=== design 1 ===
design_1/cell_classes.png
Scale bar: 20 um.
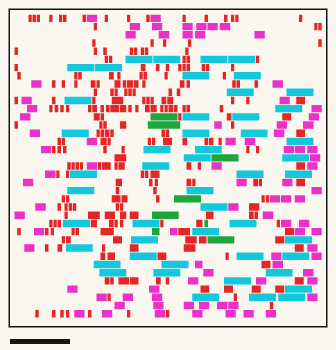

[src/rtl/fetch_ctrl.sv]
// Instruction fetch stage: PC, IF/ID pipeline register and HLT freeze.
// Optional stall/flush performance counters are enabled by defining FETCH_PERF_CNT_EN.
module fetch_ctrl (
  input  logic        clk,
  input  logic        rst,
  input  logic        stall,
  input  logic        IF_Flush,
  input  logic [15:0] br_target,
  output logic [15:0] imem_addr,
  input  logic [15:0] imem_data,
  output logic [15:0] IF_ID_Inst,
  output logic [15:0] IF_ID_PCPlus2,
  output logic        IF_ID_valid,
  output logic        halted,
  output logic [15:0] stall_cnt,
  output logic [15:0] flush_cnt
);

  typedef enum logic [0:0] {
    RUN    = 1'b0,
    HALTED = 1'b1
  } state_t;

  state_t      state_r;
  logic [15:0] pc_r;
  logic [15:0] ifIdInst_r;
  logic [15:0] ifIdPcPlus2_r;
  logic        ifIdValid_r;
  logic        halted_r;

  logic [15:0] pcPlus2_s;
  logic [15:0] brAligned_s;
  logic        isHlt_s;

  assign pcPlus2_s   = pc_r + 16'd2;
  assign brAligned_s = br_target & 16'hFFFE;
  assign isHlt_s     = (imem_data[15:12] == 4'hF);

  // Fetch FSM: PC, IF/ID register and the registered halted flag
  always_ff @(posedge clk or posedge rst) begin
    if (rst) begin
      state_r       <= RUN;
      pc_r          <= 16'h0000;
      ifIdInst_r    <= 16'h0000;
      ifIdPcPlus2_r <= 16'h0000;
      ifIdValid_r   <= 1'b0;
      halted_r      <= 1'b0;
    end else begin
      case (state_r)
        RUN: begin
          if (stall) begin
            pc_r <= pc_r;
          end else if (IF_Flush) begin
            pc_r          <= brAligned_s;
            ifIdInst_r    <= 16'h0000;
            ifIdPcPlus2_r <= 16'h0000;
            ifIdValid_r   <= 1'b0;
          end else begin
            ifIdInst_r    <= imem_data;
            ifIdPcPlus2_r <= pcPlus2_s;
            ifIdValid_r   <= 1'b1;
            if (isHlt_s) begin
              state_r  <= HALTED;
              halted_r <= 1'b1;
            end else begin
              pc_r <= pcPlus2_s;
            end
          end
        end
        HALTED: begin
          // Only reset leaves HALTED; the decode stage drains with bubbles
          if (stall) begin
            pc_r <= pc_r;
          end else begin
            ifIdInst_r    <= 16'h0000;
            ifIdPcPlus2_r <= 16'h0000;
            ifIdValid_r   <= 1'b0;
          end
        end
        default: begin
          state_r  <= RUN;
          halted_r <= 1'b0;
        end
      endcase
    end
  end

`ifdef FETCH_PERF_CNT_EN
  logic [15:0] stallCnt_r;
  logic [15:0] flushCnt_r;
  logic        flushApplies_s;

  assign flushApplies_s = (state_r == RUN) && !stall && IF_Flush;

  // Saturating performance counters
  always_ff @(posedge clk or posedge rst) begin
    if (rst) begin
      stallCnt_r <= 16'h0000;
      flushCnt_r <= 16'h0000;
    end else begin
      if (stall && (stallCnt_r != 16'hFFFF)) begin
        stallCnt_r <= stallCnt_r + 16'd1;
      end else begin
        stallCnt_r <= stallCnt_r;
      end
      if (flushApplies_s && (flushCnt_r != 16'hFFFF)) begin
        flushCnt_r <= flushCnt_r + 16'd1;
      end else begin
        flushCnt_r <= flushCnt_r;
      end
    end
  end

  assign stall_cnt = stallCnt_r;
  assign flush_cnt = flushCnt_r;
`else
  assign stall_cnt = 16'h0000;
  assign flush_cnt = 16'h0000;
`endif

  assign imem_addr     = pc_r;
  assign IF_ID_Inst    = ifIdInst_r;
  assign IF_ID_PCPlus2 = ifIdPcPlus2_r;
  assign IF_ID_valid   = ifIdValid_r;
  assign halted        = halted_r;

endmodule

[config.mk]
export PLATFORM = sky130hd
export DESIGN_NAME = fetch_ctrl
export DESIGN_NICKNAME = d
export VERILOG_FILES = /design/src/rtl/fetch_ctrl.sv
export SDC_FILE = /design/constraint.sdc
export NUM_CORES = 1
export LEC_CHECK = 0
export ABC_AREA = 1
export CAP_MARGIN = 10
export CORE_UTILIZATION = 25
export CTS_BUF_LIST = sky130_fd_sc_hd__clkbuf_16
export DETAILED_ROUTE_END_ITERATION = 8
export GPL_ROUTABILITY_DRIVEN = 1
export PLACE_DENSITY_LB_ADDON = 0.12
export SYNTH_ARGS = -nofsm -noshare
export SYNTH_HDL_FRONTEND = slang
export SYNTH_SLANG_ARGS = --single-unit
[constraint.sdc]
create_clock -name clk -period 3.74 [get_ports clk]
set_clock_uncertainty 0.1 [all_clocks]
set_input_delay 0.748 -clock clk [delete_from_list [all_inputs] [get_ports clk]]
set_output_delay 0.748 -clock clk [all_outputs]
set_load 0.05 [all_outputs]
=== design 2 ===
$ cat config.mk
export PLATFORM = sky130hd
export DESIGN_NAME = ps2_host_tx_flat
export DESIGN_NICKNAME = d
export VERILOG_FILES = /design/src/rtl/ps2_host_tx_if.sv /design/src/rtl/ps2_host_tx.sv /design/src/flat_wrapper.sv
export SDC_FILE = /design/constraint.sdc
export NUM_CORES = 1
export LEC_CHECK = 0
export ABC_AREA = 1
export ABC_CLOCK_PERIOD_IN_PS = 2400
export CELL_PAD_IN_SITES_DETAIL_PLACEMENT = 0
export CELL_PAD_IN_SITES_GLOBAL_PLACEMENT = 1
export CORE_MARGIN = 2
export CORE_UTILIZATION = 30
export CTS_CLUSTER_DIAMETER = 50
export DETAILED_ROUTE_END_ITERATION = 12
export PLACE_DENSITY = 0.67
export SLEW_MARGIN = 25
export SYNTH_ARGS = -nofsm -noshare
export SYNTH_HDL_FRONTEND = slang
export SYNTH_SLANG_ARGS = --single-unit
$ cat constraint.sdc
create_clock -name CLK -period 2.4 [get_ports CLK]
set_clock_uncertainty 0.05 [all_clocks]
set_input_delay 0.36 -clock CLK [delete_from_list [all_inputs] [get_ports CLK]]
set_output_delay 0.36 -clock CLK [all_outputs]
set_load 0.02 [all_outputs]
$ cat src/rtl/ps2_host_tx_if.sv
// Command-side handshake between the command logic (master) and the PS/2 host transmitter (slave).
interface ps2_host_tx_if;
  logic [7:0] tx_data;
  logic       tx_valid;
  logic       tx_ready;
  logic       busy;
  logic       done;
  logic       ack_ok;
  logic       timeout;

  modport master (
    output tx_data, tx_valid,
    input  tx_ready, busy, done, ack_ok, timeout
  );

  modport slave (
    input  tx_data, tx_valid,
    output tx_ready, busy, done, ack_ok, timeout
  );
endinterface

$ cat src/rtl/ps2_host_tx.sv
// PS/2 host-to-device transmitter: inhibits the bus, requests to send, then shifts one
// byte out LSB first on device clock falls and reports ACK, completion or timeout.
module ps2_host_tx #(
  parameter int unsigned INHIBIT_CYCLES = 5000,
  parameter int unsigned SETUP_CYCLES   = 50,
  parameter int unsigned TIMEOUT_CYCLES = 750000
) (
  input  logic         CLK,
  input  logic         RST,
  ps2_host_tx_if.slave cmd,
  input  logic         PS2_CLK,
  input  logic         PS2_DAT,
  output logic         ps2_clk_oe,
  output logic         ps2_dat_oe
);
  localparam int unsigned MAX_A   = (INHIBIT_CYCLES > TIMEOUT_CYCLES) ? INHIBIT_CYCLES : TIMEOUT_CYCLES;
  localparam int unsigned MAX_CNT = (MAX_A > SETUP_CYCLES) ? MAX_A : SETUP_CYCLES;
  localparam int unsigned CNT_W   = $clog2(MAX_CNT + 1);

  localparam logic [CNT_W-1:0] INHIBIT_LAST = CNT_W'(INHIBIT_CYCLES - 1);
  localparam logic [CNT_W-1:0] SETUP_LAST   = CNT_W'(SETUP_CYCLES - 1);
  localparam logic [CNT_W-1:0] TIMEOUT_LAST = CNT_W'(TIMEOUT_CYCLES - 1);

  typedef enum logic [2:0] {
    S_IDLE,
    S_INHIBIT,
    S_REQ,
    S_SEND,
    S_WAIT_REL
  } state_t;

  state_t           state_q, state_d;
  logic [CNT_W-1:0] cnt_q, cnt_d;
  logic [3:0]       bit_cnt_q, bit_cnt_d;
  logic [7:0]       shift_q, shift_d;
  logic             parity_q, parity_d;
  logic             dat_bit_q, dat_bit_d;
  logic             ack_ok_q, ack_ok_d;
  logic             done_q, done_d;
  logic             timeout_q, timeout_d;
  logic             clk_meta_q, clk_meta_d;
  logic             clk_sync_q, clk_sync_d;
  logic             clk_prev_q, clk_prev_d;
  logic             dat_meta_q, dat_meta_d;
  logic             dat_sync_q, dat_sync_d;

  logic       fall;
  logic [3:0] bit_next;
  logic       abort;

  assign fall     = clk_prev_q & ~clk_sync_q;
  assign bit_next = (bit_cnt_q == 4'd11) ? 4'd11 : bit_cnt_q + 4'd1;

  always_ff @(posedge CLK) begin
    if (RST) begin
      state_q    <= S_IDLE;
      cnt_q      <= '0;
      bit_cnt_q  <= '0;
      shift_q    <= '0;
      parity_q   <= 1'b0;
      dat_bit_q  <= 1'b0;
      ack_ok_q   <= 1'b0;
      done_q     <= 1'b0;
      timeout_q  <= 1'b0;
      clk_meta_q <= 1'b1;
      clk_sync_q <= 1'b1;
      clk_prev_q <= 1'b1;
      dat_meta_q <= 1'b1;
      dat_sync_q <= 1'b1;
    end else begin
      state_q    <= state_d;
      cnt_q      <= cnt_d;
      bit_cnt_q  <= bit_cnt_d;
      shift_q    <= shift_d;
      parity_q   <= parity_d;
      dat_bit_q  <= dat_bit_d;
      ack_ok_q   <= ack_ok_d;
      done_q     <= done_d;
      timeout_q  <= timeout_d;
      clk_meta_q <= clk_meta_d;
      clk_sync_q <= clk_sync_d;
      clk_prev_q <= clk_prev_d;
      dat_meta_q <= dat_meta_d;
      dat_sync_q <= dat_sync_d;
    end
  end

  always_comb begin
    state_d    = state_q;
    cnt_d      = cnt_q;
    bit_cnt_d  = bit_cnt_q;
    shift_d    = shift_q;
    parity_d   = parity_q;
    dat_bit_d  = dat_bit_q;
    ack_ok_d   = ack_ok_q;
    done_d     = 1'b0;
    timeout_d  = 1'b0;
    abort      = 1'b0;
    clk_meta_d = PS2_CLK;
    clk_sync_d = clk_meta_q;
    clk_prev_d = clk_sync_q;
    dat_meta_d = PS2_DAT;
    dat_sync_d = dat_meta_q;

    case (state_q)
      S_IDLE: begin
        cnt_d     = '0;
        dat_bit_d = 1'b0;
        if (cmd.tx_valid) begin
          shift_d   = cmd.tx_data;
          parity_d  = ~^cmd.tx_data;
          ack_ok_d  = 1'b0;
          bit_cnt_d = '0;
          state_d   = S_INHIBIT;
        end
      end
      S_INHIBIT: begin
        if (cnt_q == INHIBIT_LAST) begin
          cnt_d   = '0;
          state_d = S_REQ;
        end else begin
          cnt_d = cnt_q + CNT_W'(1);
        end
      end
      S_REQ: begin
        // Leaving REQ keeps data pulled low: that is the start bit the device clocks in first.
        if (cnt_q == SETUP_LAST) begin
          cnt_d     = '0;
          dat_bit_d = 1'b1;
          state_d   = S_SEND;
        end else begin
          cnt_d = cnt_q + CNT_W'(1);
        end
      end
      S_SEND: begin
        if (fall) begin
          cnt_d     = '0;
          bit_cnt_d = bit_next;
          if (bit_next <= 4'd8) begin
            dat_bit_d = ~shift_q[0];
            shift_d   = {1'b0, shift_q[7:1]};
          end else if (bit_next == 4'd9) begin
            dat_bit_d = ~parity_q;
          end else if (bit_next == 4'd10) begin
            dat_bit_d = 1'b0;
          end else begin
            ack_ok_d  = ~dat_sync_q;
            dat_bit_d = 1'b0;
            state_d   = S_WAIT_REL;
          end
        end else if (cnt_q == TIMEOUT_LAST) begin
          abort = 1'b1;
        end else begin
          cnt_d = cnt_q + CNT_W'(1);
        end
      end
      S_WAIT_REL: begin
        if (clk_sync_q && dat_sync_q) begin
          done_d  = 1'b1;
          cnt_d   = '0;
          state_d = S_IDLE;
        end else if (fall) begin
          cnt_d = '0;
        end else if (cnt_q == TIMEOUT_LAST) begin
          abort = 1'b1;
        end else begin
          cnt_d = cnt_q + CNT_W'(1);
        end
      end
      default: begin
        state_d = S_IDLE;
      end
    endcase

    if (abort) begin
      timeout_d = 1'b1;
      ack_ok_d  = 1'b0;
      dat_bit_d = 1'b0;
      cnt_d     = '0;
      state_d   = S_IDLE;
    end
  end

  assign ps2_clk_oe   = (state_q == S_INHIBIT) || (state_q == S_REQ);
  assign ps2_dat_oe   = (state_q == S_REQ) || ((state_q == S_SEND) && dat_bit_q);
  assign cmd.tx_ready = (state_q == S_IDLE);
  assign cmd.busy     = (state_q != S_IDLE);
  assign cmd.done     = done_q;
  assign cmd.ack_ok   = ack_ok_q;
  assign cmd.timeout  = timeout_q;
endmodule

$ cat src/flat_wrapper.sv
// flat-port wrapper written by rule: the top's interface ports become plain ports
module ps2_host_tx_flat 
#(
  parameter int unsigned INHIBIT_CYCLES = 5000,
  parameter int unsigned SETUP_CYCLES   = 50,
  parameter int unsigned TIMEOUT_CYCLES = 750000
)
  (CLK, RST, PS2_CLK, PS2_DAT, ps2_clk_oe, ps2_dat_oe, cmd_tx_data, cmd_tx_valid, cmd_tx_ready, cmd_busy, cmd_done, cmd_ack_ok, cmd_timeout);
  ps2_host_tx_if cmd_i ();
  input  logic CLK;
  input  logic RST;
  input  logic PS2_CLK;
  input  logic PS2_DAT;
  output logic ps2_clk_oe;
  output logic ps2_dat_oe;
  input wire logic [$bits(cmd_i.tx_data)-1:0] cmd_tx_data;
  input wire logic [$bits(cmd_i.tx_valid)-1:0] cmd_tx_valid;
  output wire logic [$bits(cmd_i.tx_ready)-1:0] cmd_tx_ready;
  output wire logic [$bits(cmd_i.busy)-1:0] cmd_busy;
  output wire logic [$bits(cmd_i.done)-1:0] cmd_done;
  output wire logic [$bits(cmd_i.ack_ok)-1:0] cmd_ack_ok;
  output wire logic [$bits(cmd_i.timeout)-1:0] cmd_timeout;
  assign cmd_i.tx_data = cmd_tx_data;
  assign cmd_i.tx_valid = cmd_tx_valid;
  assign cmd_tx_ready = cmd_i.tx_ready;
  assign cmd_busy = cmd_i.busy;
  assign cmd_done = cmd_i.done;
  assign cmd_ack_ok = cmd_i.ack_ok;
  assign cmd_timeout = cmd_i.timeout;
  ps2_host_tx #(.INHIBIT_CYCLES(INHIBIT_CYCLES), .SETUP_CYCLES(SETUP_CYCLES), .TIMEOUT_CYCLES(TIMEOUT_CYCLES)) u_core (.CLK(CLK), .RST(RST), .cmd(cmd_i), .PS2_CLK(PS2_CLK), .PS2_DAT(PS2_DAT), .ps2_clk_oe(ps2_clk_oe), .ps2_dat_oe(ps2_dat_oe));
endmodule
=== design 3 ===
**config.mk**
```make
export PLATFORM = sky130hd
export DESIGN_NAME = keypad_scanner
export DESIGN_NICKNAME = d
export VERILOG_FILES = /design/src/rtl/keypad_scanner.sv
export SDC_FILE = /design/constraint.sdc
export NUM_CORES = 1
export LEC_CHECK = 0
export ABC_AREA = 0
export CAP_MARGIN = 10
export CORE_MARGIN = 2
export CORE_UTILIZATION = 45
export CTS_CLUSTER_DIAMETER = 80
export DETAILED_ROUTE_END_ITERATION = 16
export GPL_TIMING_DRIVEN = 0
export PLACE_DENSITY = 0.68
export SYNTH_ARGS = -nofsm -noshare
export SYNTH_HDL_FRONTEND = slang
export SYNTH_SLANG_ARGS = --single-unit
```
**constraint.sdc**
```tcl
create_clock -name clk -period 1.8 [get_ports clk]
set_input_delay 0.54 -clock clk [delete_from_list [all_inputs] [get_ports clk]]
set_output_delay 0.54 -clock clk [all_outputs]
set_load 0.005 [all_outputs]
```
**src/rtl/keypad_scanner.sv**
```systemverilog
// keypad_scanner: scans a 4x4 active-low matrix keypad, debounces press and
// release, and emits one `key` strobe with a 4-bit {row,col} symbol per press.
// Optional build macro: KEYPAD_MULTI_REJECT_EN (reject samples with 2+ rows low).
module keypad_scanner #(
    parameter int unsigned SCAN_DIV     = 1000,
    parameter int unsigned DEBOUNCE_CNT = 8
) (
    input  logic       clk,
    input  logic       clr,
    input  logic [3:0] row,
    output logic [3:0] col,
    output logic       key,
    output logic [3:0] code,
    output logic       busy
);

    localparam int unsigned SLOT_W = $clog2(SCAN_DIV);
    localparam int unsigned CNT_W  = $clog2(DEBOUNCE_CNT + 1);
    localparam logic [SLOT_W-1:0] SLOT_LAST = SLOT_W'(SCAN_DIV - 1);
    localparam logic [CNT_W-1:0]  CNT_LAST  = CNT_W'(DEBOUNCE_CNT - 1);

    typedef enum logic [1:0] {
        ST_SCAN     = 2'd0,
        ST_DEBOUNCE = 2'd1,
        ST_HELD     = 2'd2
    } state_t;

    state_t            state;
    logic [3:0]        row_meta;
    logic [3:0]        row_sync;
    logic [SLOT_W-1:0] slot;
    logic [1:0]        col_idx;
    logic [1:0]        cand_row;
    logic [1:0]        cand_col;
    logic [CNT_W-1:0]  deb_cnt;
    logic [CNT_W-1:0]  rel_cnt;

    logic              sample;
    logic [3:0]        row_low;
    logic              row_hit;
    logic [1:0]        row_idx;
    logic              row_valid;
    logic              rel_hold;

    // Active-low one-hot column drive for a column index
    function automatic logic [3:0] col_onehot(input logic [1:0] idx);
        return ~(4'b0001 << idx);
    endfunction

    // Two-flop synchronizer for the asynchronous row inputs
    always_ff @(posedge clk) begin
        if (clr) begin
            row_meta <= 4'b1111;
            row_sync <= 4'b1111;
        end else begin
            row_meta <= row;
            row_sync <= row_meta;
        end
    end

    // Free-running slot counter; the last slot cycle is the sample point
    always_ff @(posedge clk) begin
        if (clr) begin
            slot <= '0;
        end else begin
            slot <= (slot == SLOT_LAST) ? '0 : slot + SLOT_W'(1);
        end
    end

    assign sample = (slot == SLOT_LAST);

    // Row decode: any low row is a hit, lowest-index low row wins
    always_comb begin
        row_low = ~row_sync;
        row_hit = |row_low;
        row_idx = 2'd0;
        for (int i = 3; i >= 0; i--) begin
            if (row_low[i]) row_idx = 2'(i);
        end
    end

`ifdef KEYPAD_MULTI_REJECT_EN
    logic row_multi;

    // Two or more rows low is ambiguous: no hit, and freezes release counting
    always_comb begin
        row_multi = (row_low & (row_low - 4'd1)) != 4'd0;
        row_valid = row_hit && !row_multi;
        rel_hold  = row_multi;
    end
`else
    // Any low row is a usable hit; release counting never pauses
    always_comb begin
        row_valid = row_hit;
        rel_hold  = 1'b0;
    end
`endif

    // Scan / debounce / held FSM with registered outputs
    always_ff @(posedge clk) begin
        if (clr) begin
            state    <= ST_SCAN;
            col_idx  <= 2'd0;
            col      <= 4'b1110;
            cand_row <= 2'd0;
            cand_col <= 2'd0;
            deb_cnt  <= '0;
            rel_cnt  <= '0;
            key      <= 1'b0;
            code     <= 4'h0;
            busy     <= 1'b0;
        end else begin
            key <= 1'b0;
            if (sample) begin
                unique case (state)
                    ST_SCAN: begin
                        if (row_valid) begin
                            cand_row <= row_idx;
                            cand_col <= col_idx;
                            deb_cnt  <= CNT_W'(1);
                            busy     <= 1'b1;
                            if (DEBOUNCE_CNT == 1) begin
                                key     <= 1'b1;
                                code    <= {row_idx, col_idx};
                                rel_cnt <= '0;
                                state   <= ST_HELD;
                            end else begin
                                state <= ST_DEBOUNCE;
                            end
                        end else begin
                            col_idx <= col_idx + 2'd1;
                            col     <= col_onehot(col_idx + 2'd1);
                        end
                    end
                    ST_DEBOUNCE: begin
                        if (row_valid && (row_idx == cand_row)) begin
                            if (deb_cnt == CNT_LAST) begin
                                key     <= 1'b1;
                                code    <= {cand_row, cand_col};
                                deb_cnt <= '0;
                                rel_cnt <= '0;
                                state   <= ST_HELD;
                            end else begin
                                deb_cnt <= deb_cnt + CNT_W'(1);
                            end
                        end else begin
                            deb_cnt <= '0;
                            col_idx <= col_idx + 2'd1;
                            col     <= col_onehot(col_idx + 2'd1);
                            busy    <= 1'b0;
                            state   <= ST_SCAN;
                        end
                    end
                    ST_HELD: begin
                        if (!rel_hold) begin
                            if (row_sync[cand_row]) begin
                                if (rel_cnt == CNT_LAST) begin
                                    rel_cnt <= '0;
                                    col_idx <= 2'd0;
                                    col     <= 4'b1110;
                                    busy    <= 1'b0;
                                    state   <= ST_SCAN;
                                end else begin
                                    rel_cnt <= rel_cnt + CNT_W'(1);
                                end
                            end else begin
                                rel_cnt <= '0;
                            end
                        end
                    end
                    default: begin
                        busy  <= 1'b0;
                        state <= ST_SCAN;
                    end
                endcase
            end
        end
    end

endmodule

```
=== design 4 ===
[config.mk]
export PLATFORM = sky130hd
export DESIGN_NAME = uart_rx_fc
export DESIGN_NICKNAME = d
export VERILOG_FILES = /design/src/rtl/uart_rx_fc.sv
export SDC_FILE = /design/constraint.sdc
export NUM_CORES = 1
export LEC_CHECK = 0
export ABC_AREA = 1
export CAP_MARGIN = 20
export CORE_MARGIN = 2
export CORE_UTILIZATION = 35
export CTS_CLUSTER_DIAMETER = 50
export DETAILED_ROUTE_END_ITERATION = 10
export PLACE_DENSITY = 0.53
export SLEW_MARGIN = 10
export SYNTH_ARGS = -nofsm -noshare
export SYNTH_HDL_FRONTEND = slang
export SYNTH_SLANG_ARGS = --single-unit
[constraint.sdc]
create_clock -name clk -period 1.95 [get_ports clk]
set_clock_uncertainty 0.2 [all_clocks]
set_input_delay 0.2925 -clock clk [delete_from_list [all_inputs] [get_ports clk]]
set_output_delay 0.2925 -clock clk [all_outputs]
set_load 0.05 [all_outputs]
[src/rtl/uart_rx_fc.sv]
// uart_rx_fc: UART receiver with 2-FF synchroniser, 3-sample majority vote and configurable framing.
// Completed words sit in a valid/ready output register with parity, framing and overrun flags.
module uart_rx_fc #(
  parameter int CLKS_PER_BIT = 868,
  parameter int DATA_BITS    = 8,
  parameter int PARITY       = 0,
  parameter int STOP_BITS    = 1
) (
  input  logic                 clk,
  input  logic                 resetn,
  input  logic                 rx_i,
  output logic [DATA_BITS-1:0] data_o,
  output logic                 valid_o,
  input  logic                 ready_i,
  output logic                 parity_err_o,
  output logic                 frame_err_o,
  output logic                 overrun_o,
  output logic                 busy_o
);
  localparam int H  = CLKS_PER_BIT / 2;
  localparam int L  = DATA_BITS + ((PARITY != 0) ? 1 : 0) + STOP_BITS;
  localparam int CW = $clog2(CLKS_PER_BIT);
  localparam int IW = 4;
  localparam logic [CW-1:0] C_S0   = CW'(H - 1);
  localparam logic [CW-1:0] C_S1   = CW'(H);
  localparam logic [CW-1:0] C_DEC  = CW'(H + 1);
  localparam logic [CW-1:0] C_LAST = CW'(CLKS_PER_BIT - 1);
  localparam logic [IW-1:0] I_DATA = IW'(DATA_BITS);
  localparam logic [IW-1:0] I_LAST = IW'(L);

  typedef enum logic [2:0] {S_IDLE, S_START, S_DATA, S_PAR, S_STOP} state_t;

  state_t               state_q, state_d;
  logic [CW-1:0]        cnt_q, cnt_d;
  logic [IW-1:0]        idx_q, idx_d;
  logic [1:0]           sync_q;
  logic                 s0_q, s0_d, s1_q, s1_d;
  logic [DATA_BITS-1:0] shreg_q, shreg_d, data_q, data_d;
  logic                 par_q, par_d, ferr_q, ferr_d;
  logic                 valid_q, valid_d, perr_q, perr_d, fe_q, fe_d, ovr_q, ovr_d;
  logic                 rx_s, decide, bit_end, vote, done, load, xsum, perr_now;

  always_ff @(posedge clk or negedge resetn) begin
    if (!resetn) begin
      state_q <= S_IDLE;
      cnt_q   <= '0;
      idx_q   <= '0;
      sync_q  <= 2'b11;
      s0_q    <= 1'b1;
      s1_q    <= 1'b1;
      shreg_q <= '0;
      par_q   <= 1'b0;
      ferr_q  <= 1'b0;
      data_q  <= '0;
      valid_q <= 1'b0;
      perr_q  <= 1'b0;
      fe_q    <= 1'b0;
      ovr_q   <= 1'b0;
    end else begin
      state_q <= state_d;
      cnt_q   <= cnt_d;
      idx_q   <= idx_d;
      sync_q  <= {sync_q[0], rx_i};
      s0_q    <= s0_d;
      s1_q    <= s1_d;
      shreg_q <= shreg_d;
      par_q   <= par_d;
      ferr_q  <= ferr_d;
      data_q  <= data_d;
      valid_q <= valid_d;
      perr_q  <= perr_d;
      fe_q    <= fe_d;
      ovr_q   <= ovr_d;
    end
  end

  always_comb begin
    state_d = state_q;
    cnt_d   = bit_end ? '0 : cnt_q + CW'(1);
    idx_d   = bit_end ? idx_q + IW'(1) : idx_q;
    case (state_q)
      S_IDLE: begin
        state_d = rx_s ? S_IDLE : S_START;
        cnt_d   = CW'(1);
      end
      S_START: state_d = (decide && vote) ? S_IDLE : bit_end ? S_DATA : S_START;
      S_DATA:  state_d = (bit_end && idx_q == I_DATA) ? ((PARITY != 0) ? S_PAR : S_STOP) : S_DATA;
      S_PAR:   state_d = bit_end ? S_STOP : S_PAR;
      S_STOP:  state_d = done ? S_IDLE : S_STOP;
      default: state_d = S_IDLE;
    endcase
    if (state_d == S_IDLE) begin
      cnt_d = '0;
      idx_d = '0;
    end
  end

  always_comb begin
    rx_s    = sync_q[1];
    decide  = cnt_q == C_DEC;
    bit_end = cnt_q == C_LAST;
    vote    = (s0_q & s1_q) | (s0_q & rx_s) | (s1_q & rx_s);
    done    = state_q == S_STOP && decide && idx_q == I_LAST;
    busy_o  = state_q != S_IDLE;
  end

  // The final stop-bit vote is folded in combinationally so the word loads on the decision edge.
  always_comb begin
    s0_d     = (state_q != S_IDLE && cnt_q == C_S0) ? rx_s : s0_q;
    s1_d     = (state_q != S_IDLE && cnt_q == C_S1) ? rx_s : s1_q;
    shreg_d  = (state_q == S_DATA && decide) ? {vote, shreg_q[DATA_BITS-1:1]} : shreg_q;
    par_d    = (state_q == S_PAR && decide) ? vote : par_q;
    ferr_d   = (state_q == S_IDLE) ? 1'b0 : (state_q == S_STOP && decide && !vote) ? 1'b1 : ferr_q;
    xsum     = ^shreg_q ^ par_q;
    perr_now = (PARITY == 1) ? ~xsum : (PARITY == 2) ? xsum : 1'b0;
    load     = done && (!valid_q || ready_i);
    data_d   = load ? shreg_q : data_q;
    perr_d   = load ? perr_now : perr_q;
    fe_d     = load ? (ferr_q | ~vote) : fe_q;
    valid_d  = load ? 1'b1 : (valid_q && ready_i) ? 1'b0 : valid_q;
    ovr_d    = load ? 1'b0 : done ? 1'b1 : (valid_q && ready_i) ? 1'b0 : ovr_q;
  end

  assign data_o       = data_q;
  assign valid_o      = valid_q;
  assign parity_err_o = perr_q;
  assign frame_err_o  = fe_q;
  assign overrun_o    = ovr_q;
endmodule

design_1/drive_strength.png
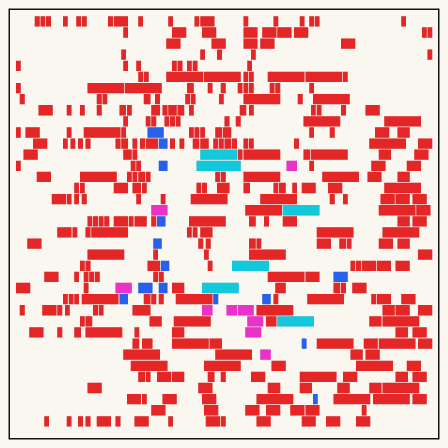
- drive 3 to 4: magenta (cells 9; share 2.3%)
- drive 2: blue (cells 14; share 3.6%)
- drive 1 or less: red (cells 365; share 93%)
- drive 6 and up: cyan (cells 6; share 1.5%)
final instance area: 3620 um^2
Area Overhead vs Synth: 37.0%
setup ws final: 1.24 ns
non-clock buffer total of the final layout: 85

Notes on design_1/cell_classes.png above:
- clock drivers and dummy loads: green (cells 8; share of their area 4.8%)
- other buffers and delay cells: magenta (cells 85; share of their area 24%)
- flip-flops: cyan (cells 49; share of their area 36%)
- all other logic: red (cells 252; share of their area 35%)
Core Area: 10300 um^2
sequential portion of the cell area: 33.9%
final core occ: 35.2%
std cell rows: 37

==> results.sh, design 1 <==
# source this file to load flow results
export IMPL_grt_util_met2_pct=19.6
export IMPL_powerClk_uw=506
export IMPL_comb_power_uw=883
export IMPL_area_share_nonclk_buffers_pct=23.3
export IMPL_lay_top_cells="103 x nand2_1, 82 x clkdlybuf4s50_1, 49 x dfrtp_1, 34 x conb_1, 25 x nor2_1"
export IMPL_status="completed"
export IMPL_area_leaders="dfrtp_1 46%, nand2_1 15%, buf_4 11%"
export IMPL_top_area_share_pct=46.4
export IMPL_worst_path_largest_cell_delay_ns=0.86
export IMPL_peakVddDrop_mv=0.175
export IMPL_grt_pass1_vias=2106
export IMPL_chipHeight_um=105
export IMPL_dominant_cells="flip-flops and latches"
export IMPL_htreeDepth=2
export IMPL_synthSimpleGateAreaFrac_pct=26.5
export IMPL_drc=0
export IMPL_ys_ff=49
export IMPL_flops=49
export IMPL_postCtsHoldBufs=0
export IMPL_grt_busiest_layer="met2"
export IMPL_met1_usage_pct=16.7
export IMPL_period_used_pct=67.0
export IMPL_cp_max_fo=7
export IMPL_place_area_um2=3450
export IMPL_root_buffer="clkbuf_16"
export IMPL_clockBufferDepth=2
export IMPL_end_kind="output pin"
## design 1: final timing paths
check / from / slack (ns) / cells past startpoint / to
max: imem_addr[3] / 1.24 / 1 / imem_addr[3]
min: halted / 0.36 / 1 / halted
max reg2reg: imem_addr[1] / 1.91 / 8 / imem_addr[9]
min reg2reg: halted / 0.36 / 1 / halted
max in group asynchronous: rst / 2.10 / 3 / IF_ID_PCPlus2[2]
min in group asynchronous: rst / 0.68 / 2 / IF_ID_Inst[1]
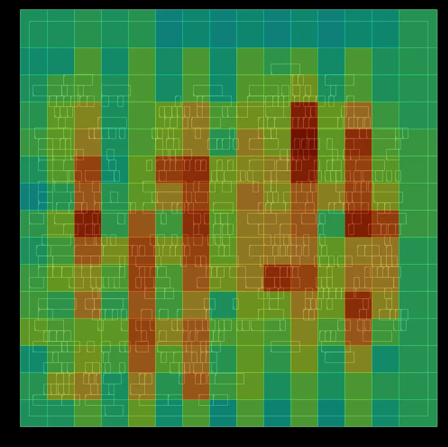
design_2/final_congestion.png
grt met3 use: 2.58%
met2 usage: 27.4%

design_2/wire_density.png
Scale bar: 20 um. The die is cut into 21 by 21 equal tiles; dark purple is low, yellow is high, scaled to the fullest tile. Values are wire area over tile area, all layers added.
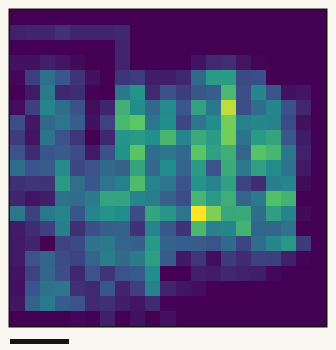
- densest ninth of the die: centre
- mean over tiles: 0.12
- fullest tile: 0.54
- emptiest ninth of the die: north-west
Total GRT Usage: 15.9%
vias: 3031
Post-Route WL: 8.41 mm
routed len/inst: 12.9 um

==> results.sh, design 2 <==
# source this file to load flow results
export IMPL_status="completed"
export IMPL_syn_to_final_growth_pct=14.2
export IMPL_wl_met1_mm=3.95
export IMPL_fin_setup_tns_ns=0
export IMPL_synthArstFlopShare_pct=0
export IMPL_power_frac_seq_pct=32.6
export IMPL_yosysWarnings=0
export IMPL_num_nets_final=534
export IMPL_fmax_mhz=447
export IMPL_synth_compound_area_share_pct=11.0
export IMPL_synth_xor_area_share_pct=3.62
export IMPL_area_leaders="dfxtp_1 29%, nand2_1 15%, nor2_1 7.2%"
export IMPL_postCtsHoldBufs=0
export IMPL_post_cts_buffers=0
export IMPL_cts_tree="done"
export IMPL_root_buffer="clkbuf_8"
export IMPL_final_cells=653
export IMPL_routed_wl_met3_um=322
export IMPL_top_power_group="combinational logic"
export IMPL_whs_ns=0.372
export IMPL_final_util_pct=35.1
export IMPL_synthMuxAreaShare_pct=0
export IMPL_r2r_start="u_core.cnt_q[0]"
export IMPL_path_delay_family="buffers and inverters"
export IMPL_pwr_share_comb_pct=45.3
export IMPL_num_antenna_cells=0
export IMPL_worst_pin_slew_ns=0.521
export IMPL_p_int_mw=1.62
export IMPL_ys_ff=45
export IMPL_chipHeight_um=106
export IMPL_powerSeq_uw=940
export IMPL_synth_cell_type_count=37
export IMPL_antenna_found_initial=0
export IMPL_grt_start_max_net_pins=20
export IMPL_critical_path_startpoint_type="register"
export IMPL_final_fill_count=1142
export IMPL_yosys_area_um2=3140
export IMPL_final_max_slew_viol_count=0
export IMPL_core_um2=10200
export IMPL_hpwl_mm=6.49
export IMPL_comb_area_um2=1890
export IMPL_insertion_delay_ns=0.31
export IMPL_dp_slack_ns=0.427
export IMPL_crit_end="ps2_clk_oe"
export IMPL_p_leak_nw=1.52
export IMPL_clockBufferDepth=2
export IMPL_grt_pass1_wl_mm=14.5
export IMPL_finalPower_mw=2.88
export IMPL_highest_layer="met4"
export IMPL_path_common_cell="nand2_1"
export IMPL_drive_above_1_share_pct=14.3
export IMPL_cp_cell_sequence="nor2_1, nand2_1, nand2_1, clkdlybuf4s50_1"
export IMPL_ff_type="dfxtp_1"
export IMPL_fp_util_pct=30.7
export IMPL_comb_power_mw=1.30
export IMPL_startpoint="u_core.state_q[0]"
export IMPL_finalSetupViolations=0
export IMPL_period_used_pct=93.1
export IMPL_synth_edff_count=0
-- design 2: sequential cells by signal, indices dropped and copies added, names as in the netlist, 3 cells and up --
signal / count
u_core.bit_cnt_q: 4
u_core.cnt_q: 20
u_core.state_q: 3
u_core.shift_q: 8
-- design 2: layout make-up --
type | count | area share, %
Clock buffer | 5 | 1.92
Multi-Input combinational cell | 365 | 52.6
Sequential cell | 45 | 25.1
Clock inverter | 3 | 1.39
Tap cell | 136 | 4.74
Inverter | 75 | 7.91
Timing Repair Buffer | 24 | 6.35
design_4/final_congestion.png
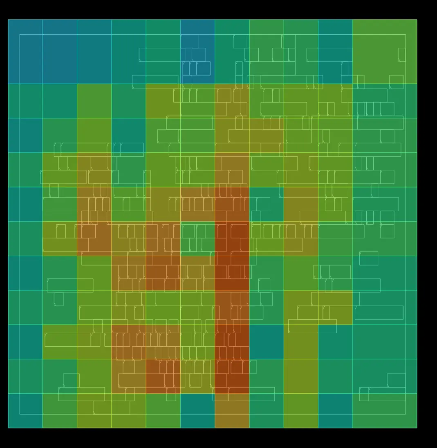
GR peak layer: met2
routed len/inst: 12.1 um
met2 usage: 22.6%

design_4/port_nets.png
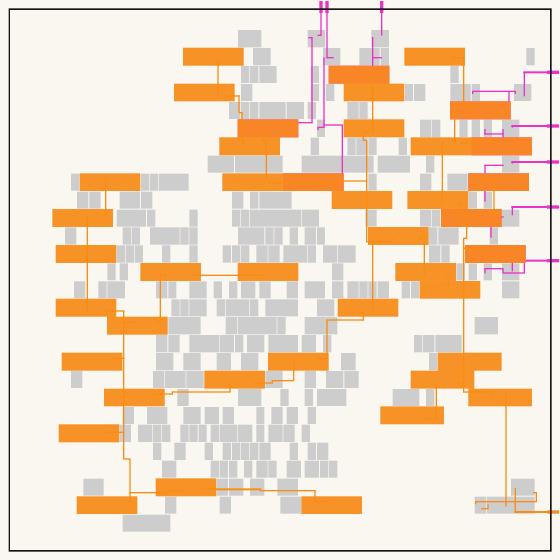
- `resetn`: orange (bits 1; direction input; edge east; end cells 41; wire 362 um)
- `data_o`: magenta (bits 8; direction output; edge 5 east, 3 north; end cells 8; wire 142 um)
PortBufs: 15
I/O pins: 17

==> results.sh, design 4 <==
# source this file to load flow results
export IMPL_cp_cell_sequence="nor2_1, nand2_2, buf_4, buf_12"
export IMPL_synth_area_um2=2120
export IMPL_taps=75
export IMPL_met2_length_mm=1.92
export IMPL_largest_reg_flops=10
export IMPL_p_leak_nw=1.25
export IMPL_drive_above_1_share_pct=24.5
export IMPL_drt_first_pass_iters=4
export IMPL_antenna_found_initial=0
export IMPL_met1_usage_pct=19.4
export IMPL_finalPower_mw=1.63
export IMPL_top_area_share_pct=43.6
export IMPL_ys_ff=41
export IMPL_hold_class="register to register"
export IMPL_comb_area_share_pct=36.4
export IMPL_met3_usage_pct=3.30
export IMPL_yosysWarnings=0
export IMPL_fp_util_pct=36.1
export IMPL_cts_inserted_buffers=5
export IMPL_whs_ns=0.165
export IMPL_r2r_end="cnt_q[9]"
export IMPL_insertion_delay_ns=0.29
export IMPL_die_w_um=81.9
export IMPL_period_used_pct=94.7
export IMPL_core_um2=5890
export IMPL_ff2ff_setup_slack_ns=0.14
export IMPL_cts_sinks=41
export IMPL_drc=0
export IMPL_end_kind="output pin"
export IMPL_finalSetupViolations=0
export IMPL_place_area_um2=2420
export IMPL_layout_top_cell="nand2_1"
export IMPL_top_cell="nand2_1"
export IMPL_status="completed"
export IMPL_hold_end="sync_q[1]"
export IMPL_wl_met1_mm=2.10
export IMPL_comb_area_um2=928
export IMPL_crit_path_top_delay_cell="dfrtp_1"
export IMPL_num_nets_final=286
export IMPL_powerClk_uw=701
export IMPL_final_max_slew_viol_count=0
export IMPL_flops=41
export IMPL_grt_pass1_wl_mm=7.38
export IMPL_p_int_mw=1.26
export IMPL_yosys_area_um2=2120
export IMPL_seq_cell_share_pct=40.4
export IMPL_clockBufferDepth=2
export IMPL_hpwl_mm=3.04
## design 4: kinds of logic after synthesis
family | count (synthesis) | share of synthesized area (%)
other | 1 | 0.177
and+or+nand+nor | 117 | 26.2
xor gates and xnor gates | 2 | 0.826
buffers and inverters | 36 | 8.02
DFF | 41 | 48.6
AOI/OAI and AO/OA | 40 | 11.6
muxes | 2 | 1.06
adders and majority gates | 6 | 3.54
## design 4: metrics by stage
stage	util [%]	setup WS [ns]
final	43.3	0.103
after global routing	43.3	0.00763
after CTS	43.2	0.0382
after detailed placement	41.1	0.0486
after global placement	41.1	0.0538
after floorplan	-	0.124
design_3/drive_strength.png
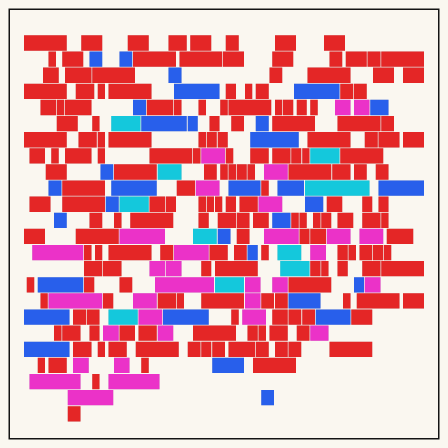
- drive 2: blue (cells 32; share 12%)
- drive 3 to 4: magenta (cells 32; share 12%)
- drive 6 and up: cyan (cells 10; share 3.8%)
- drive 1 or less: red (cells 192; share 72%)
setup ws final: -0.0532 ns
non-clock buffer total of the final layout: 36
Area Overhead vs Synth: 28.3%

design_3/wire_density.png
Scale bar: 20 um. The die is cut into 14 by 14 equal tiles; dark purple is low, yellow is high, scaled to the fullest tile. Values are wire area over tile area, all layers added.
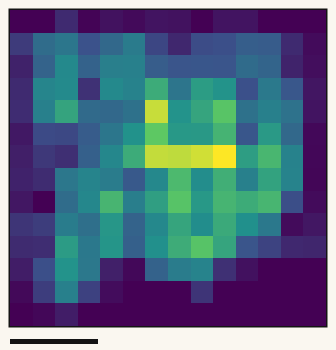
- tiles over half the peak: 20%
- nearly empty tiles: 17%
- densest ninth of the die: centre
- emptiest ninth of the die: south-east
- mean over tiles: 0.14
vias: 1770
Total GRT Usage: 19.4%

==> results.sh, design 3 <==
# source this file to load flow results
export IMPL_status="finished with violations"
export IMPL_violations="setup timing"
export IMPL_top_cells_by_count="44 x dfxtp_1, 24 x nor2_1, 19 x nand2_1"
export IMPL_ys_sh_adder_pct=4.18
export IMPL_path_delay_family="simple AND/OR/NAND/NOR gates"
export IMPL_yosys_area_um2=2090
export IMPL_synth_cell_type_count=50
export IMPL_drv_cap=0
export IMPL_top_area_share_pct=42.1
export IMPL_met2_length_mm=2.27
export IMPL_r2r_cells=5
export IMPL_path_buffers=0
export IMPL_top_area_cell="dfxtp_1"
export IMPL_ys_ff=44
export IMPL_period_used_pct=103
export IMPL_logic_family="simple AND/OR/NAND/NOR gates"
export IMPL_hold_path_startpoint="row_meta[2]"
export IMPL_cts_tree="done"
export IMPL_powerSeq_uw=999
export IMPL_power_clock_fraction_pct=42.4
export IMPL_post_cts_buffers=6
export IMPL_taps=52
export IMPL_finalSetupViolations=5
export IMPL_pwr_share_comb_pct=4.8
export IMPL_power_density_nw_per_um2=706
export IMPL_dominant_cells="logic gates"
export IMPL_drive_above_1_share_pct=27.8
export IMPL_ant_nets=0
export IMPL_drt_first_pass_iters=4
export IMPL_met3_usage_pct=4.31
export IMPL_area_leaders="dfxtp_1 42%, nand2b_1 5.1%, nor2_1 4.3%"
export IMPL_final_setup_worst_slack_ns=-0.0532
design 3: flip-flops by register name, summed over array words and instances, names as in the netlist:
| signal | count |
|---|---|
| cand_row | 2 |
| deb_cnt | 4 |
| col | 4 |
| row_meta | 4 |
| col_idx | 2 |
| state | 2 |
| rel_cnt | 4 |
| slot | 10 |
| row_sync | 4 |
| key | 1 |
| code | 4 |
| busy | 1 |
| cand_col | 2 |

=== design 5 ===
design_5/port_nets.png
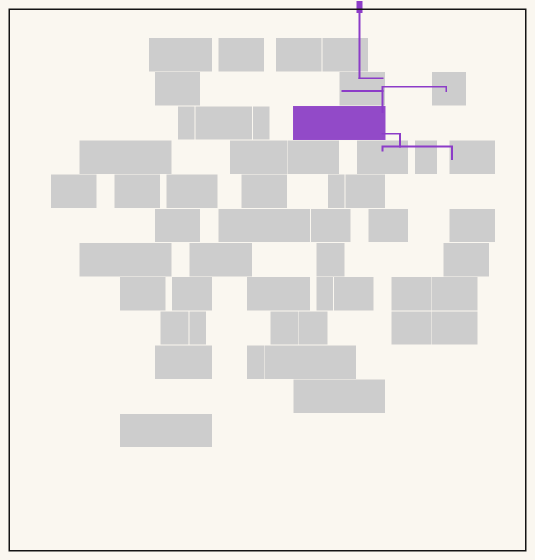

<file path="src/rtl/cmp_pkg.sv">
// Shared types and constants for the LSB-first bit-serial magnitude comparator.
//   cmp_state_t : controller states (IDLE, SHIFT, DONE)
//   cmp_res_t   : packed {gt, eq, lt} verdict
//   CMP_RES_EQ  : verdict loaded at the start of a comparison
//   CMP_RES_CLR : all-zero verdict held after reset
//   cnt_w()     : width of the beat counter, max(1, clog2(width))
package cmp_pkg;

  typedef enum logic [1:0] {
    IDLE  = 2'd0,
    SHIFT = 2'd1,
    DONE  = 2'd2
  } cmp_state_t;

  typedef struct packed {
    logic gt;
    logic eq;
    logic lt;
  } cmp_res_t;

  localparam cmp_res_t CMP_RES_EQ  = '{gt: 1'b0, eq: 1'b1, lt: 1'b0};
  localparam cmp_res_t CMP_RES_CLR = '{gt: 1'b0, eq: 1'b0, lt: 1'b0};

  // A one-bit operand still needs a one-bit counter.
  function automatic int cnt_w(input int width);
    cnt_w = (width > 1) ? $clog2(width) : 1;
  endfunction

endpackage

</file>
<file path="src/rtl/cmp_lsb_step.sv">
// One LSB-first comparison step: folds the current bit pair into the running
// verdict. A later (more significant) differing bit always overrides the
// earlier verdict; equal bits leave it unchanged.
// Ports:
//   a_bit, b_bit : current operand bits
//   prev         : verdict so far
//   is_msb       : current pair is the sign/most significant bit
//   next         : updated verdict
// Build option: CMP_SERIAL_SIGNED_EN makes the MSB a two's-complement sign
// bit, which inverts the gt/lt sense on that beat only.
import cmp_pkg::*;

module cmp_lsb_step (
  input  logic     a_bit,
  input  logic     b_bit,
  input  cmp_res_t prev,
  input  logic     is_msb,
  output cmp_res_t next
);

`ifdef CMP_SERIAL_SIGNED_EN
  localparam logic SIGNED_EN = 1'b1;
`else
  localparam logic SIGNED_EN = 1'b0;
`endif

  logic flip_s;

  // On a signed sign bit, a set bit means the smaller operand.
  assign flip_s = SIGNED_EN & is_msb;

  // Verdict update for one bit pair.
  always_comb begin
    next = prev;
    if (a_bit != b_bit) begin
      if (flip_s) begin
        next.gt = ~a_bit & b_bit;
        next.lt = a_bit & ~b_bit;
      end else begin
        next.gt = a_bit & ~b_bit;
        next.lt = ~a_bit & b_bit;
      end
      next.eq = 1'b0;
    end else begin
      next = prev;
    end
  end

endmodule

</file>
<file path="src/rtl/cmp_serial_lsb.sv">
// Bit-serial magnitude comparator, operands streamed LSB first.
// After WIDTH accepted beats the result is held with res_valid=1 until the
// next start or reset.
// Ports:
//   clk, rst_n       : clock, synchronous active-low reset
//   start            : begin a comparison (honoured in IDLE/DONE only)
//   in_valid/in_ready: bit-pair handshake; in_ready=1 only in SHIFT
//   a_bit, b_bit     : operand bits, LSB first
//   busy             : comparison in progress (SHIFT)
//   res_valid        : gt/eq/lt hold the final result (DONE)
//   gt, eq, lt       : verdict; partial during SHIFT, one-hot in DONE
// Build option: CMP_SERIAL_SIGNED_EN selects two's-complement operands.
import cmp_pkg::*;

module cmp_serial_lsb #(
  parameter int WIDTH = 4
) (
  input  logic clk,
  input  logic rst_n,
  input  logic start,
  input  logic in_valid,
  output logic in_ready,
  input  logic a_bit,
  input  logic b_bit,
  output logic busy,
  output logic res_valid,
  output logic gt,
  output logic eq,
  output logic lt
);

  localparam int            CW   = cnt_w(WIDTH);
  localparam logic [CW-1:0] LAST = CW'(WIDTH - 1);

  cmp_state_t    state_q, state_d;
  logic [CW-1:0] count_q, count_d;
  cmp_res_t      res_q, res_d;
  cmp_res_t      step_res_s;
  logic          is_msb_s;

  assign is_msb_s = (count_q == LAST);

  cmp_lsb_step u_step (
    .a_bit  (a_bit),
    .b_bit  (b_bit),
    .prev   (res_q),
    .is_msb (is_msb_s),
    .next   (step_res_s)
  );

  // Next-state, counter and verdict update.
  always_comb begin
    state_d = state_q;
    count_d = count_q;
    res_d   = res_q;
    case (state_q)
      IDLE, DONE: begin
        // in_valid is ignored here, even in the cycle start is sampled.
        if (start) begin
          state_d = SHIFT;
          count_d = '0;
          res_d   = CMP_RES_EQ;
        end else begin
          state_d = state_q;
        end
      end
      SHIFT: begin
        // start is ignored while shifting; in_ready is implicitly 1 here.
        if (in_valid) begin
          res_d   = step_res_s;
          count_d = count_q + CW'(1);
          if (is_msb_s) begin
            state_d = DONE;
          end else begin
            state_d = SHIFT;
          end
        end else begin
          state_d = SHIFT;
        end
      end
      default: begin
        state_d = IDLE;
        count_d = '0;
        res_d   = CMP_RES_CLR;
      end
    endcase
  end

  // State, counter and verdict registers.
  always_ff @(posedge clk) begin
    if (!rst_n) begin
      state_q <= IDLE;
      count_q <= '0;
      res_q   <= CMP_RES_CLR;
    end else begin
      state_q <= state_d;
      count_q <= count_d;
      res_q   <= res_d;
    end
  end

  // Status outputs are pure decodes of the state register.
  assign in_ready  = (state_q == SHIFT);
  assign busy      = (state_q == SHIFT);
  assign res_valid = (state_q == DONE);
  assign gt        = res_q.gt;
  assign eq        = res_q.eq;
  assign lt        = res_q.lt;

endmodule
</file>
<file path="config.mk">
export PLATFORM = sky130hd
export DESIGN_NAME = cmp_serial_lsb
export DESIGN_NICKNAME = d
export VERILOG_FILES = /design/src/rtl/cmp_pkg.sv /design/src/rtl/cmp_lsb_step.sv /design/src/rtl/cmp_serial_lsb.sv
export SDC_FILE = /design/constraint.sdc
export NUM_CORES = 1
export LEC_CHECK = 0
export CAP_MARGIN = 20
export CORE_AREA = 2 2 39 41
export CTS_BUF_LIST = sky130_fd_sc_hd__clkbuf_8
export CTS_CLUSTER_SIZE = 10
export DETAILED_ROUTE_END_ITERATION = 8
export DIE_AREA = 0 0 41 43
export PLACE_DENSITY = 0.6
export REMOVE_ABC_BUFFERS = 1
export SLEW_MARGIN = 20
export SYNTH_ARGS = -nofsm -noshare
export SYNTH_HDL_FRONTEND = slang
export SYNTH_HIERARCHICAL = 1
export SYNTH_SLANG_ARGS = --single-unit
</file>
<file path="constraint.sdc">
create_clock -name clk -period 3.64 [get_ports clk]
set_clock_uncertainty 0.05 [all_clocks]
set_input_delay 0.728 -clock clk [delete_from_list [all_inputs] [get_ports clk]]
set_output_delay 0.728 -clock clk [all_outputs]
set_load 0.02 [all_outputs]
</file>
=== design 6 ===
<file path="config.mk">
export PLATFORM = sky130hd
export DESIGN_NAME = chronocube_vram_arbiter_flat
export DESIGN_NICKNAME = d
export VERILOG_FILES = /design/src/rtl/chronocube_vram_arbiter_if.sv /design/src/rtl/chronocube_vram_arbiter.sv /design/src/flat_wrapper.sv
export SDC_FILE = /design/constraint.sdc
export NUM_CORES = 1
export LEC_CHECK = 0
export CORE_UTILIZATION = 34
export CTS_CLUSTER_DIAMETER = 50
export CTS_CLUSTER_SIZE = 28
export DETAILED_ROUTE_END_ITERATION = 8
export PLACE_DENSITY = 0.77
export SLEW_MARGIN = 40
export SYNTH_ARGS = -nofsm -noshare
export SYNTH_HDL_FRONTEND = slang
export SYNTH_SLANG_ARGS = --single-unit
</file>
<file path="constraint.sdc">
create_clock -name clk -period 1.75 [get_ports clk]
set_input_delay 0.35 -clock clk [delete_from_list [all_inputs] [get_ports clk]]
set_output_delay 0.35 -clock clk [all_outputs]
set_load 0.03 [all_outputs]
</file>
<file path="src/rtl/chronocube_vram_arbiter_if.sv">
// Client-side request/grant/read-return bundle for chronocube_vram_arbiter.
// master = VRAM client side, slave = arbiter side.
interface chronocube_vram_arbiter_if #(
  parameter int NUM_CLIENTS = 2,
  parameter int ADDR_WIDTH  = 16,
  parameter int DATA_WIDTH  = 16,
  parameter int BE_WIDTH    = 2
);
  logic [NUM_CLIENTS-1:0]            req;
  logic [NUM_CLIENTS-1:0]            req_wr;
  logic [NUM_CLIENTS*BE_WIDTH-1:0]   req_be;
  logic [NUM_CLIENTS*ADDR_WIDTH-1:0] req_addr;
  logic [NUM_CLIENTS*DATA_WIDTH-1:0] req_wdata;
  logic [NUM_CLIENTS-1:0]            gnt;
  logic [NUM_CLIENTS-1:0]            rvalid;
  logic [DATA_WIDTH-1:0]             rdata;

  modport master (
    output req, req_wr, req_be, req_addr, req_wdata,
    input  gnt, rvalid, rdata
  );

  modport slave (
    input  req, req_wr, req_be, req_addr, req_wdata,
    output gnt, rvalid, rdata
  );
endinterface

</file>
<file path="src/rtl/chronocube_vram_arbiter.sv">
// N-client VRAM arbiter: comb grant, pins one cycle later, rvalid READ_LATENCY+2 after grant; rvalid never stalls.
// Define CHRONOCUBE_VRAM_LOCK_EN to add lock/lock_client exclusive-access inputs.
module chronocube_vram_arbiter #(
  parameter int NUM_CLIENTS    = 2,
  parameter int ADDR_WIDTH     = 16,
  parameter int DATA_WIDTH     = 16,
  parameter int BE_WIDTH       = 2,
  parameter int READ_LATENCY   = 1,
  parameter int FIXED_PRIORITY = 0,
  parameter int TURNAROUND     = 1,
  localparam int IDX_W = (NUM_CLIENTS > 1) ? $clog2(NUM_CLIENTS) : 1
) (
  input  logic                    clk,
  input  logic                    reset,
  chronocube_vram_arbiter_if.slave cli,
`ifdef CHRONOCUBE_VRAM_LOCK_EN
  input  logic                    lock,
  input  logic [IDX_W-1:0]        lock_client,
`endif
  output logic                    vram_en,
  output logic                    vram_rd,
  output logic                    vram_wr,
  output logic [BE_WIDTH-1:0]     vram_be,
  output logic [ADDR_WIDTH-1:0]   vram_addr,
  output logic [DATA_WIDTH-1:0]   vram_data_out,
  input  logic [DATA_WIDTH-1:0]   vram_data_in
);

  if (NUM_CLIENTS < 1 || NUM_CLIENTS > 8 || READ_LATENCY < 1 || READ_LATENCY > 4 ||
      TURNAROUND < 0 || TURNAROUND > 3) begin : g_bad_param
    $error("chronocube_vram_arbiter: illegal parameter set");
  end

  logic [IDX_W-1:0]       ptr;
  logic [1:0]             ta_cnt;
  logic [NUM_CLIENTS-1:0] elig;
  logic                   locked;
  logic                   gnt_any;
  logic [IDX_W-1:0]       gnt_idx;
  logic [IDX_W-1:0]       cand_idx;
  logic                   sel_wr;
  logic [BE_WIDTH-1:0]    sel_be;
  logic [ADDR_WIDTH-1:0]  sel_addr;
  logic [DATA_WIDTH-1:0]  sel_wdata;
  logic [READ_LATENCY:0]  tag_vld;
  logic [IDX_W-1:0]       tag_idx [READ_LATENCY+1];

  // Writes sit out while the bus is still turning around from a read.
  always_comb begin
    elig = cli.req & ~(cli.req_wr & {NUM_CLIENTS{ta_cnt != 2'd0}}) & {NUM_CLIENTS{~reset}};
`ifdef CHRONOCUBE_VRAM_LOCK_EN
    if (lock) elig = elig & (NUM_CLIENTS'(1) << lock_client);
`endif
  end

`ifdef CHRONOCUBE_VRAM_LOCK_EN
  assign locked = lock;
`else
  assign locked = 1'b0;
`endif

  // Walk the search order backwards so the last hit is the first candidate.
  always_comb begin
    gnt_any  = 1'b0;
    gnt_idx  = '0;
    cand_idx = '0;
    for (int k = NUM_CLIENTS - 1; k >= 0; k--) begin
      if (FIXED_PRIORITY != 0) cand_idx = IDX_W'(k);
      else                     cand_idx = IDX_W'((int'(ptr) + k) % NUM_CLIENTS);
      if (elig[cand_idx]) begin
        gnt_any = 1'b1;
        gnt_idx = cand_idx;
      end
    end
  end

  assign cli.gnt   = gnt_any ? (NUM_CLIENTS'(1) << gnt_idx) : '0;
  assign sel_wr    = cli.req_wr[gnt_idx];
  assign sel_be    = cli.req_be[int'(gnt_idx)*BE_WIDTH +: BE_WIDTH];
  assign sel_addr  = cli.req_addr[int'(gnt_idx)*ADDR_WIDTH +: ADDR_WIDTH];
  assign sel_wdata = cli.req_wdata[int'(gnt_idx)*DATA_WIDTH +: DATA_WIDTH];

  always_ff @(posedge clk) begin
    if (reset) begin
      ptr           <= '0;
      ta_cnt        <= 2'd0;
      vram_en       <= 1'b0;
      vram_rd       <= 1'b0;
      vram_wr       <= 1'b0;
      vram_be       <= '0;
      vram_addr     <= '0;
      vram_data_out <= '0;
      tag_vld       <= '0;
      for (int i = 0; i <= READ_LATENCY; i++) tag_idx[i] <= '0;
      cli.rvalid    <= '0;
      cli.rdata     <= '0;
    end else begin
      if (FIXED_PRIORITY == 0 && gnt_any && !locked)
        ptr <= (int'(gnt_idx) == NUM_CLIENTS - 1) ? '0 : gnt_idx + 1'b1;

      if (gnt_any && !sel_wr)  ta_cnt <= 2'(TURNAROUND);
      else if (ta_cnt != 2'd0) ta_cnt <= ta_cnt - 2'd1;

      vram_en       <= gnt_any;
      vram_rd       <= gnt_any & ~sel_wr;
      vram_wr       <= gnt_any & sel_wr;
      vram_be       <= gnt_any ? sel_be : '0;
      vram_data_out <= (gnt_any && sel_wr) ? sel_wdata : '0;
      if (gnt_any) vram_addr <= sel_addr;

      // Stage 0 lines up with the pin cycle; stage READ_LATENCY with valid data.
      tag_vld[0] <= gnt_any & ~sel_wr;
      tag_idx[0] <= gnt_idx;
      for (int i = 1; i <= READ_LATENCY; i++) begin
        tag_vld[i] <= tag_vld[i-1];
        tag_idx[i] <= tag_idx[i-1];
      end

      cli.rvalid <= tag_vld[READ_LATENCY] ? (NUM_CLIENTS'(1) << tag_idx[READ_LATENCY]) : '0;
      if (tag_vld[READ_LATENCY]) cli.rdata <= vram_data_in;
    end
  end

endmodule
</file>
<file path="src/flat_wrapper.sv">
// flat-port wrapper written by rule: the top's interface ports become plain ports
module chronocube_vram_arbiter_flat 
#(
  parameter int NUM_CLIENTS    = 2,
  parameter int ADDR_WIDTH     = 16,
  parameter int DATA_WIDTH     = 16,
  parameter int BE_WIDTH       = 2,
  parameter int READ_LATENCY   = 1,
  parameter int FIXED_PRIORITY = 0,
  parameter int TURNAROUND     = 1,
  localparam int IDX_W = (NUM_CLIENTS > 1) ? $clog2(NUM_CLIENTS) : 1
)
  (clk, reset, vram_en, vram_rd, vram_wr, vram_be, vram_addr, vram_data_out, vram_data_in, cli_req, cli_req_wr, cli_req_be, cli_req_addr, cli_req_wdata, cli_gnt, cli_rvalid, cli_rdata);
  chronocube_vram_arbiter_if #(.NUM_CLIENTS(NUM_CLIENTS), .ADDR_WIDTH(ADDR_WIDTH), .DATA_WIDTH(DATA_WIDTH), .BE_WIDTH(BE_WIDTH)) cli_i ();
  input  logic clk;
  input  logic reset;
  output logic vram_en;
  output logic vram_rd;
  output logic vram_wr;
  output logic [BE_WIDTH-1:0] vram_be;
  output logic [ADDR_WIDTH-1:0] vram_addr;
  output logic [DATA_WIDTH-1:0] vram_data_out;
  input  logic [DATA_WIDTH-1:0] vram_data_in;
  input wire logic [$bits(cli_i.req)-1:0] cli_req;
  input wire logic [$bits(cli_i.req_wr)-1:0] cli_req_wr;
  input wire logic [$bits(cli_i.req_be)-1:0] cli_req_be;
  input wire logic [$bits(cli_i.req_addr)-1:0] cli_req_addr;
  input wire logic [$bits(cli_i.req_wdata)-1:0] cli_req_wdata;
  output wire logic [$bits(cli_i.gnt)-1:0] cli_gnt;
  output wire logic [$bits(cli_i.rvalid)-1:0] cli_rvalid;
  output wire logic [$bits(cli_i.rdata)-1:0] cli_rdata;
  assign cli_i.req = cli_req;
  assign cli_i.req_wr = cli_req_wr;
  assign cli_i.req_be = cli_req_be;
  assign cli_i.req_addr = cli_req_addr;
  assign cli_i.req_wdata = cli_req_wdata;
  assign cli_gnt = cli_i.gnt;
  assign cli_rvalid = cli_i.rvalid;
  assign cli_rdata = cli_i.rdata;
  chronocube_vram_arbiter #(.NUM_CLIENTS(NUM_CLIENTS), .ADDR_WIDTH(ADDR_WIDTH), .DATA_WIDTH(DATA_WIDTH), .BE_WIDTH(BE_WIDTH), .READ_LATENCY(READ_LATENCY), .FIXED_PRIORITY(FIXED_PRIORITY), .TURNAROUND(TURNAROUND)) u_core (.clk(clk), .reset(reset), .cli(cli_i), .vram_en(vram_en), .vram_rd(vram_rd), .vram_wr(vram_wr), .vram_be(vram_be), .vram_addr(vram_addr), .vram_data_out(vram_data_out), .vram_data_in(vram_data_in));
endmodule
</file>
=== design 7 ===
==> src/rtl/bram_fifo_ctrl_s18.sv <==
// FWFT FIFO controller around a 1Kx18 dual-port BRAM with a 2-entry output buffer.
// Optional macro BRAM_FIFO_PARITY_CHK_EN: byte parity generation on write, checking on read.
module bram_fifo_ctrl_s18 #(
    parameter int AFULL_LEVEL = 1020
) (
    input  logic        CLK,
    input  logic        RST_N,
    input  logic        CLR,
    input  logic [17:0] IN_DATA,
    input  logic        IN_VALID,
    output logic        IN_READY,
    output logic [17:0] OUT_DATA,
    output logic        OUT_VALID,
    input  logic        OUT_READY,
    output logic [10:0] LEVEL,
    output logic        AFULL,
    output logic        PAR_ERR,
    output logic [9:0]  RAM_ADDRA,
    output logic [15:0] RAM_DIA,
    output logic [1:0]  RAM_DIPA,
    output logic        RAM_ENA,
    output logic        RAM_WEA,
    output logic [9:0]  RAM_ADDRB,
    output logic        RAM_ENB,
    output logic        RAM_WEB,
    output logic        RAM_SSRA,
    output logic        RAM_SSRB,
    input  logic [15:0] RAM_DOB,
    input  logic [1:0]  RAM_DOPB
);

    localparam logic [10:0] AFULL_LVL = 11'(AFULL_LEVEL);

    logic [9:0]  wr_ptr_q, wr_ptr_d, rd_ptr_q, rd_ptr_d;
    logic [10:0] ram_cnt_q, ram_cnt_d, level_q, level_d;
    logic        rd_pend_q, rd_pend_d;
    logic [1:0]  occ_q, occ_d;
    logic [17:0] head_q, head_d, skid_q, skid_d;
    logic        afull_q, afull_d, par_err_q, par_err_d;

    logic        push, pop, issue, par_bad;
    logic [2:0]  buf_need;
    logic [17:0] rd_word;

`ifdef BRAM_FIFO_PARITY_CHK_EN
    logic unused_in_par;
    assign unused_in_par = ^IN_DATA[17:16];
    assign RAM_DIPA = {^IN_DATA[15:8], ^IN_DATA[7:0]};
    assign rd_word  = {2'b00, RAM_DOB};
    assign par_bad  = rd_pend_q & ({^RAM_DOB[15:8], ^RAM_DOB[7:0]} != RAM_DOPB);
`else
    assign RAM_DIPA = IN_DATA[17:16];
    assign rd_word  = {RAM_DOPB, RAM_DOB};
    assign par_bad  = 1'b0;
`endif

    assign IN_READY  = (ram_cnt_q != 11'd1024) & ~CLR & RST_N;
    assign push      = IN_VALID & IN_READY;
    assign OUT_VALID = (occ_q != 2'd0);
    assign OUT_DATA  = head_q;
    assign pop       = OUT_VALID & OUT_READY;

    // Only issue a read if the buffer still has room once the in-flight word lands.
    assign buf_need  = {1'b0, occ_q} + {2'b00, rd_pend_q} - {2'b00, pop};
    assign issue     = (ram_cnt_q != 11'd0) & (buf_need < 3'd2) & ~CLR;

    assign RAM_ENA   = push;
    assign RAM_WEA   = push;
    assign RAM_ADDRA = wr_ptr_q;
    assign RAM_DIA   = IN_DATA[15:0];
    assign RAM_ENB   = issue;
    assign RAM_ADDRB = rd_ptr_q;
    assign RAM_WEB   = 1'b0;
    assign RAM_SSRA  = 1'b0;
    assign RAM_SSRB  = 1'b0;

    assign LEVEL   = level_q;
    assign AFULL   = afull_q;
    assign PAR_ERR = par_err_q;

    always_comb begin
        wr_ptr_d  = push  ? wr_ptr_q + 10'd1 : wr_ptr_q;
        rd_ptr_d  = issue ? rd_ptr_q + 10'd1 : rd_ptr_q;
        ram_cnt_d = ram_cnt_q + {10'd0, push} - {10'd0, issue};
        rd_pend_d = issue;
        occ_d     = occ_q - {1'b0, pop} + {1'b0, rd_pend_q};
        head_d    = head_q;
        skid_d    = skid_q;
        par_err_d = par_err_q | par_bad;

        if (pop && occ_q == 2'd2)
            head_d = skid_q;
        // Returning word goes to the head whenever the head slot is free after this pop.
        if (rd_pend_q) begin
            if (occ_q == 2'd0 || (pop && occ_q == 2'd1))
                head_d = rd_word;
            else
                skid_d = rd_word;
        end

        if (CLR) begin
            wr_ptr_d  = '0;
            rd_ptr_d  = '0;
            ram_cnt_d = '0;
            rd_pend_d = 1'b0;
            occ_d     = '0;
            par_err_d = 1'b0;
        end

        level_d = ram_cnt_d + {10'd0, rd_pend_d} + {9'd0, occ_d};
        afull_d = (level_d >= AFULL_LVL);
    end

    always_ff @(posedge CLK or negedge RST_N) begin
        if (!RST_N) begin
            wr_ptr_q  <= '0;
            rd_ptr_q  <= '0;
            ram_cnt_q <= '0;
            rd_pend_q <= 1'b0;
            occ_q     <= '0;
            head_q    <= '0;
            skid_q    <= '0;
            level_q   <= '0;
            afull_q   <= (AFULL_LVL == 11'd0);
            par_err_q <= 1'b0;
        end else begin
            wr_ptr_q  <= wr_ptr_d;
            rd_ptr_q  <= rd_ptr_d;
            ram_cnt_q <= ram_cnt_d;
            rd_pend_q <= rd_pend_d;
            occ_q     <= occ_d;
            head_q    <= head_d;
            skid_q    <= skid_d;
            level_q   <= level_d;
            afull_q   <= afull_d;
            par_err_q <= par_err_d;
        end
    end

endmodule

==> config.mk <==
export PLATFORM = sky130hd
export DESIGN_NAME = bram_fifo_ctrl_s18
export DESIGN_NICKNAME = d
export VERILOG_FILES = /design/src/rtl/bram_fifo_ctrl_s18.sv
export SDC_FILE = /design/constraint.sdc
export NUM_CORES = 1
export LEC_CHECK = 0
export CORE_AREA = 3 3 117 119
export DETAILED_ROUTE_END_ITERATION = 8
export DIE_AREA = 0 0 120 122
export HOLD_SLACK_MARGIN = 0.03
export PLACE_DENSITY = 0.71
export SYNTH_ARGS = -nofsm -noshare
export SYNTH_HDL_FRONTEND = slang
export SYNTH_SLANG_ARGS = --single-unit
==> constraint.sdc <==
create_clock -name CLK -period 7.3 [get_ports CLK]
set_input_delay 1.825 -clock CLK [delete_from_list [all_inputs] [get_ports CLK]]
set_output_delay 1.825 -clock CLK [all_outputs]
set_load 0.01 [all_outputs]
=== design 8 ===
## src/rtl/ns_msg_relay_pkg.sv

```systemverilog
// Shared constants, FSM state types and the redundancy function for the ns message relay.
package ns_msg_relay_pkg;

    localparam int unsigned NS_ADDRESS_SIZE = 4;
    localparam int unsigned NS_DATA_SIZE    = 8;
    localparam int unsigned NS_REDUN_SIZE   = 4;
    localparam int unsigned NS_MSG_SIZE     = 2 * NS_ADDRESS_SIZE + NS_DATA_SIZE + NS_REDUN_SIZE;

    localparam logic NS_ON  = 1'b1;
    localparam logic NS_OFF = 1'b0;

    typedef enum logic [1:0] {
        IN_IDLE = 2'd0,
        IN_CHK  = 2'd1,
        IN_ACK  = 2'd2
    } in_state_e;

    typedef enum logic [1:0] {
        OUT_IDLE = 2'd0,
        OUT_REQ  = 2'd1,
        OUT_REL  = 2'd2
    } out_state_e;

    // XOR-fold of {src, dst, dat} into NS_REDUN_SIZE-bit chunks.
    function automatic logic [NS_REDUN_SIZE-1:0] calc_redun(
        input logic [NS_ADDRESS_SIZE-1:0] src,
        input logic [NS_ADDRESS_SIZE-1:0] dst,
        input logic [NS_DATA_SIZE-1:0]    dat
    );
        localparam int unsigned FW = 2 * NS_ADDRESS_SIZE + NS_DATA_SIZE;
        logic [FW-1:0]            flat;
        logic [NS_REDUN_SIZE-1:0] red;
        flat = {src, dst, dat};
        red  = '0;
        for (int unsigned c = 0; c < (FW + NS_REDUN_SIZE - 1) / NS_REDUN_SIZE; c++) begin
            red = red ^ NS_REDUN_SIZE'(flat >> (c * NS_REDUN_SIZE));
        end
        return red;
    endfunction

endpackage

```

## src/rtl/ns_msg_relay_fifo.sv

```systemverilog
// ns_msg_fifo: DEPTH-entry message FIFO with wrapping pointers and an occupancy count.
module ns_msg_fifo #(
    parameter int unsigned DEPTH = 4,
    parameter int unsigned ASZ   = 4,
    parameter int unsigned DSZ   = 8,
    parameter int unsigned RSZ   = 4
) (
    input  logic                         clk,
    input  logic                         rst_n,
    input  logic                         push_i,
    input  logic [2*ASZ+DSZ+RSZ-1:0]     wdata_i,
    input  logic                         pop_i,
    output logic [2*ASZ+DSZ+RSZ-1:0]     rdata_o,
    output logic                         full_o,
    output logic                         empty_o,
    output logic [$clog2(DEPTH):0]       count_o
);

    localparam int unsigned MW = 2 * ASZ + DSZ + RSZ;
    localparam int unsigned PW = $clog2(DEPTH);
    localparam int unsigned CW = PW + 1;

    logic [MW-1:0] mem_q [DEPTH];
    logic [PW-1:0] wr_ptr_q;
    logic [PW-1:0] rd_ptr_q;
    logic [CW-1:0] count_q;
    logic          push_ok;
    logic          pop_ok;

    assign full_o  = (count_q == CW'(DEPTH));
    assign empty_o = (count_q == '0);
    assign count_o = count_q;
    assign rdata_o = mem_q[rd_ptr_q];

    assign push_ok = push_i && !full_o;
    assign pop_ok  = pop_i && !empty_o;

    always_ff @(posedge clk) begin
        if (push_ok) begin
            mem_q[wr_ptr_q] <= wdata_i;
        end
    end

    // Simultaneous push and pop both advance their pointers and cancel in the count.
    always_ff @(posedge clk) begin
        if (!rst_n) begin
            wr_ptr_q <= '0;
            rd_ptr_q <= '0;
            count_q  <= '0;
        end else begin
            if (push_ok) begin
                wr_ptr_q <= wr_ptr_q + PW'(1);
            end
            if (pop_ok) begin
                rd_ptr_q <= rd_ptr_q + PW'(1);
            end
            count_q <= count_q + CW'(push_ok) - CW'(pop_ok);
        end
    end

endmodule

```

## src/rtl/ns_msg_relay.sv

```systemverilog
// ns_msg_relay: 4-phase in/out message relay with redundancy check and FIFO decoupling.
// Define NS_RELAY_DROP_BAD_EN to discard messages whose redundancy field mismatches.
module ns_msg_relay
    import ns_msg_relay_pkg::*;
#(
    parameter int unsigned DEPTH = 4,
    parameter int unsigned ASZ   = NS_ADDRESS_SIZE,
    parameter int unsigned DSZ   = NS_DATA_SIZE,
    parameter int unsigned RSZ   = NS_REDUN_SIZE
) (
    input  logic           clk,
    input  logic           rst_n,
    input  logic [ASZ-1:0] i0_src,
    input  logic [ASZ-1:0] i0_dst,
    input  logic [DSZ-1:0] i0_dat,
    input  logic [RSZ-1:0] i0_red,
    input  logic           i0_req,
    output logic           i0_ack,
    output logic [ASZ-1:0] o0_src,
    output logic [ASZ-1:0] o0_dst,
    output logic [DSZ-1:0] o0_dat,
    output logic [RSZ-1:0] o0_red,
    output logic           o0_req,
    input  logic           o0_ack,
    output logic [3:0]     dbg_leds,
    output logic [3:0]     dbg_disp0,
    output logic [3:0]     dbg_disp1
);

    localparam int unsigned MW = 2 * ASZ + DSZ + RSZ;
    localparam int unsigned CW = $clog2(DEPTH) + 1;

    in_state_e      in_state_q;
    out_state_e     out_state_q;
    logic [ASZ-1:0] stg_src_q;
    logic [ASZ-1:0] stg_dst_q;
    logic [DSZ-1:0] stg_dat_q;
    logic [RSZ-1:0] stg_red_q;
    logic           i0_ack_q;
    logic           err_flag_q;
    logic [3:0]     err_cnt_q;
    logic [ASZ-1:0] o0_src_q;
    logic [ASZ-1:0] o0_dst_q;
    logic [DSZ-1:0] o0_dat_q;
    logic [RSZ-1:0] o0_red_q;
    logic           o0_req_q;

    logic           red_ok;
    logic           push_c;
    logic           pop_c;
    logic [MW-1:0]  head;
    logic           fifo_full;
    logic           fifo_empty;
    logic [CW-1:0]  fifo_count;

    assign red_ok = (stg_red_q == calc_redun(stg_src_q, stg_dst_q, stg_dat_q));

`ifdef NS_RELAY_DROP_BAD_EN
    assign push_c = (in_state_q == IN_CHK) && red_ok;
`else
    assign push_c = (in_state_q == IN_CHK);
`endif

    assign pop_c = (out_state_q == OUT_REQ) && o0_ack;

    ns_msg_fifo #(
        .DEPTH (DEPTH),
        .ASZ   (ASZ),
        .DSZ   (DSZ),
        .RSZ   (RSZ)
    ) u_fifo (
        .clk     (clk),
        .rst_n   (rst_n),
        .push_i  (push_c),
        .wdata_i ({stg_src_q, stg_dst_q, stg_dat_q, stg_red_q}),
        .pop_i   (pop_c),
        .rdata_o (head),
        .full_o  (fifo_full),
        .empty_o (fifo_empty),
        .count_o (fifo_count)
    );

    // Input handshake: stage, check, acknowledge; full FIFO holds the request in IN_IDLE.
    always_ff @(posedge clk) begin
        if (!rst_n) begin
            in_state_q <= IN_IDLE;
            stg_src_q  <= '0;
            stg_dst_q  <= '0;
            stg_dat_q  <= '0;
            stg_red_q  <= '0;
            i0_ack_q   <= NS_OFF;
            err_flag_q <= NS_OFF;
            err_cnt_q  <= '0;
        end else begin
            case (in_state_q)
                IN_IDLE: begin
                    if (i0_req && !i0_ack_q && !fifo_full) begin
                        stg_src_q  <= i0_src;
                        stg_dst_q  <= i0_dst;
                        stg_dat_q  <= i0_dat;
                        stg_red_q  <= i0_red;
                        in_state_q <= IN_CHK;
                    end
                end
                IN_CHK: begin
                    if (!red_ok) begin
                        err_flag_q <= NS_ON;
                        if (err_cnt_q != 4'hF) begin
                            err_cnt_q <= err_cnt_q + 4'd1;
                        end
                    end
                    i0_ack_q   <= NS_ON;
                    in_state_q <= IN_ACK;
                end
                IN_ACK: begin
                    if (!i0_req) begin
                        i0_ack_q   <= NS_OFF;
                        in_state_q <= IN_IDLE;
                    end
                end
                default: in_state_q <= IN_IDLE;
            endcase
        end
    end

    // Output handshake: fields are loaded once per message and held until the pop.
    always_ff @(posedge clk) begin
        if (!rst_n) begin
            out_state_q <= OUT_IDLE;
            o0_src_q    <= '0;
            o0_dst_q    <= '0;
            o0_dat_q    <= '0;
            o0_red_q    <= '0;
            o0_req_q    <= NS_OFF;
        end else begin
            case (out_state_q)
                OUT_IDLE: begin
                    if (!fifo_empty && !o0_ack) begin
                        {o0_src_q, o0_dst_q, o0_dat_q, o0_red_q} <= head;
                        o0_req_q    <= NS_ON;
                        out_state_q <= OUT_REQ;
                    end
                end
                OUT_REQ: begin
                    if (o0_ack) begin
                        o0_req_q    <= NS_OFF;
                        out_state_q <= OUT_REL;
                    end
                end
                OUT_REL: begin
                    if (!o0_ack) begin
                        out_state_q <= OUT_IDLE;
                    end
                end
                default: out_state_q <= OUT_IDLE;
            endcase
        end
    end

    assign i0_ack    = i0_ack_q;
    assign o0_src    = o0_src_q;
    assign o0_dst    = o0_dst_q;
    assign o0_dat    = o0_dat_q;
    assign o0_red    = o0_red_q;
    assign o0_req    = o0_req_q;
    assign dbg_leds  = {o0_req_q, fifo_empty, fifo_full, err_flag_q};
    assign dbg_disp0 = err_cnt_q;
    assign dbg_disp1 = 4'(fifo_count);

endmodule

```

## config.mk

```make
export PLATFORM = sky130hd
export DESIGN_NAME = ns_msg_relay
export DESIGN_NICKNAME = d
export VERILOG_FILES = /design/src/rtl/ns_msg_relay_pkg.sv /design/src/rtl/ns_msg_relay_fifo.sv /design/src/rtl/ns_msg_relay.sv
export SDC_FILE = /design/constraint.sdc
export NUM_CORES = 1
export LEC_CHECK = 0
export CORE_MARGIN = 2
export CORE_UTILIZATION = 56
export CTS_CLUSTER_DIAMETER = 50
export CTS_CLUSTER_SIZE = 14
export DETAILED_ROUTE_END_ITERATION = 6
export GPL_TIMING_DRIVEN = 0
export HOLD_SLACK_MARGIN = 0.12
export PLACE_DENSITY = 0.88
export SYNTH_ARGS = -nofsm -noshare
export SYNTH_HDL_FRONTEND = slang
export SYNTH_SLANG_ARGS = --single-unit
```

## constraint.sdc

```tcl
create_clock -name clk -period 3.2 [get_ports clk]
set_input_delay 0.64 -clock clk [delete_from_list [all_inputs] [get_ports clk]]
set_output_delay 0.64 -clock clk [all_outputs]
set_load 0.03 [all_outputs]
```

design_5/wire_density.png
Scale bar: 10 um. The die is cut into 8 by 9 equal tiles; dark purple is low, yellow is high, scaled to the fullest tile. Values are wire area over tile area, all layers added.
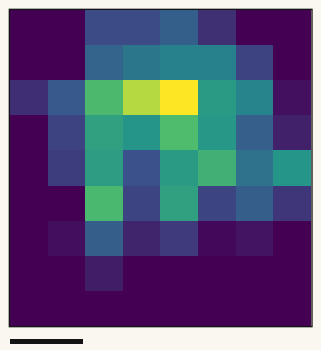
- fullest tile: 0.30
- emptiest ninth of the die: south-east
- tiles over half the peak: 19%
- mean over tiles: 0.065
routed len/inst: 11.1 um
Post-Route WL: 731 um
vias: 314

design_5/drive_strength.png
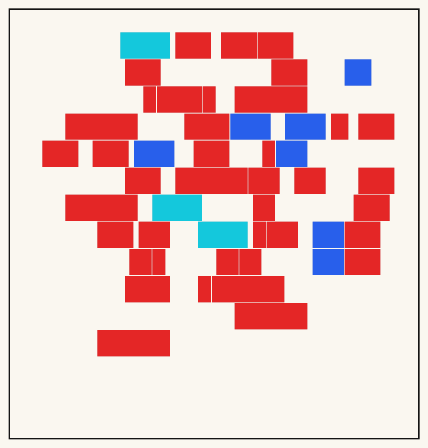
- drive 2: blue (cells 7; share 14%)
- drive 1 or less: red (cells 40; share 80%)
- drive 6 and up: cyan (cells 3; share 6.0%)
final instance area: 544 um^2
setup ws final: 1.39 ns

## Picture notes: design_5/port_nets.png
- `eq`: purple (bits 1; direction output; edge north; end cells 1; wire 27.0 um)
PortBufs: 11
I/O pins: 12

==> results.sh, design 5 <==
# source this file to load flow results
export IMPL_status="completed"
export IMPL_synthSimpleGateAreaFrac_pct=16.6
export IMPL_crit_path_top_delay_cell="clkdlybuf4s50_1"
export IMPL_r2r_end="count_q[0]"
export IMPL_yosys_area_um2=377
export IMPL_ff_type="dfxtp_1"
export IMPL_ant_nets=0
export IMPL_cp_max_fo=7
export IMPL_die_area_um2=1760
export IMPL_reg_top3="count_q x2, state_q x2"
export IMPL_clock_area_share_pct=8.28
export IMPL_synth_avg_cell_area_um2=10.5
export IMPL_antenna_found_initial=0
export IMPL_dominant_cells="logic gates"
export IMPL_htreeDepth=1
==> design 5: routing by layer <==
| layer | global-route usage, % | up-vias | routed length (um) |
|---|---|---|---|
| li1 | - | 159 | - |
| met2 | 12.5 | 9 | 347 |
| met5 | 0 | - | 0 |
| met1 | 12.3 | 144 | 351 |
| met3 | 3.14 | 2 | 23 |
| met4 | 10.0 | 0 | 8 |
==> design 5: report_power, final <==
part           internal (mW)  total (mW)  switching (mW)  leakage [nW]
clock network         0.0728       0.105          0.0322        0.0269
logic                 0.0199      0.0355          0.0156         0.150
registers             0.0802      0.0834         0.00322        0.0571
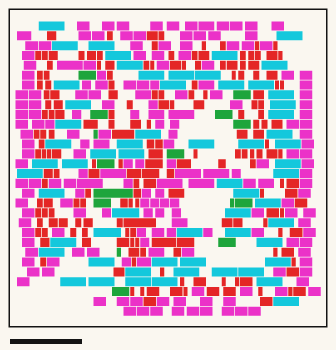
design_6/cell_classes.png
Scale bar: 20 um.
- flip-flops: cyan (cells 61; share of their area 27%)
- other buffers and delay cells: magenta (cells 187; share of their area 42%)
- all other logic: red (cells 187; share of their area 27%)
- clock drivers and dummy loads: green (cells 15; share of their area 4.3%)
final instance area: 4630 um^2
std cell rows: 30
Core Area: 6910 um^2

==> results.sh, design 6 <==
# source this file to load flow results
export IMPL_status="finished with violations"
export IMPL_violations="setup timing"
export IMPL_vias_per_cell=5.02
export IMPL_grt_pass1_vias=2751
export IMPL_worst_pin_slew_ns=0.372
export IMPL_final_cells=547
export IMPL_synth_cell_type_count=31
export IMPL_top_area_share_pct=49.3
export IMPL_comb_power_mw=2.05
export IMPL_grt_total_usage_pct=21.7
export IMPL_synth_avg_cell_area_um2=9.11
export IMPL_top_area_cell="dfxtp_1"
export IMPL_overflow=0
export IMPL_dp_slack_ns=-0.286
export IMPL_final_fill_count=594
export IMPL_top_cells_by_count="61 x dfxtp_1, 38 x nor2_1, 36 x nand3_1"
export IMPL_layout_top_cell="clkdlybuf4s50_1"
export IMPL_final_setup_worst_slack_ns=-0.0443
export IMPL_synthesis_instances=272
export IMPL_setup_worst_path_class="input pin to output pin"
export IMPL_finalSetupViolations=3
export IMPL_ys_ff=61
## design 6: logic make-up (layout without fill, tap and decap cells)
kind of cell    count (synthesis)  in the layout  share of synthesized area [%]
xor+xnor                        1              1                          0.353
simple gates                   94             94                           19.1
mux                            16             16                           6.46
buf+inv                        27            205                           5.10
other cells                     0              1                              0
flops                          61             61                           49.3
fa+ha+maj                       1              1                          0.505
compound gates                 72             72                           19.2
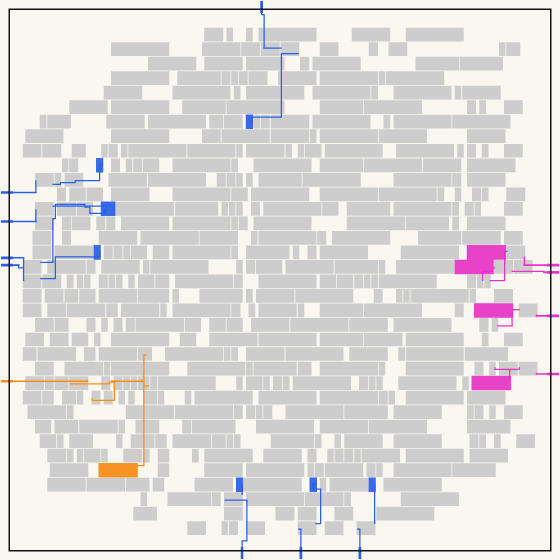
design_8/port_nets.png
- `o0_dst`: magenta (bits 4; direction output; edge east; end cells 4; wire 44.7 um)
- `i0_ack`: orange (bits 1; direction output; edge west; end cells 1; wire 60.3 um)
- `i0_dat`: blue (bits 8; direction input; edge 4 west, 3 south, 1 north; end cells 8; wire 163 um)
PortBufs: 56
I/O pins: 58

design_8/final_congestion.png
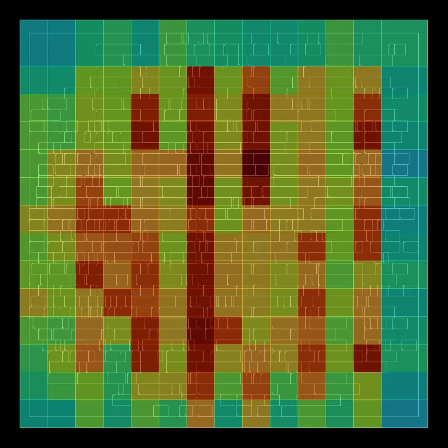
met2 usage: 41.7%
met1 Usage GRT: 29.6%
GR peak layer: met2

==> results.sh, design 8 <==
# source this file to load flow results
export IMPL_arrival_ns=3.38
export IMPL_path_common_cell="inv_1"
export IMPL_synth_cell_type_count=33
export IMPL_worst_path_largest_cell_delay_ns=0.77
export IMPL_status="completed"
export IMPL_dp_cells=556
export IMPL_drv_cap=0
export IMPL_wl_met1_mm=4.39
export IMPL_hpwl_mm=6.93
export IMPL_insertion_delay_ns=0.53
export IMPL_cts_resized=0
export IMPL_vias_per_cell=5.80
export IMPL_finClkSkew_ns=0.00732
export IMPL_synthMuxAreaShare_pct=8.90
export IMPL_whs_ns=0.453
export IMPL_r2r_start="u_fifo.count_o[1]"
export IMPL_row_count=35
export IMPL_critical_path_startpoint_type="input pin"
export IMPL_top_area_share_pct=45.4
export IMPL_dominant_cells="flip-flops and latches"
export IMPL_htreeDepth=4
export IMPL_r2r_end="u_fifo.count_o[2]"
export IMPL_grt_total_usage_pct=24.5
export IMPL_power_density_nw_per_um2=702
export IMPL_synth_seq_share_pct=67.4
export IMPL_post_cts_buffers=0
export IMPL_chipHeight_um=101
export IMPL_crit_required_ns=3.60
export IMPL_met2_length_mm=6.02
export IMPL_postCtsHoldBufs=0
export IMPL_crit_path_top_delay_cell="nor4_1"
export IMPL_num_vias=3409
export IMPL_seq_cell_share_pct=54.2
export IMPL_root_buffer="clkbuf_8"
export IMPL_period_needed_ns=2.99
export IMPL_routed_wl_met3_um=905
export IMPL_slew_headroom_pct=24.4
export IMPL_nNonClkBuffers=78
export IMPL_non_clock_inverter_count=10
export IMPL_cp_max_fo=4
export IMPL_period_used_pct=93.3
export IMPL_yosysWarnings=0
export IMPL_synth_edff_count=80
export IMPL_highest_layer="met4"
export IMPL_ff_type="edfxtp_1"
export IMPL_end_kind="register"
export IMPL_hold_class="register to register"
export IMPL_num_nets_final=496
export IMPL_warnings=29
export IMPL_nClkBuffers=19
export IMPL_path_delay_family="adder cells"
export IMPL_cp_cell_sequence="clkdlybuf4s50_1, inv_1, nor4_1, ha_1, inv_1, ha_1, inv_1, fa_1, xor2_1, xnor2_1, nor2_1"
export IMPL_crit_end="u_fifo.count_o[2]"
export IMPL_fin_setup_tns_ns=0
export IMPL_peakVddDrop_mv=0.457
export IMPL_clock_area_share_pct=8.96
export IMPL_comb_area_um2=1580
export IMPL_synthesis_instances=389
export IMPL_holdPathStages=2
export IMPL_dp_slack_ns=-0.220
export IMPL_finalPower_mw=4.62
==> design 8: registers in the layout, summed over array words and instances, names as in the netlist, 3 cells and up <==
register / flops
dbg_disp0: 4
o0_dat: 8
o0_dst: 4
o0_red: 4
o0_src: 4
stg_dat_q: 8
stg_dst_q: 4
stg_red_q: 4
stg_src_q: 4
u_fifo.count_o: 3
u_fifo.mem_q: 80
==> design 8: report_power, final <==
| part | internal (mW) | switching (mW) |
|---|---|---|
| clock | 1.19 | 0.747 |
| combinational | 0.252 | 0.344 |
| sequential | 2.00 | 0.0850 |
design_7/drive_strength.png
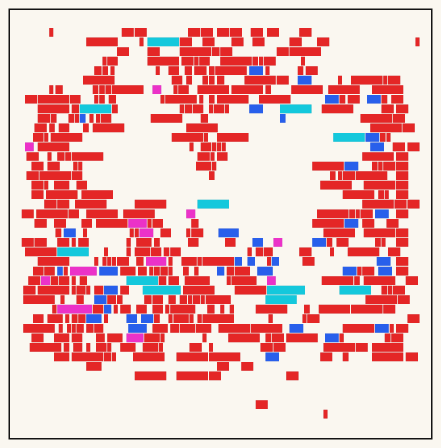
- drive 1 or less: red (cells 418; share 87%)
- drive 2: blue (cells 37; share 7.7%)
- drive 3 to 4: magenta (cells 12; share 2.5%)
- drive 6 and up: cyan (cells 11; share 2.3%)
final instance area: 5530 um^2
setup ws final: 0.858 ns
non-clock buffer total of the final layout: 81

design_7/wire_density.png
Scale bar: 20 um. The die is cut into 24 by 24 equal tiles; dark purple is low, yellow is high, scaled to the fullest tile. Values are wire area over tile area, all layers added.
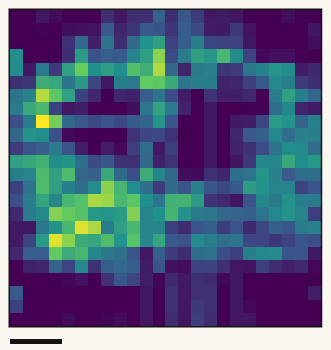
- fullest tile: 0.39
- emptiest ninth of the die: south-east
- nearly empty tiles: 21%
Post-Route WL: 9.20 mm
Total GRT Usage: 13.2%
routed len/inst: 14.2 um

==> results.sh, design 7 <==
# source this file to load flow results
export IMPL_cp_cell_sequence="clkdlybuf4s50_1, nor2b_1, or2_2, ha_1, inv_1, fa_1, xnor2_1, o311ai_2, or2_2, inv_1, clkdlybuf4s50_1"
export IMPL_cp_max_fo=6
export IMPL_status="completed"
export IMPL_die_w_um=120
export IMPL_dominant_cells="flip-flops and latches"
export IMPL_drive_above_1_share_pct=12.6
export IMPL_top_power_group="combinational logic"
export IMPL_p_int_mw=1.50
export IMPL_htreeDepth=3
export IMPL_ant_nets=0
export IMPL_syn_to_final_growth_pct=25.5
export IMPL_comb_area_share_pct=36.7
export IMPL_antenna_found_initial=0
export IMPL_slew_headroom_pct=33.5
export IMPL_vias_per_cell=4.74
export IMPL_whs_ns=0.504
export IMPL_power_frac_seq_pct=29.8
export IMPL_warnings=30
export IMPL_top_area_cell="dfrtp_1"
export IMPL_power_density_nw_per_um2=436
export IMPL_r2r_start="occ_q[1]"
export IMPL_fp_util_pct=34.8
export IMPL_ys_ff=82
export IMPL_finalSetupViolations=0
export IMPL_cts_tree="done"
==> design 7: layout by cell type, fill, tap and decap left out, drive strengths merged, types with 13 or more instances in the layout <==
cell type	count
nand2	32
ha	19
mux2i	21
dfrtp	82
nor2	29
mux2	19
clkdlybuf4s50	76
inv	34
xnor2	16
xor2	13
o21ai	23
==> design 7: sequential cells by signal (all words and copies together) (netlist names) <==
signal / cells
rd_pend_q: 1
LEVEL: 11
AFULL: 1
occ_q: 2
RAM_ADDRB: 10
RAM_ADDRA: 10
skid_q: 18
ram_cnt_q: 11
OUT_DATA: 18

=== design 9 ===
design_9/final_congestion.png
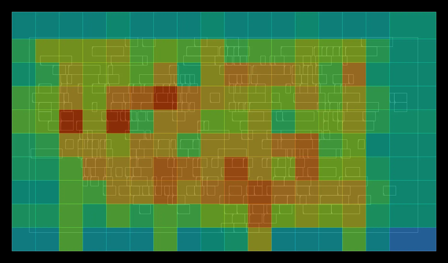

[config.mk]
export PLATFORM = sky130hd
export DESIGN_NAME = rr_grant_arbiter
export DESIGN_NICKNAME = d
export VERILOG_FILES = /design/src/rtl/rr_grant_arbiter_pkg.sv /design/src/rtl/rr_pick.sv /design/src/rtl/rr_grant_arbiter.sv
export SDC_FILE = /design/constraint.sdc
export NUM_CORES = 1
export LEC_CHECK = 0
export CELL_PAD_IN_SITES_DETAIL_PLACEMENT = 0
export CELL_PAD_IN_SITES_GLOBAL_PLACEMENT = 2
export CORE_AREA = 5 5 119 65
export CTS_BUF_LIST = sky130_fd_sc_hd__clkbuf_4
export CTS_CLUSTER_SIZE = 10
export DETAILED_ROUTE_END_ITERATION = 8
export DIE_AREA = 0 0 124 70
export GPL_TIMING_DRIVEN = 0
export PLACE_DENSITY = 0.87
export SLEW_MARGIN = 15
export SYNTH_ARGS = -nofsm -noshare
export SYNTH_HDL_FRONTEND = slang
export SYNTH_SLANG_ARGS = --single-unit
[constraint.sdc]
create_clock -name clk -period 5.65 [get_ports clk]
set_input_delay 1.4125 -clock clk [delete_from_list [all_inputs] [get_ports clk]]
set_output_delay 1.4125 -clock clk [all_outputs]
set_load 0.02 [all_outputs]
[src/rtl/rr_grant_arbiter_pkg.sv]
// Shared types and constants for the round-robin grant arbiter.
package rr_grant_arbiter_pkg;

    localparam int GRANT_W     = 8;
    localparam int PTR_W       = 3;
    localparam int CNT_W       = 8;
    localparam int TIMEOUT_DEF = 255;

    typedef enum logic [1:0] {
        ST_IDLE    = 2'd0,
        ST_GRANT   = 2'd1,
        ST_RELEASE = 2'd2
    } state_t;

endpackage

[src/rtl/rr_pick.sv]
// Combinational round-robin picker: first set request at or above ptr,
// wrapping from the top bit back to bit 0.
module rr_pick
    import rr_grant_arbiter_pkg::*;
(
    input  logic [GRANT_W-1:0] req,
    input  logic [PTR_W-1:0]   ptr,
    output logic [GRANT_W-1:0] winner,
    output logic [PTR_W-1:0]   index,
    output logic               valid
);

    logic [PTR_W-1:0] pos;

    always_comb begin
        winner = '0;
        index  = '0;
        valid  = 1'b0;
        pos    = '0;
        // pos is PTR_W wide, so the add wraps 7 -> 0 on its own
        for (int i = 0; i < GRANT_W; i++) begin
            pos = ptr + PTR_W'(i);
            if (!valid && req[pos]) begin
                valid = 1'b1;
                index = pos;
            end
        end
        if (valid) begin
            winner[index] = 1'b1;
        end
    end

endmodule

[src/rtl/rr_grant_arbiter.sv]
// Round-robin grant arbiter with hold timeout; every output is a flop so
// the downstream encoder never sees a combinational path from req/ack.
module rr_grant_arbiter
    import rr_grant_arbiter_pkg::*;
#(
    parameter int TIMEOUT_CYCLES = TIMEOUT_DEF
)
(
    input  logic               clk,
    input  logic               reset,
    input  logic [GRANT_W-1:0] req_in,
    input  logic               ack_in,
    output logic [GRANT_W-1:0] grant_out,
    output logic               enable_out,
    output logic               timeout_out,
    output logic               busy_out
);

    localparam logic [CNT_W-1:0] LAST = CNT_W'(TIMEOUT_CYCLES - 1);

    state_t             state, state_nx;
    logic [GRANT_W-1:0] grant, grant_nx;
    logic [PTR_W-1:0]   idx, idx_nx;
    logic [PTR_W-1:0]   ptr, ptr_nx;
    logic [CNT_W-1:0]   cnt, cnt_nx;
    logic               timeout, timeout_nx;
    logic               enable, enable_nx;
    logic               busy, busy_nx;
    logic               done_early;
    logic               hit_limit;

    logic [GRANT_W-1:0] pick_winner;
    logic [PTR_W-1:0]   pick_index;
    logic               pick_valid;

    rr_pick u_pick (
        .req    (req_in),
        .ptr    (ptr),
        .winner (pick_winner),
        .index  (pick_index),
        .valid  (pick_valid)
    );

    always_ff @(posedge clk or posedge reset) begin
        if (reset) begin
            state   <= ST_IDLE;
            grant   <= '0;
            idx     <= '0;
            ptr     <= '0;
            cnt     <= '0;
            timeout <= 1'b0;
            enable  <= 1'b0;
            busy    <= 1'b0;
        end else begin
            state   <= state_nx;
            grant   <= grant_nx;
            idx     <= idx_nx;
            ptr     <= ptr_nx;
            cnt     <= cnt_nx;
            timeout <= timeout_nx;
            enable  <= enable_nx;
            busy    <= busy_nx;
        end
    end

    always_comb begin
        state_nx   = state;
        grant_nx   = grant;
        idx_nx     = idx;
        ptr_nx     = ptr;
        cnt_nx     = cnt;
        timeout_nx = 1'b0;
        done_early = 1'b0;
        hit_limit  = 1'b0;
        unique case (state)
            ST_IDLE: begin
                if (pick_valid) begin
                    state_nx = ST_GRANT;
                    grant_nx = pick_winner;
                    idx_nx   = pick_index;
                    cnt_nx   = '0;
                end
            end
            ST_GRANT: begin
                done_early = ack_in || !req_in[idx];
                hit_limit  = (cnt == LAST);
                if (done_early || hit_limit) begin
                    state_nx   = ST_RELEASE;
                    grant_nx   = '0;
                    ptr_nx     = idx + 1'b1;
                    cnt_nx     = '0;
                    // ack or drop wins over a coincident timeout
                    timeout_nx = !done_early;
                end else begin
                    cnt_nx = cnt + 1'b1;
                end
            end
            ST_RELEASE: begin
                state_nx = ST_IDLE;
            end
            default: begin
                state_nx = ST_IDLE;
                grant_nx = '0;
                cnt_nx   = '0;
            end
        endcase
        enable_nx = (grant_nx != '0);
        busy_nx   = (state_nx != ST_IDLE);
    end

    assign grant_out   = grant;
    assign enable_out  = enable;
    assign timeout_out = timeout;
    assign busy_out    = busy;

endmodule

=== design 10 ===
**src/rtl/load_store_unit_if.sv**
```systemverilog
// Word-wide data-memory port between the load/store unit and data memory.
interface load_store_unit_if;
    logic        mem_req;
    logic        mem_we;
    logic [31:0] mem_addr;
    logic [3:0]  mem_wstrb;
    logic [31:0] mem_wdata;
    logic        mem_ack;
    logic [31:0] mem_rdata;

    // The load/store unit issues requests.
    modport master (
        output mem_req, mem_we, mem_addr, mem_wstrb, mem_wdata,
        input  mem_ack, mem_rdata
    );

    // Data memory answers them.
    modport slave (
        input  mem_req, mem_we, mem_addr, mem_wstrb, mem_wdata,
        output mem_ack, mem_rdata
    );
endinterface

```
**src/rtl/load_store_unit.sv**
```systemverilog
// RV32I load/store unit: one request/acknowledge transaction per memory op,
// byte-lane steering for stores, sign/zero extension for loads.
module load_store_unit #(
    parameter int unsigned ACK_TIMEOUT = 16
) (
    input  logic              clk,
    input  logic              rst,
    input  logic              valid_in,
    input  logic [5:0]        alucode,
    input  logic [31:0]       addr,
    input  logic [31:0]       store_data,
    input  logic [4:0]        rd_in,
    output logic              busy,
    load_store_unit_if.master mem,
    output logic              wb_valid,
    output logic [4:0]        wb_rd,
    output logic [31:0]       wb_data,
    output logic              misaligned,
    output logic              bus_err
);

    localparam logic [5:0] ALU_LB  = 6'd9;
    localparam logic [5:0] ALU_LH  = 6'd10;
    localparam logic [5:0] ALU_LW  = 6'd11;
    localparam logic [5:0] ALU_LBU = 6'd12;
    localparam logic [5:0] ALU_LHU = 6'd13;
    localparam logic [5:0] ALU_SB  = 6'd14;
    localparam logic [5:0] ALU_SH  = 6'd15;
    localparam logic [5:0] ALU_SW  = 6'd16;

    localparam logic [7:0] CNT_LAST = 8'(ACK_TIMEOUT - 1);

    typedef enum logic [1:0] {StIdle, StWait, StDone} state_e;

    state_e      state_q, state_d;
    logic [5:0]  op_q, op_d;
    logic [1:0]  off_q, off_d;
    logic [4:0]  rd_q, rd_d;
    logic [7:0]  cnt_q, cnt_d;
    logic        busy_q, busy_d;
    logic        req_q, req_d;
    logic        we_q, we_d;
    logic [31:0] maddr_q, maddr_d;
    logic [3:0]  wstrb_q, wstrb_d;
    logic [31:0] wdata_q, wdata_d;
    logic        wbv_q, wbv_d;
    logic [4:0]  wbrd_q, wbrd_d;
    logic [31:0] wbdata_q, wbdata_d;
    logic        mis_q, mis_d;
    logic        err_q, err_d;

    logic        is_mem, is_load, aligned;
    logic [7:0]  ld_byte;
    logic [15:0] ld_half;
    logic [31:0] ld_data;

    // Decode the incoming op: memory op or not, load or store, alignment.
    always_comb begin
        is_mem  = 1'b0;
        is_load = 1'b0;
        aligned = 1'b0;
        case (alucode)
            ALU_LB, ALU_LBU: begin
                is_mem  = 1'b1;
                is_load = 1'b1;
                aligned = 1'b1;
            end
            ALU_LH, ALU_LHU: begin
                is_mem  = 1'b1;
                is_load = 1'b1;
                aligned = ~addr[0];
            end
            ALU_LW: begin
                is_mem  = 1'b1;
                is_load = 1'b1;
                aligned = (addr[1:0] == 2'b00);
            end
            ALU_SB: begin
                is_mem  = 1'b1;
                aligned = 1'b1;
            end
            ALU_SH: begin
                is_mem  = 1'b1;
                aligned = ~addr[0];
            end
            ALU_SW: begin
                is_mem  = 1'b1;
                aligned = (addr[1:0] == 2'b00);
            end
            default: ;
        endcase
    end

    // Pick the addressed lane out of the read word and extend it.
    always_comb begin
        case (off_q)
            2'd0:    ld_byte = mem.mem_rdata[7:0];
            2'd1:    ld_byte = mem.mem_rdata[15:8];
            2'd2:    ld_byte = mem.mem_rdata[23:16];
            default: ld_byte = mem.mem_rdata[31:24];
        endcase
        ld_half = off_q[1] ? mem.mem_rdata[31:16] : mem.mem_rdata[15:0];
        case (op_q)
            ALU_LB:  ld_data = {{24{ld_byte[7]}}, ld_byte};
            ALU_LBU: ld_data = {24'h0, ld_byte};
            ALU_LH:  ld_data = {{16{ld_half[15]}}, ld_half};
            ALU_LHU: ld_data = {16'h0, ld_half};
            default: ld_data = mem.mem_rdata;
        endcase
    end

    // Next-state and registered-output logic.
    always_comb begin
        state_d  = state_q;
        op_d     = op_q;
        off_d    = off_q;
        rd_d     = rd_q;
        cnt_d    = cnt_q;
        req_d    = req_q;
        we_d     = we_q;
        maddr_d  = maddr_q;
        wstrb_d  = wstrb_q;
        wdata_d  = wdata_q;
        wbv_d    = 1'b0;
        wbrd_d   = wbrd_q;
        wbdata_d = wbdata_q;
        mis_d    = 1'b0;
        err_d    = 1'b0;

        unique case (state_q)
            StIdle: begin
                // busy_q lingers one cycle after returning to IDLE; upstream is
                // still holding then, so accepting would issue the op twice.
                if (valid_in && is_mem && !busy_q) begin
                    if (aligned) begin
                        op_d    = alucode;
                        off_d   = addr[1:0];
                        rd_d    = rd_in;
                        cnt_d   = 8'd0;
                        req_d   = 1'b1;
                        we_d    = ~is_load;
                        maddr_d = {addr[31:2], 2'b00};
                        case (alucode)
                            ALU_SB: begin
                                wdata_d = {4{store_data[7:0]}};
                                wstrb_d = 4'b0001 << addr[1:0];
                            end
                            ALU_SH: begin
                                wdata_d = {2{store_data[15:0]}};
                                wstrb_d = addr[1] ? 4'b1100 : 4'b0011;
                            end
                            ALU_SW: begin
                                wdata_d = store_data;
                                wstrb_d = 4'b1111;
                            end
                            default: begin
                                wdata_d = 32'h0;
                                wstrb_d = 4'b0000;
                            end
                        endcase
                        state_d = StWait;
                    end else begin
                        mis_d = 1'b1;
                    end
                end
            end
            StWait: begin
                if (mem.mem_ack) begin
                    req_d   = 1'b0;
                    we_d    = 1'b0;
                    wstrb_d = 4'b0000;
                    if (!we_q) begin
                        wbv_d    = 1'b1;
                        wbrd_d   = rd_q;
                        wbdata_d = ld_data;
                    end
                    state_d = StDone;
                end else if (cnt_q == CNT_LAST) begin
                    req_d   = 1'b0;
                    we_d    = 1'b0;
                    wstrb_d = 4'b0000;
                    err_d   = 1'b1;
                    state_d = StDone;
                end else begin
                    cnt_d = cnt_q + 8'd1;
                end
            end
            StDone: begin
                state_d = StIdle;
            end
            default: state_d = StIdle;
        endcase

        busy_d = (state_d != StIdle) || (state_q != StIdle);
    end

    // State and output registers; reset drops any in-flight access.
    always_ff @(posedge clk or posedge rst) begin
        if (rst) begin
            state_q  <= StIdle;
            op_q     <= 6'd0;
            off_q    <= 2'd0;
            rd_q     <= 5'd0;
            cnt_q    <= 8'd0;
            busy_q   <= 1'b0;
            req_q    <= 1'b0;
            we_q     <= 1'b0;
            maddr_q  <= 32'h0;
            wstrb_q  <= 4'b0000;
            wdata_q  <= 32'h0;
            wbv_q    <= 1'b0;
            wbrd_q   <= 5'd0;
            wbdata_q <= 32'h0;
            mis_q    <= 1'b0;
            err_q    <= 1'b0;
        end else begin
            state_q  <= state_d;
            op_q     <= op_d;
            off_q    <= off_d;
            rd_q     <= rd_d;
            cnt_q    <= cnt_d;
            busy_q   <= busy_d;
            req_q    <= req_d;
            we_q     <= we_d;
            maddr_q  <= maddr_d;
            wstrb_q  <= wstrb_d;
            wdata_q  <= wdata_d;
            wbv_q    <= wbv_d;
            wbrd_q   <= wbrd_d;
            wbdata_q <= wbdata_d;
            mis_q    <= mis_d;
            err_q    <= err_d;
        end
    end

    assign busy          = busy_q;
    assign mem.mem_req   = req_q;
    assign mem.mem_we    = we_q;
    assign mem.mem_addr  = maddr_q;
    assign mem.mem_wstrb = wstrb_q;
    assign mem.mem_wdata = wdata_q;
    assign wb_valid      = wbv_q;
    assign wb_rd         = wbrd_q;
    assign wb_data       = wbdata_q;
    assign misaligned    = mis_q;
    assign bus_err       = err_q;

endmodule

```
**src/flat_wrapper.sv**
```systemverilog
// flat-port wrapper written by rule: the top's interface ports become plain ports
module load_store_unit_flat 
#(
    parameter int unsigned ACK_TIMEOUT = 16
)
  (clk, rst, valid_in, alucode, addr, store_data, rd_in, busy, wb_valid, wb_rd, wb_data, misaligned, bus_err, mem_mem_req, mem_mem_we, mem_mem_addr, mem_mem_wstrb, mem_mem_wdata, mem_mem_ack, mem_mem_rdata);
  load_store_unit_if mem_i ();
  input  logic clk;
  input  logic rst;
  input  logic valid_in;
  input  logic [5:0] alucode;
  input  logic [31:0] addr;
  input  logic [31:0] store_data;
  input  logic [4:0] rd_in;
  output logic busy;
  output logic wb_valid;
  output logic [4:0] wb_rd;
  output logic [31:0] wb_data;
  output logic misaligned;
  output logic bus_err;
  output wire logic [$bits(mem_i.mem_req)-1:0] mem_mem_req;
  output wire logic [$bits(mem_i.mem_we)-1:0] mem_mem_we;
  output wire logic [$bits(mem_i.mem_addr)-1:0] mem_mem_addr;
  output wire logic [$bits(mem_i.mem_wstrb)-1:0] mem_mem_wstrb;
  output wire logic [$bits(mem_i.mem_wdata)-1:0] mem_mem_wdata;
  input wire logic [$bits(mem_i.mem_ack)-1:0] mem_mem_ack;
  input wire logic [$bits(mem_i.mem_rdata)-1:0] mem_mem_rdata;
  assign mem_mem_req = mem_i.mem_req;
  assign mem_mem_we = mem_i.mem_we;
  assign mem_mem_addr = mem_i.mem_addr;
  assign mem_mem_wstrb = mem_i.mem_wstrb;
  assign mem_mem_wdata = mem_i.mem_wdata;
  assign mem_i.mem_ack = mem_mem_ack;
  assign mem_i.mem_rdata = mem_mem_rdata;
  load_store_unit #(.ACK_TIMEOUT(ACK_TIMEOUT)) u_core (.clk(clk), .rst(rst), .valid_in(valid_in), .alucode(alucode), .addr(addr), .store_data(store_data), .rd_in(rd_in), .busy(busy), .mem(mem_i), .wb_valid(wb_valid), .wb_rd(wb_rd), .wb_data(wb_data), .misaligned(misaligned), .bus_err(bus_err));
endmodule
```
**config.mk**
```make
export PLATFORM = sky130hd
export DESIGN_NAME = load_store_unit_flat
export DESIGN_NICKNAME = d
export VERILOG_FILES = /design/src/rtl/load_store_unit_if.sv /design/src/rtl/load_store_unit.sv /design/src/flat_wrapper.sv
export SDC_FILE = /design/constraint.sdc
export NUM_CORES = 1
export LEC_CHECK = 0
export ABC_AREA = 1
export CORE_ASPECT_RATIO = 1.5
export CORE_MARGIN = 5
export CORE_UTILIZATION = 49
export CTS_CLUSTER_DIAMETER = 100
export DETAILED_ROUTE_END_ITERATION = 16
export PLACE_DENSITY = 0.86
export SYNTH_ARGS = -nofsm -noshare
export SYNTH_HDL_FRONTEND = slang
export SYNTH_SLANG_ARGS = --single-unit
export TNS_END_PERCENT = 30
```
**constraint.sdc**
```tcl
create_clock -name clk -period 13.7 [get_ports clk]
set_clock_uncertainty 0.2 [all_clocks]
set_input_delay 2.055 -clock clk [delete_from_list [all_inputs] [get_ports clk]]
set_output_delay 2.055 -clock clk [all_outputs]
set_load 0.01 [all_outputs]
```
=== design 11 ===
==> src/rtl/clmul16_kara_seq.sv <==
// clmul16_kara_seq: 16x16 carry-less multiply using a single 8x8 core over three cycles (Karatsuba split).
module clmul16_kara_seq #(
  parameter int HALF_W = 8,
  parameter int TAG_W  = 4
) (
  input  logic                  clk,
  input  logic                  rst,
  input  logic                  in_valid,
  output logic                  in_ready,
  input  logic [2*HALF_W-1:0]   in_a,
  input  logic [2*HALF_W-1:0]   in_b,
  input  logic [TAG_W-1:0]      in_tag,
  output logic                  out_valid,
  input  logic                  out_ready,
  output logic [4*HALF_W-2:0]   out_y,
  output logic [TAG_W-1:0]      out_tag,
  output logic                  busy,
  output logic [15:0]           done_cnt
);
  localparam int W  = 2*HALF_W;
  localparam int PW = 2*HALF_W-1;
  localparam int YW = 4*HALF_W-1;
  typedef enum logic [2:0] {IDLE, S_LL, S_HH, S_MM, DONE} state_t;
  state_t state, state_n;
  logic [W-1:0] a_r, b_r;
  logic [TAG_W-1:0] tag_r;
  logic [PW-1:0] p0, p2, pm;
  logic [HALF_W-1:0] ca, cb;
  // The one shared core; its operands are chosen by the state and are zero when idle or done
  always_comb begin
    ca = state == S_LL ? a_r[HALF_W-1:0] :
         state == S_HH ? a_r[W-1:HALF_W] :
         state == S_MM ? a_r[HALF_W-1:0] ^ a_r[W-1:HALF_W] : '0;
    cb = state == S_LL ? b_r[HALF_W-1:0] :
         state == S_HH ? b_r[W-1:HALF_W] :
         state == S_MM ? b_r[HALF_W-1:0] ^ b_r[W-1:HALF_W] : '0;
    pm = '0;
    for (int i = 0; i < HALF_W; i++)
      for (int j = 0; j < HALF_W; j++)
        pm[i+j] = pm[i+j] ^ (ca[i] & cb[j]);
  end
  always_comb begin
    in_ready = state == IDLE;
    busy     = state != IDLE;
    state_n  = state == IDLE ? (in_valid ? S_LL : IDLE) :
               state == S_LL ? S_HH :
               state == S_HH ? S_MM :
               state == S_MM ? DONE :
               (out_ready ? IDLE : DONE);
  end
  always_ff @(posedge clk) begin
    if (rst) begin
      state     <= IDLE;
      out_valid <= 1'b0;
      out_y     <= '0;
      out_tag   <= '0;
      done_cnt  <= '0;
      a_r       <= '0;
      b_r       <= '0;
      tag_r     <= '0;
      p0        <= '0;
      p2        <= '0;
    end else begin
      state     <= state_n;
      out_valid <= state_n == DONE;
      if (state == IDLE && in_valid) begin
        a_r   <= in_a;
        b_r   <= in_b;
        tag_r <= in_tag;
      end
      if (state == S_LL) p0 <= pm;
      if (state == S_HH) p2 <= pm;
      // Middle term p0^p2^pm recovers the cross products lo*hi ^ hi*lo
      if (state == S_MM) begin
        out_y   <= YW'(p0) ^ (YW'(p0 ^ p2 ^ pm) << HALF_W) ^ (YW'(p2) << W);
        out_tag <= tag_r;
      end
      if (state == DONE && out_ready) done_cnt <= done_cnt + 16'(done_cnt != 16'hFFFF);
    end
  end
endmodule
==> config.mk <==
export PLATFORM = sky130hd
export DESIGN_NAME = clmul16_kara_seq
export DESIGN_NICKNAME = d
export VERILOG_FILES = /design/src/rtl/clmul16_kara_seq.sv
export SDC_FILE = /design/constraint.sdc
export NUM_CORES = 1
export LEC_CHECK = 0
export CAP_MARGIN = 20
export CORE_ASPECT_RATIO = 1.2
export CORE_UTILIZATION = 40
export DETAILED_ROUTE_END_ITERATION = 10
export DONT_BUFFER_PORTS = 1
export PLACE_DENSITY_LB_ADDON = 0.12
export SYNTH_ARGS = -nofsm -noshare
export SYNTH_HDL_FRONTEND = slang
export SYNTH_SLANG_ARGS = --single-unit
==> constraint.sdc <==
create_clock -name clk -period 7 [get_ports clk]
set_input_delay 1.05 -clock clk [delete_from_list [all_inputs] [get_ports clk]]
set_output_delay 1.05 -clock clk [all_outputs]
set_load 0.02 [all_outputs]

==> notes/layouts.md <==
Pictures saved along the way, in no particular order.

Wire density map.
panel A
Scale bar: 20 um. The die is cut into 21 by 30 equal tiles; dark purple is low, yellow is high, scaled to the fullest tile. Values are wire area over tile area, all layers added.
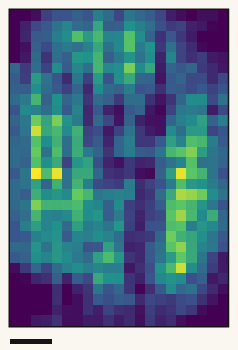
panel B
Scale bar: 20 um. The die is cut into 25 by 14 equal tiles; dark purple is low, yellow is high, scaled to the fullest tile. Values are wire area over tile area, all layers added.
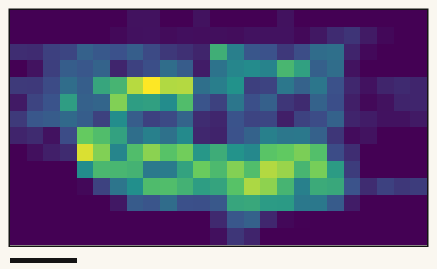
panel C
Scale bar: 20 um. The die is cut into 23 by 27 equal tiles; dark purple is low, yellow is high, scaled to the fullest tile. Values are wire area over tile area, all layers added.
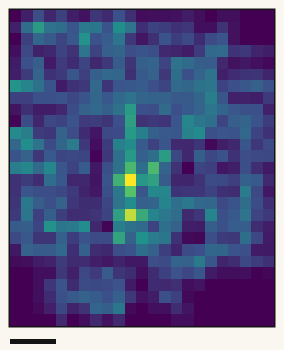
| picture | from |
|---|---|
| panel C | design 11 |
| panel A | design 10 |
| panel B | design 9 |
Of these, smallest die: panel B

design_10/cell_classes.png
Scale bar: 20 um.
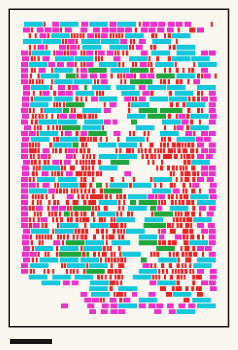
- all other logic: red (cells 648; share of their area 32%)
- flip-flops: cyan (cells 132; share of their area 36%)
- clock drivers and dummy loads: green (cells 32; share of their area 7.1%)
- other buffers and delay cells: magenta (cells 224; share of their area 25%)
Core Area: 12900 um^2
std cell rows: 51
sequential portion of the cell area: 35.7%
final core occ: 71.8%
final instance area: 9260 um^2

design_10/port_nets.png
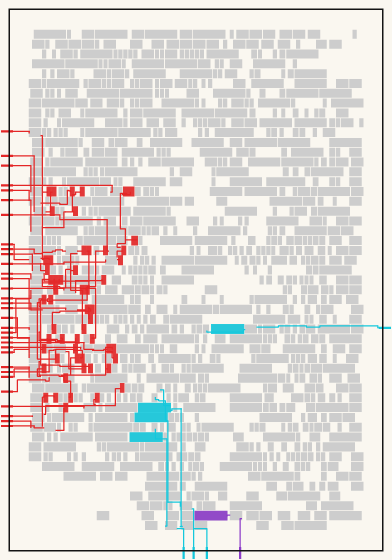
- `store_data`: red (bits 32; direction input; edge west; end cells 54; wire 944 um)
- `mem_mem_wstrb`: cyan (bits 4; direction output; edge 3 south, 1 east; end cells 4; wire 187 um)
- `bus_err`: purple (bits 1; direction output; edge south; end cells 1; wire 10.0 um)
PortBufs: 219
I/O pins: 222

==> results.sh, design 10 <==
# source this file to load flow results
export IMPL_logic_family="simple AND/OR/NAND/NOR gates"
export IMPL_wl_per_cell_um=16.2
export IMPL_dp_slack_ns=7.83
export IMPL_met1_usage_pct=28.3
export IMPL_fp_util_pct=49.3
export IMPL_setup_worst_path_class="input pin to register"
export IMPL_status="completed"
export IMPL_regArea_um2=3300
export IMPL_nNonClkBuffers=224
export IMPL_overflow=0
export IMPL_top_cells_by_count="340 x nand2_1, 132 x dfrtp_1, 65 x o21ai_0"
export IMPL_yosysWarnings=0
export IMPL_cts_sinks=132
export IMPL_final_setup_worst_slack_ns=8.27
export IMPL_synth_seq_share_pct=51.9
export IMPL_root_buffer="clkbuf_16"
export IMPL_peakVddDrop_mv=0.0916
export IMPL_fin_setup_tns_ns=0
export IMPL_rsz0062_at_grt="no"
export IMPL_power_frac_seq_pct=37.5
export IMPL_synth_compound_area_share_pct=11.8
export IMPL_whs_ns=0.278
export IMPL_synth_edff_count=0
export IMPL_path_buffers=2
export IMPL_warnings=26
[design 10: flip-flops by register name (all words and copies together) (netlist names)]
name / cells
u_core.bus_err: 1
u_core.busy: 1
u_core.cnt_q: 8
u_core.mem.mem_addr: 30
u_core.mem.mem_req: 1
u_core.mem.mem_wdata: 32
u_core.mem.mem_we: 1
u_core.mem.mem_wstrb: 4
u_core.misaligned: 1
u_core.off_q: 2
u_core.op_q: 6
u_core.rd_q: 5
u_core.state_q: 2
u_core.wb_data: 32
u_core.wb_rd: 5
u_core.wb_valid: 1
design_9/drive_strength.png
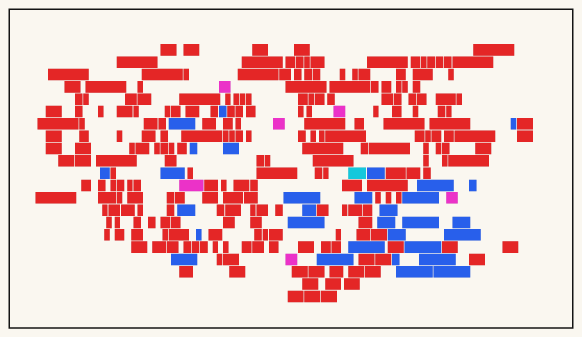
- drive 2: blue (cells 31; share 11%)
- drive 6 and up: cyan (cells 1; share 0.36%)
- drive 1 or less: red (cells 239; share 86%)
- drive 3 to 4: magenta (cells 6; share 2.2%)
Area Overhead vs Synth: 15.2%
final instance area: 2670 um^2
setup ws final: 0.483 ns
non-clock buffer total of the final layout: 32

## Picture notes: design_9/final_congestion.png
Total GRT Usage: 15.7%
met2 usage: 18.7%
final core occ: 41.2%

==> results.sh, design 9 <==
# source this file to load flow results
export IMPL_cp_depth=15
export IMPL_insertion_delay_ns=0.34
export IMPL_worst_path_largest_cell_delay_ns=0.52
export IMPL_synth_compound_area_share_pct=19.8
export IMPL_ant_nets=0
export IMPL_met3_usage_pct=4.52
export IMPL_pwr_share_comb_pct=78.4
export IMPL_fp_util_pct=35.8
export IMPL_final_hold_viol_count=0
export IMPL_root_buffer="clkbuf_4"
export IMPL_top_cell="nand2_1"
export IMPL_worst_pin_slew_ns=0.757
export IMPL_r2r_end="enable_out"
export IMPL_final_cells=369
export IMPL_synth_edff_count=0
export IMPL_status="completed"
export IMPL_dp_cells=365
export IMPL_yosysWarnings=0
export IMPL_cts_inserted_buffers=3
export IMPL_cp_max_fo=10
export IMPL_clockBufferDepth=2
export IMPL_crit_end="enable_out"
export IMPL_hold_class="register to register"
export IMPL_ff2ff_setup_slack_ns=0.48
export IMPL_regArea_um2=676
export IMPL_switching_share_pct=52.8
export IMPL_synthArstFlopShare_pct=100
export IMPL_core_um2=6490
export IMPL_top_power_group="combinational logic"
export IMPL_startpoint="ptr[1]"
export IMPL_cts_sinks=27
export IMPL_period_used_pct=91.5
export IMPL_top_area_cell="dfrtp_1"
export IMPL_wl_per_cell_um=17.3
export IMPL_final_max_slew_viol_count=0
export IMPL_power_frac_seq_pct=16.8
export IMPL_cp_cell_sequence="clkbuf_1, buf_1, inv_1, ha_1, buf_4, buf_2, mux2i_1, nand3_1, o211ai_1, nand3_1, or4_1, o211ai_1, nor2_1, a221o_1, or4_1"
export IMPL_synthesis_nets=268
export IMPL_met1_usage_pct=27.4
export IMPL_power_density_nw_per_um2=686
export IMPL_cts_tree="done"
## design 9: worst min-delay path by stage
stage,start,endpoint,depth (start not counted)
final,cnt[7],cnt[7],1
after global routing,cnt[7],cnt[7],1
after CTS,cnt[7],cnt[7],1
after detailed placement,cnt[7],cnt[7],1
after global placement,cnt[7],cnt[7],1
after floorplan,cnt[7],cnt[7],1
## design 9: cell type report
type	instances	share of cell area, %
plain buffers	11	2.25
multi-input cells	201	57.5
clock inverters	1	0.187
well taps	92	4.31
clock buffers	3	0.842
repair buffers	21	7.86
flip-flops and latches	27	25.3
inverters	13	1.82
design_11/final_congestion.png
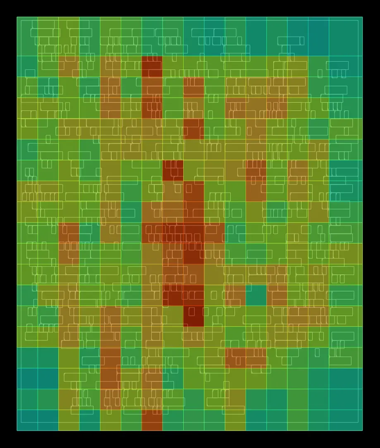
Total GRT Usage: 18.3%
routed len/inst: 14.7 um
grt met3 use: 4.65%
met1 Usage GRT: 23.7%
final core occ: 45.5%

==> results.sh, design 11 <==
# source this file to load flow results
export IMPL_top_power_group="the clock network"
export IMPL_synth_avg_cell_area_um2=8.43
export IMPL_synth_area_um2=6090
export IMPL_htreeDepth=4
export IMPL_drive_above_1_share_pct=10.4
export IMPL_antenna_found_initial=0
export IMPL_ys_cells=722
export IMPL_grt_busiest_layer="met2"
export IMPL_insertion_delay_ns=0.42
export IMPL_synth_edff_count=0
export IMPL_period_needed_ns=3.24
export IMPL_crit_required_ns=5.95
export IMPL_clockBufferDepth=2
export IMPL_cts_resized=0
export IMPL_worst_pin_slew_ns=0.990
export IMPL_area_leaders="dfxtp_1 40%, nand2_1 11%, a21oi_1 6.5%"
export IMPL_top_cell="nand2_1"
export IMPL_chipHeight_um=137
export IMPL_nClkBuffers=19
export IMPL_cts_sinks=121
export IMPL_final_cells=917
export IMPL_p_int_mw=1.34
export IMPL_powerSeq_uw=782
export IMPL_cp_cell_sequence="nor3_1, inv_1"
export IMPL_met2_length_mm=6.44
export IMPL_status="completed"
export IMPL_root_buffer="clkbuf_16"
-- design 11: cells by family after synthesis --
kind of cell / Yosys count / synth area share (%)
buf+inv: 50 / 3.91
mux: 2 / 0.329
fa+ha+maj: 2 / 0.411
xor+xnor: 107 / 21.3
simple gates: 336 / 24.6
flops: 121 / 39.8
compound gates: 104 / 9.58
-- design 11: path summary, 6_finish.rpt --
path | from | end | slack, ns | cells past startpoint
max | state[0] | busy | 3.76 | 2
min reg2reg | b_r[1] | b_r[1] | 0.45 | 2
min | b_r[1] | b_r[1] | 0.45 | 2
max reg2reg | state[0] | out_y[14] | 3.95 | 7


==> notes/layouts.md <==
Pictures saved along the way, in no particular order.

Wire density map.
(a)
Scale bar: 20 um. The die is cut into 17 by 17 equal tiles; dark purple is low, yellow is high, scaled to the fullest tile. Values are wire area over tile area, all layers added.
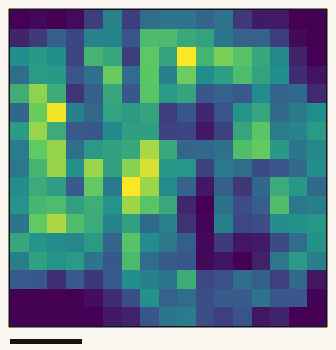
(b)
Scale bar: 20 um. The die is cut into 16 by 16 equal tiles; dark purple is low, yellow is high, scaled to the fullest tile. Values are wire area over tile area, all layers added.
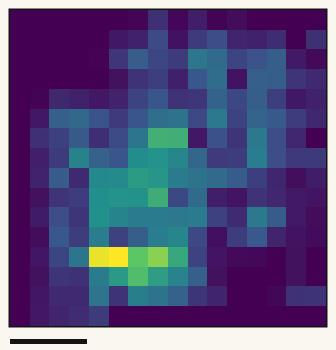
(c)
Scale bar: 20 um. The die is cut into 20 by 20 equal tiles; dark purple is low, yellow is high, scaled to the fullest tile. Values are wire area over tile area, all layers added.
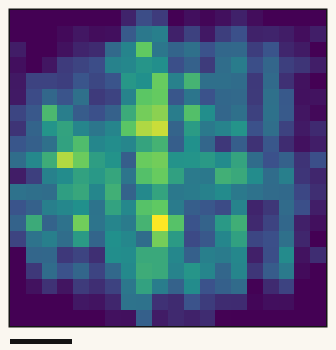
(d)
Scale bar: 20 um. The die is cut into 21 by 21 equal tiles; dark purple is low, yellow is high, scaled to the fullest tile. Values are wire area over tile area, all layers added.
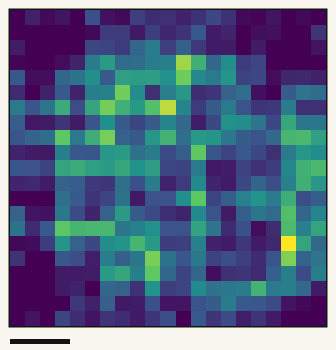
(a): design 6
(d): design 1
(b): design 4
(c): design 8


==> layout pictures side by side <==
Routing congestion.
Plate I
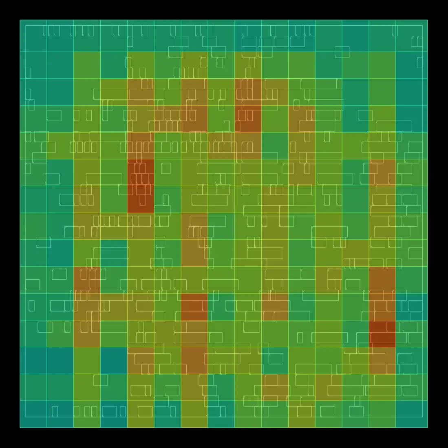
Plate II
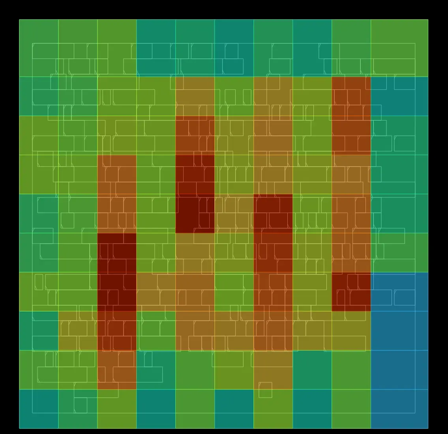
Plate III
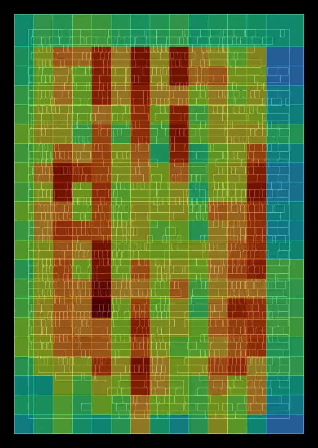
Plate IV
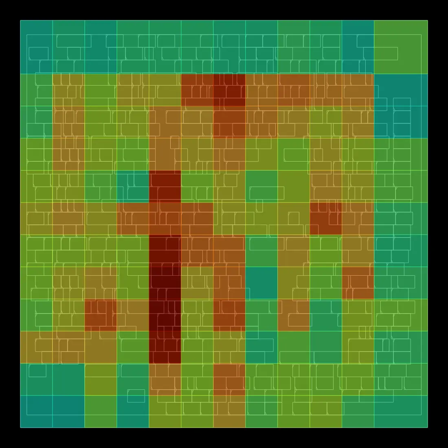
Plate V
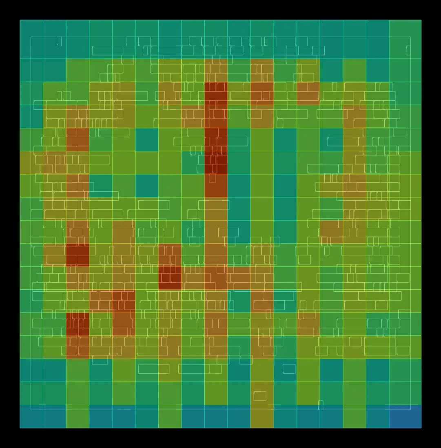
- lowest utilization: Plate I
- highest track usage: Plate III
- Plate I = design 1
- Plate IV = design 6
- Plate V = design 7
- Plate II = design 3
- Plate III = design 10

Power is estimated from default activity; no workload was simulated.
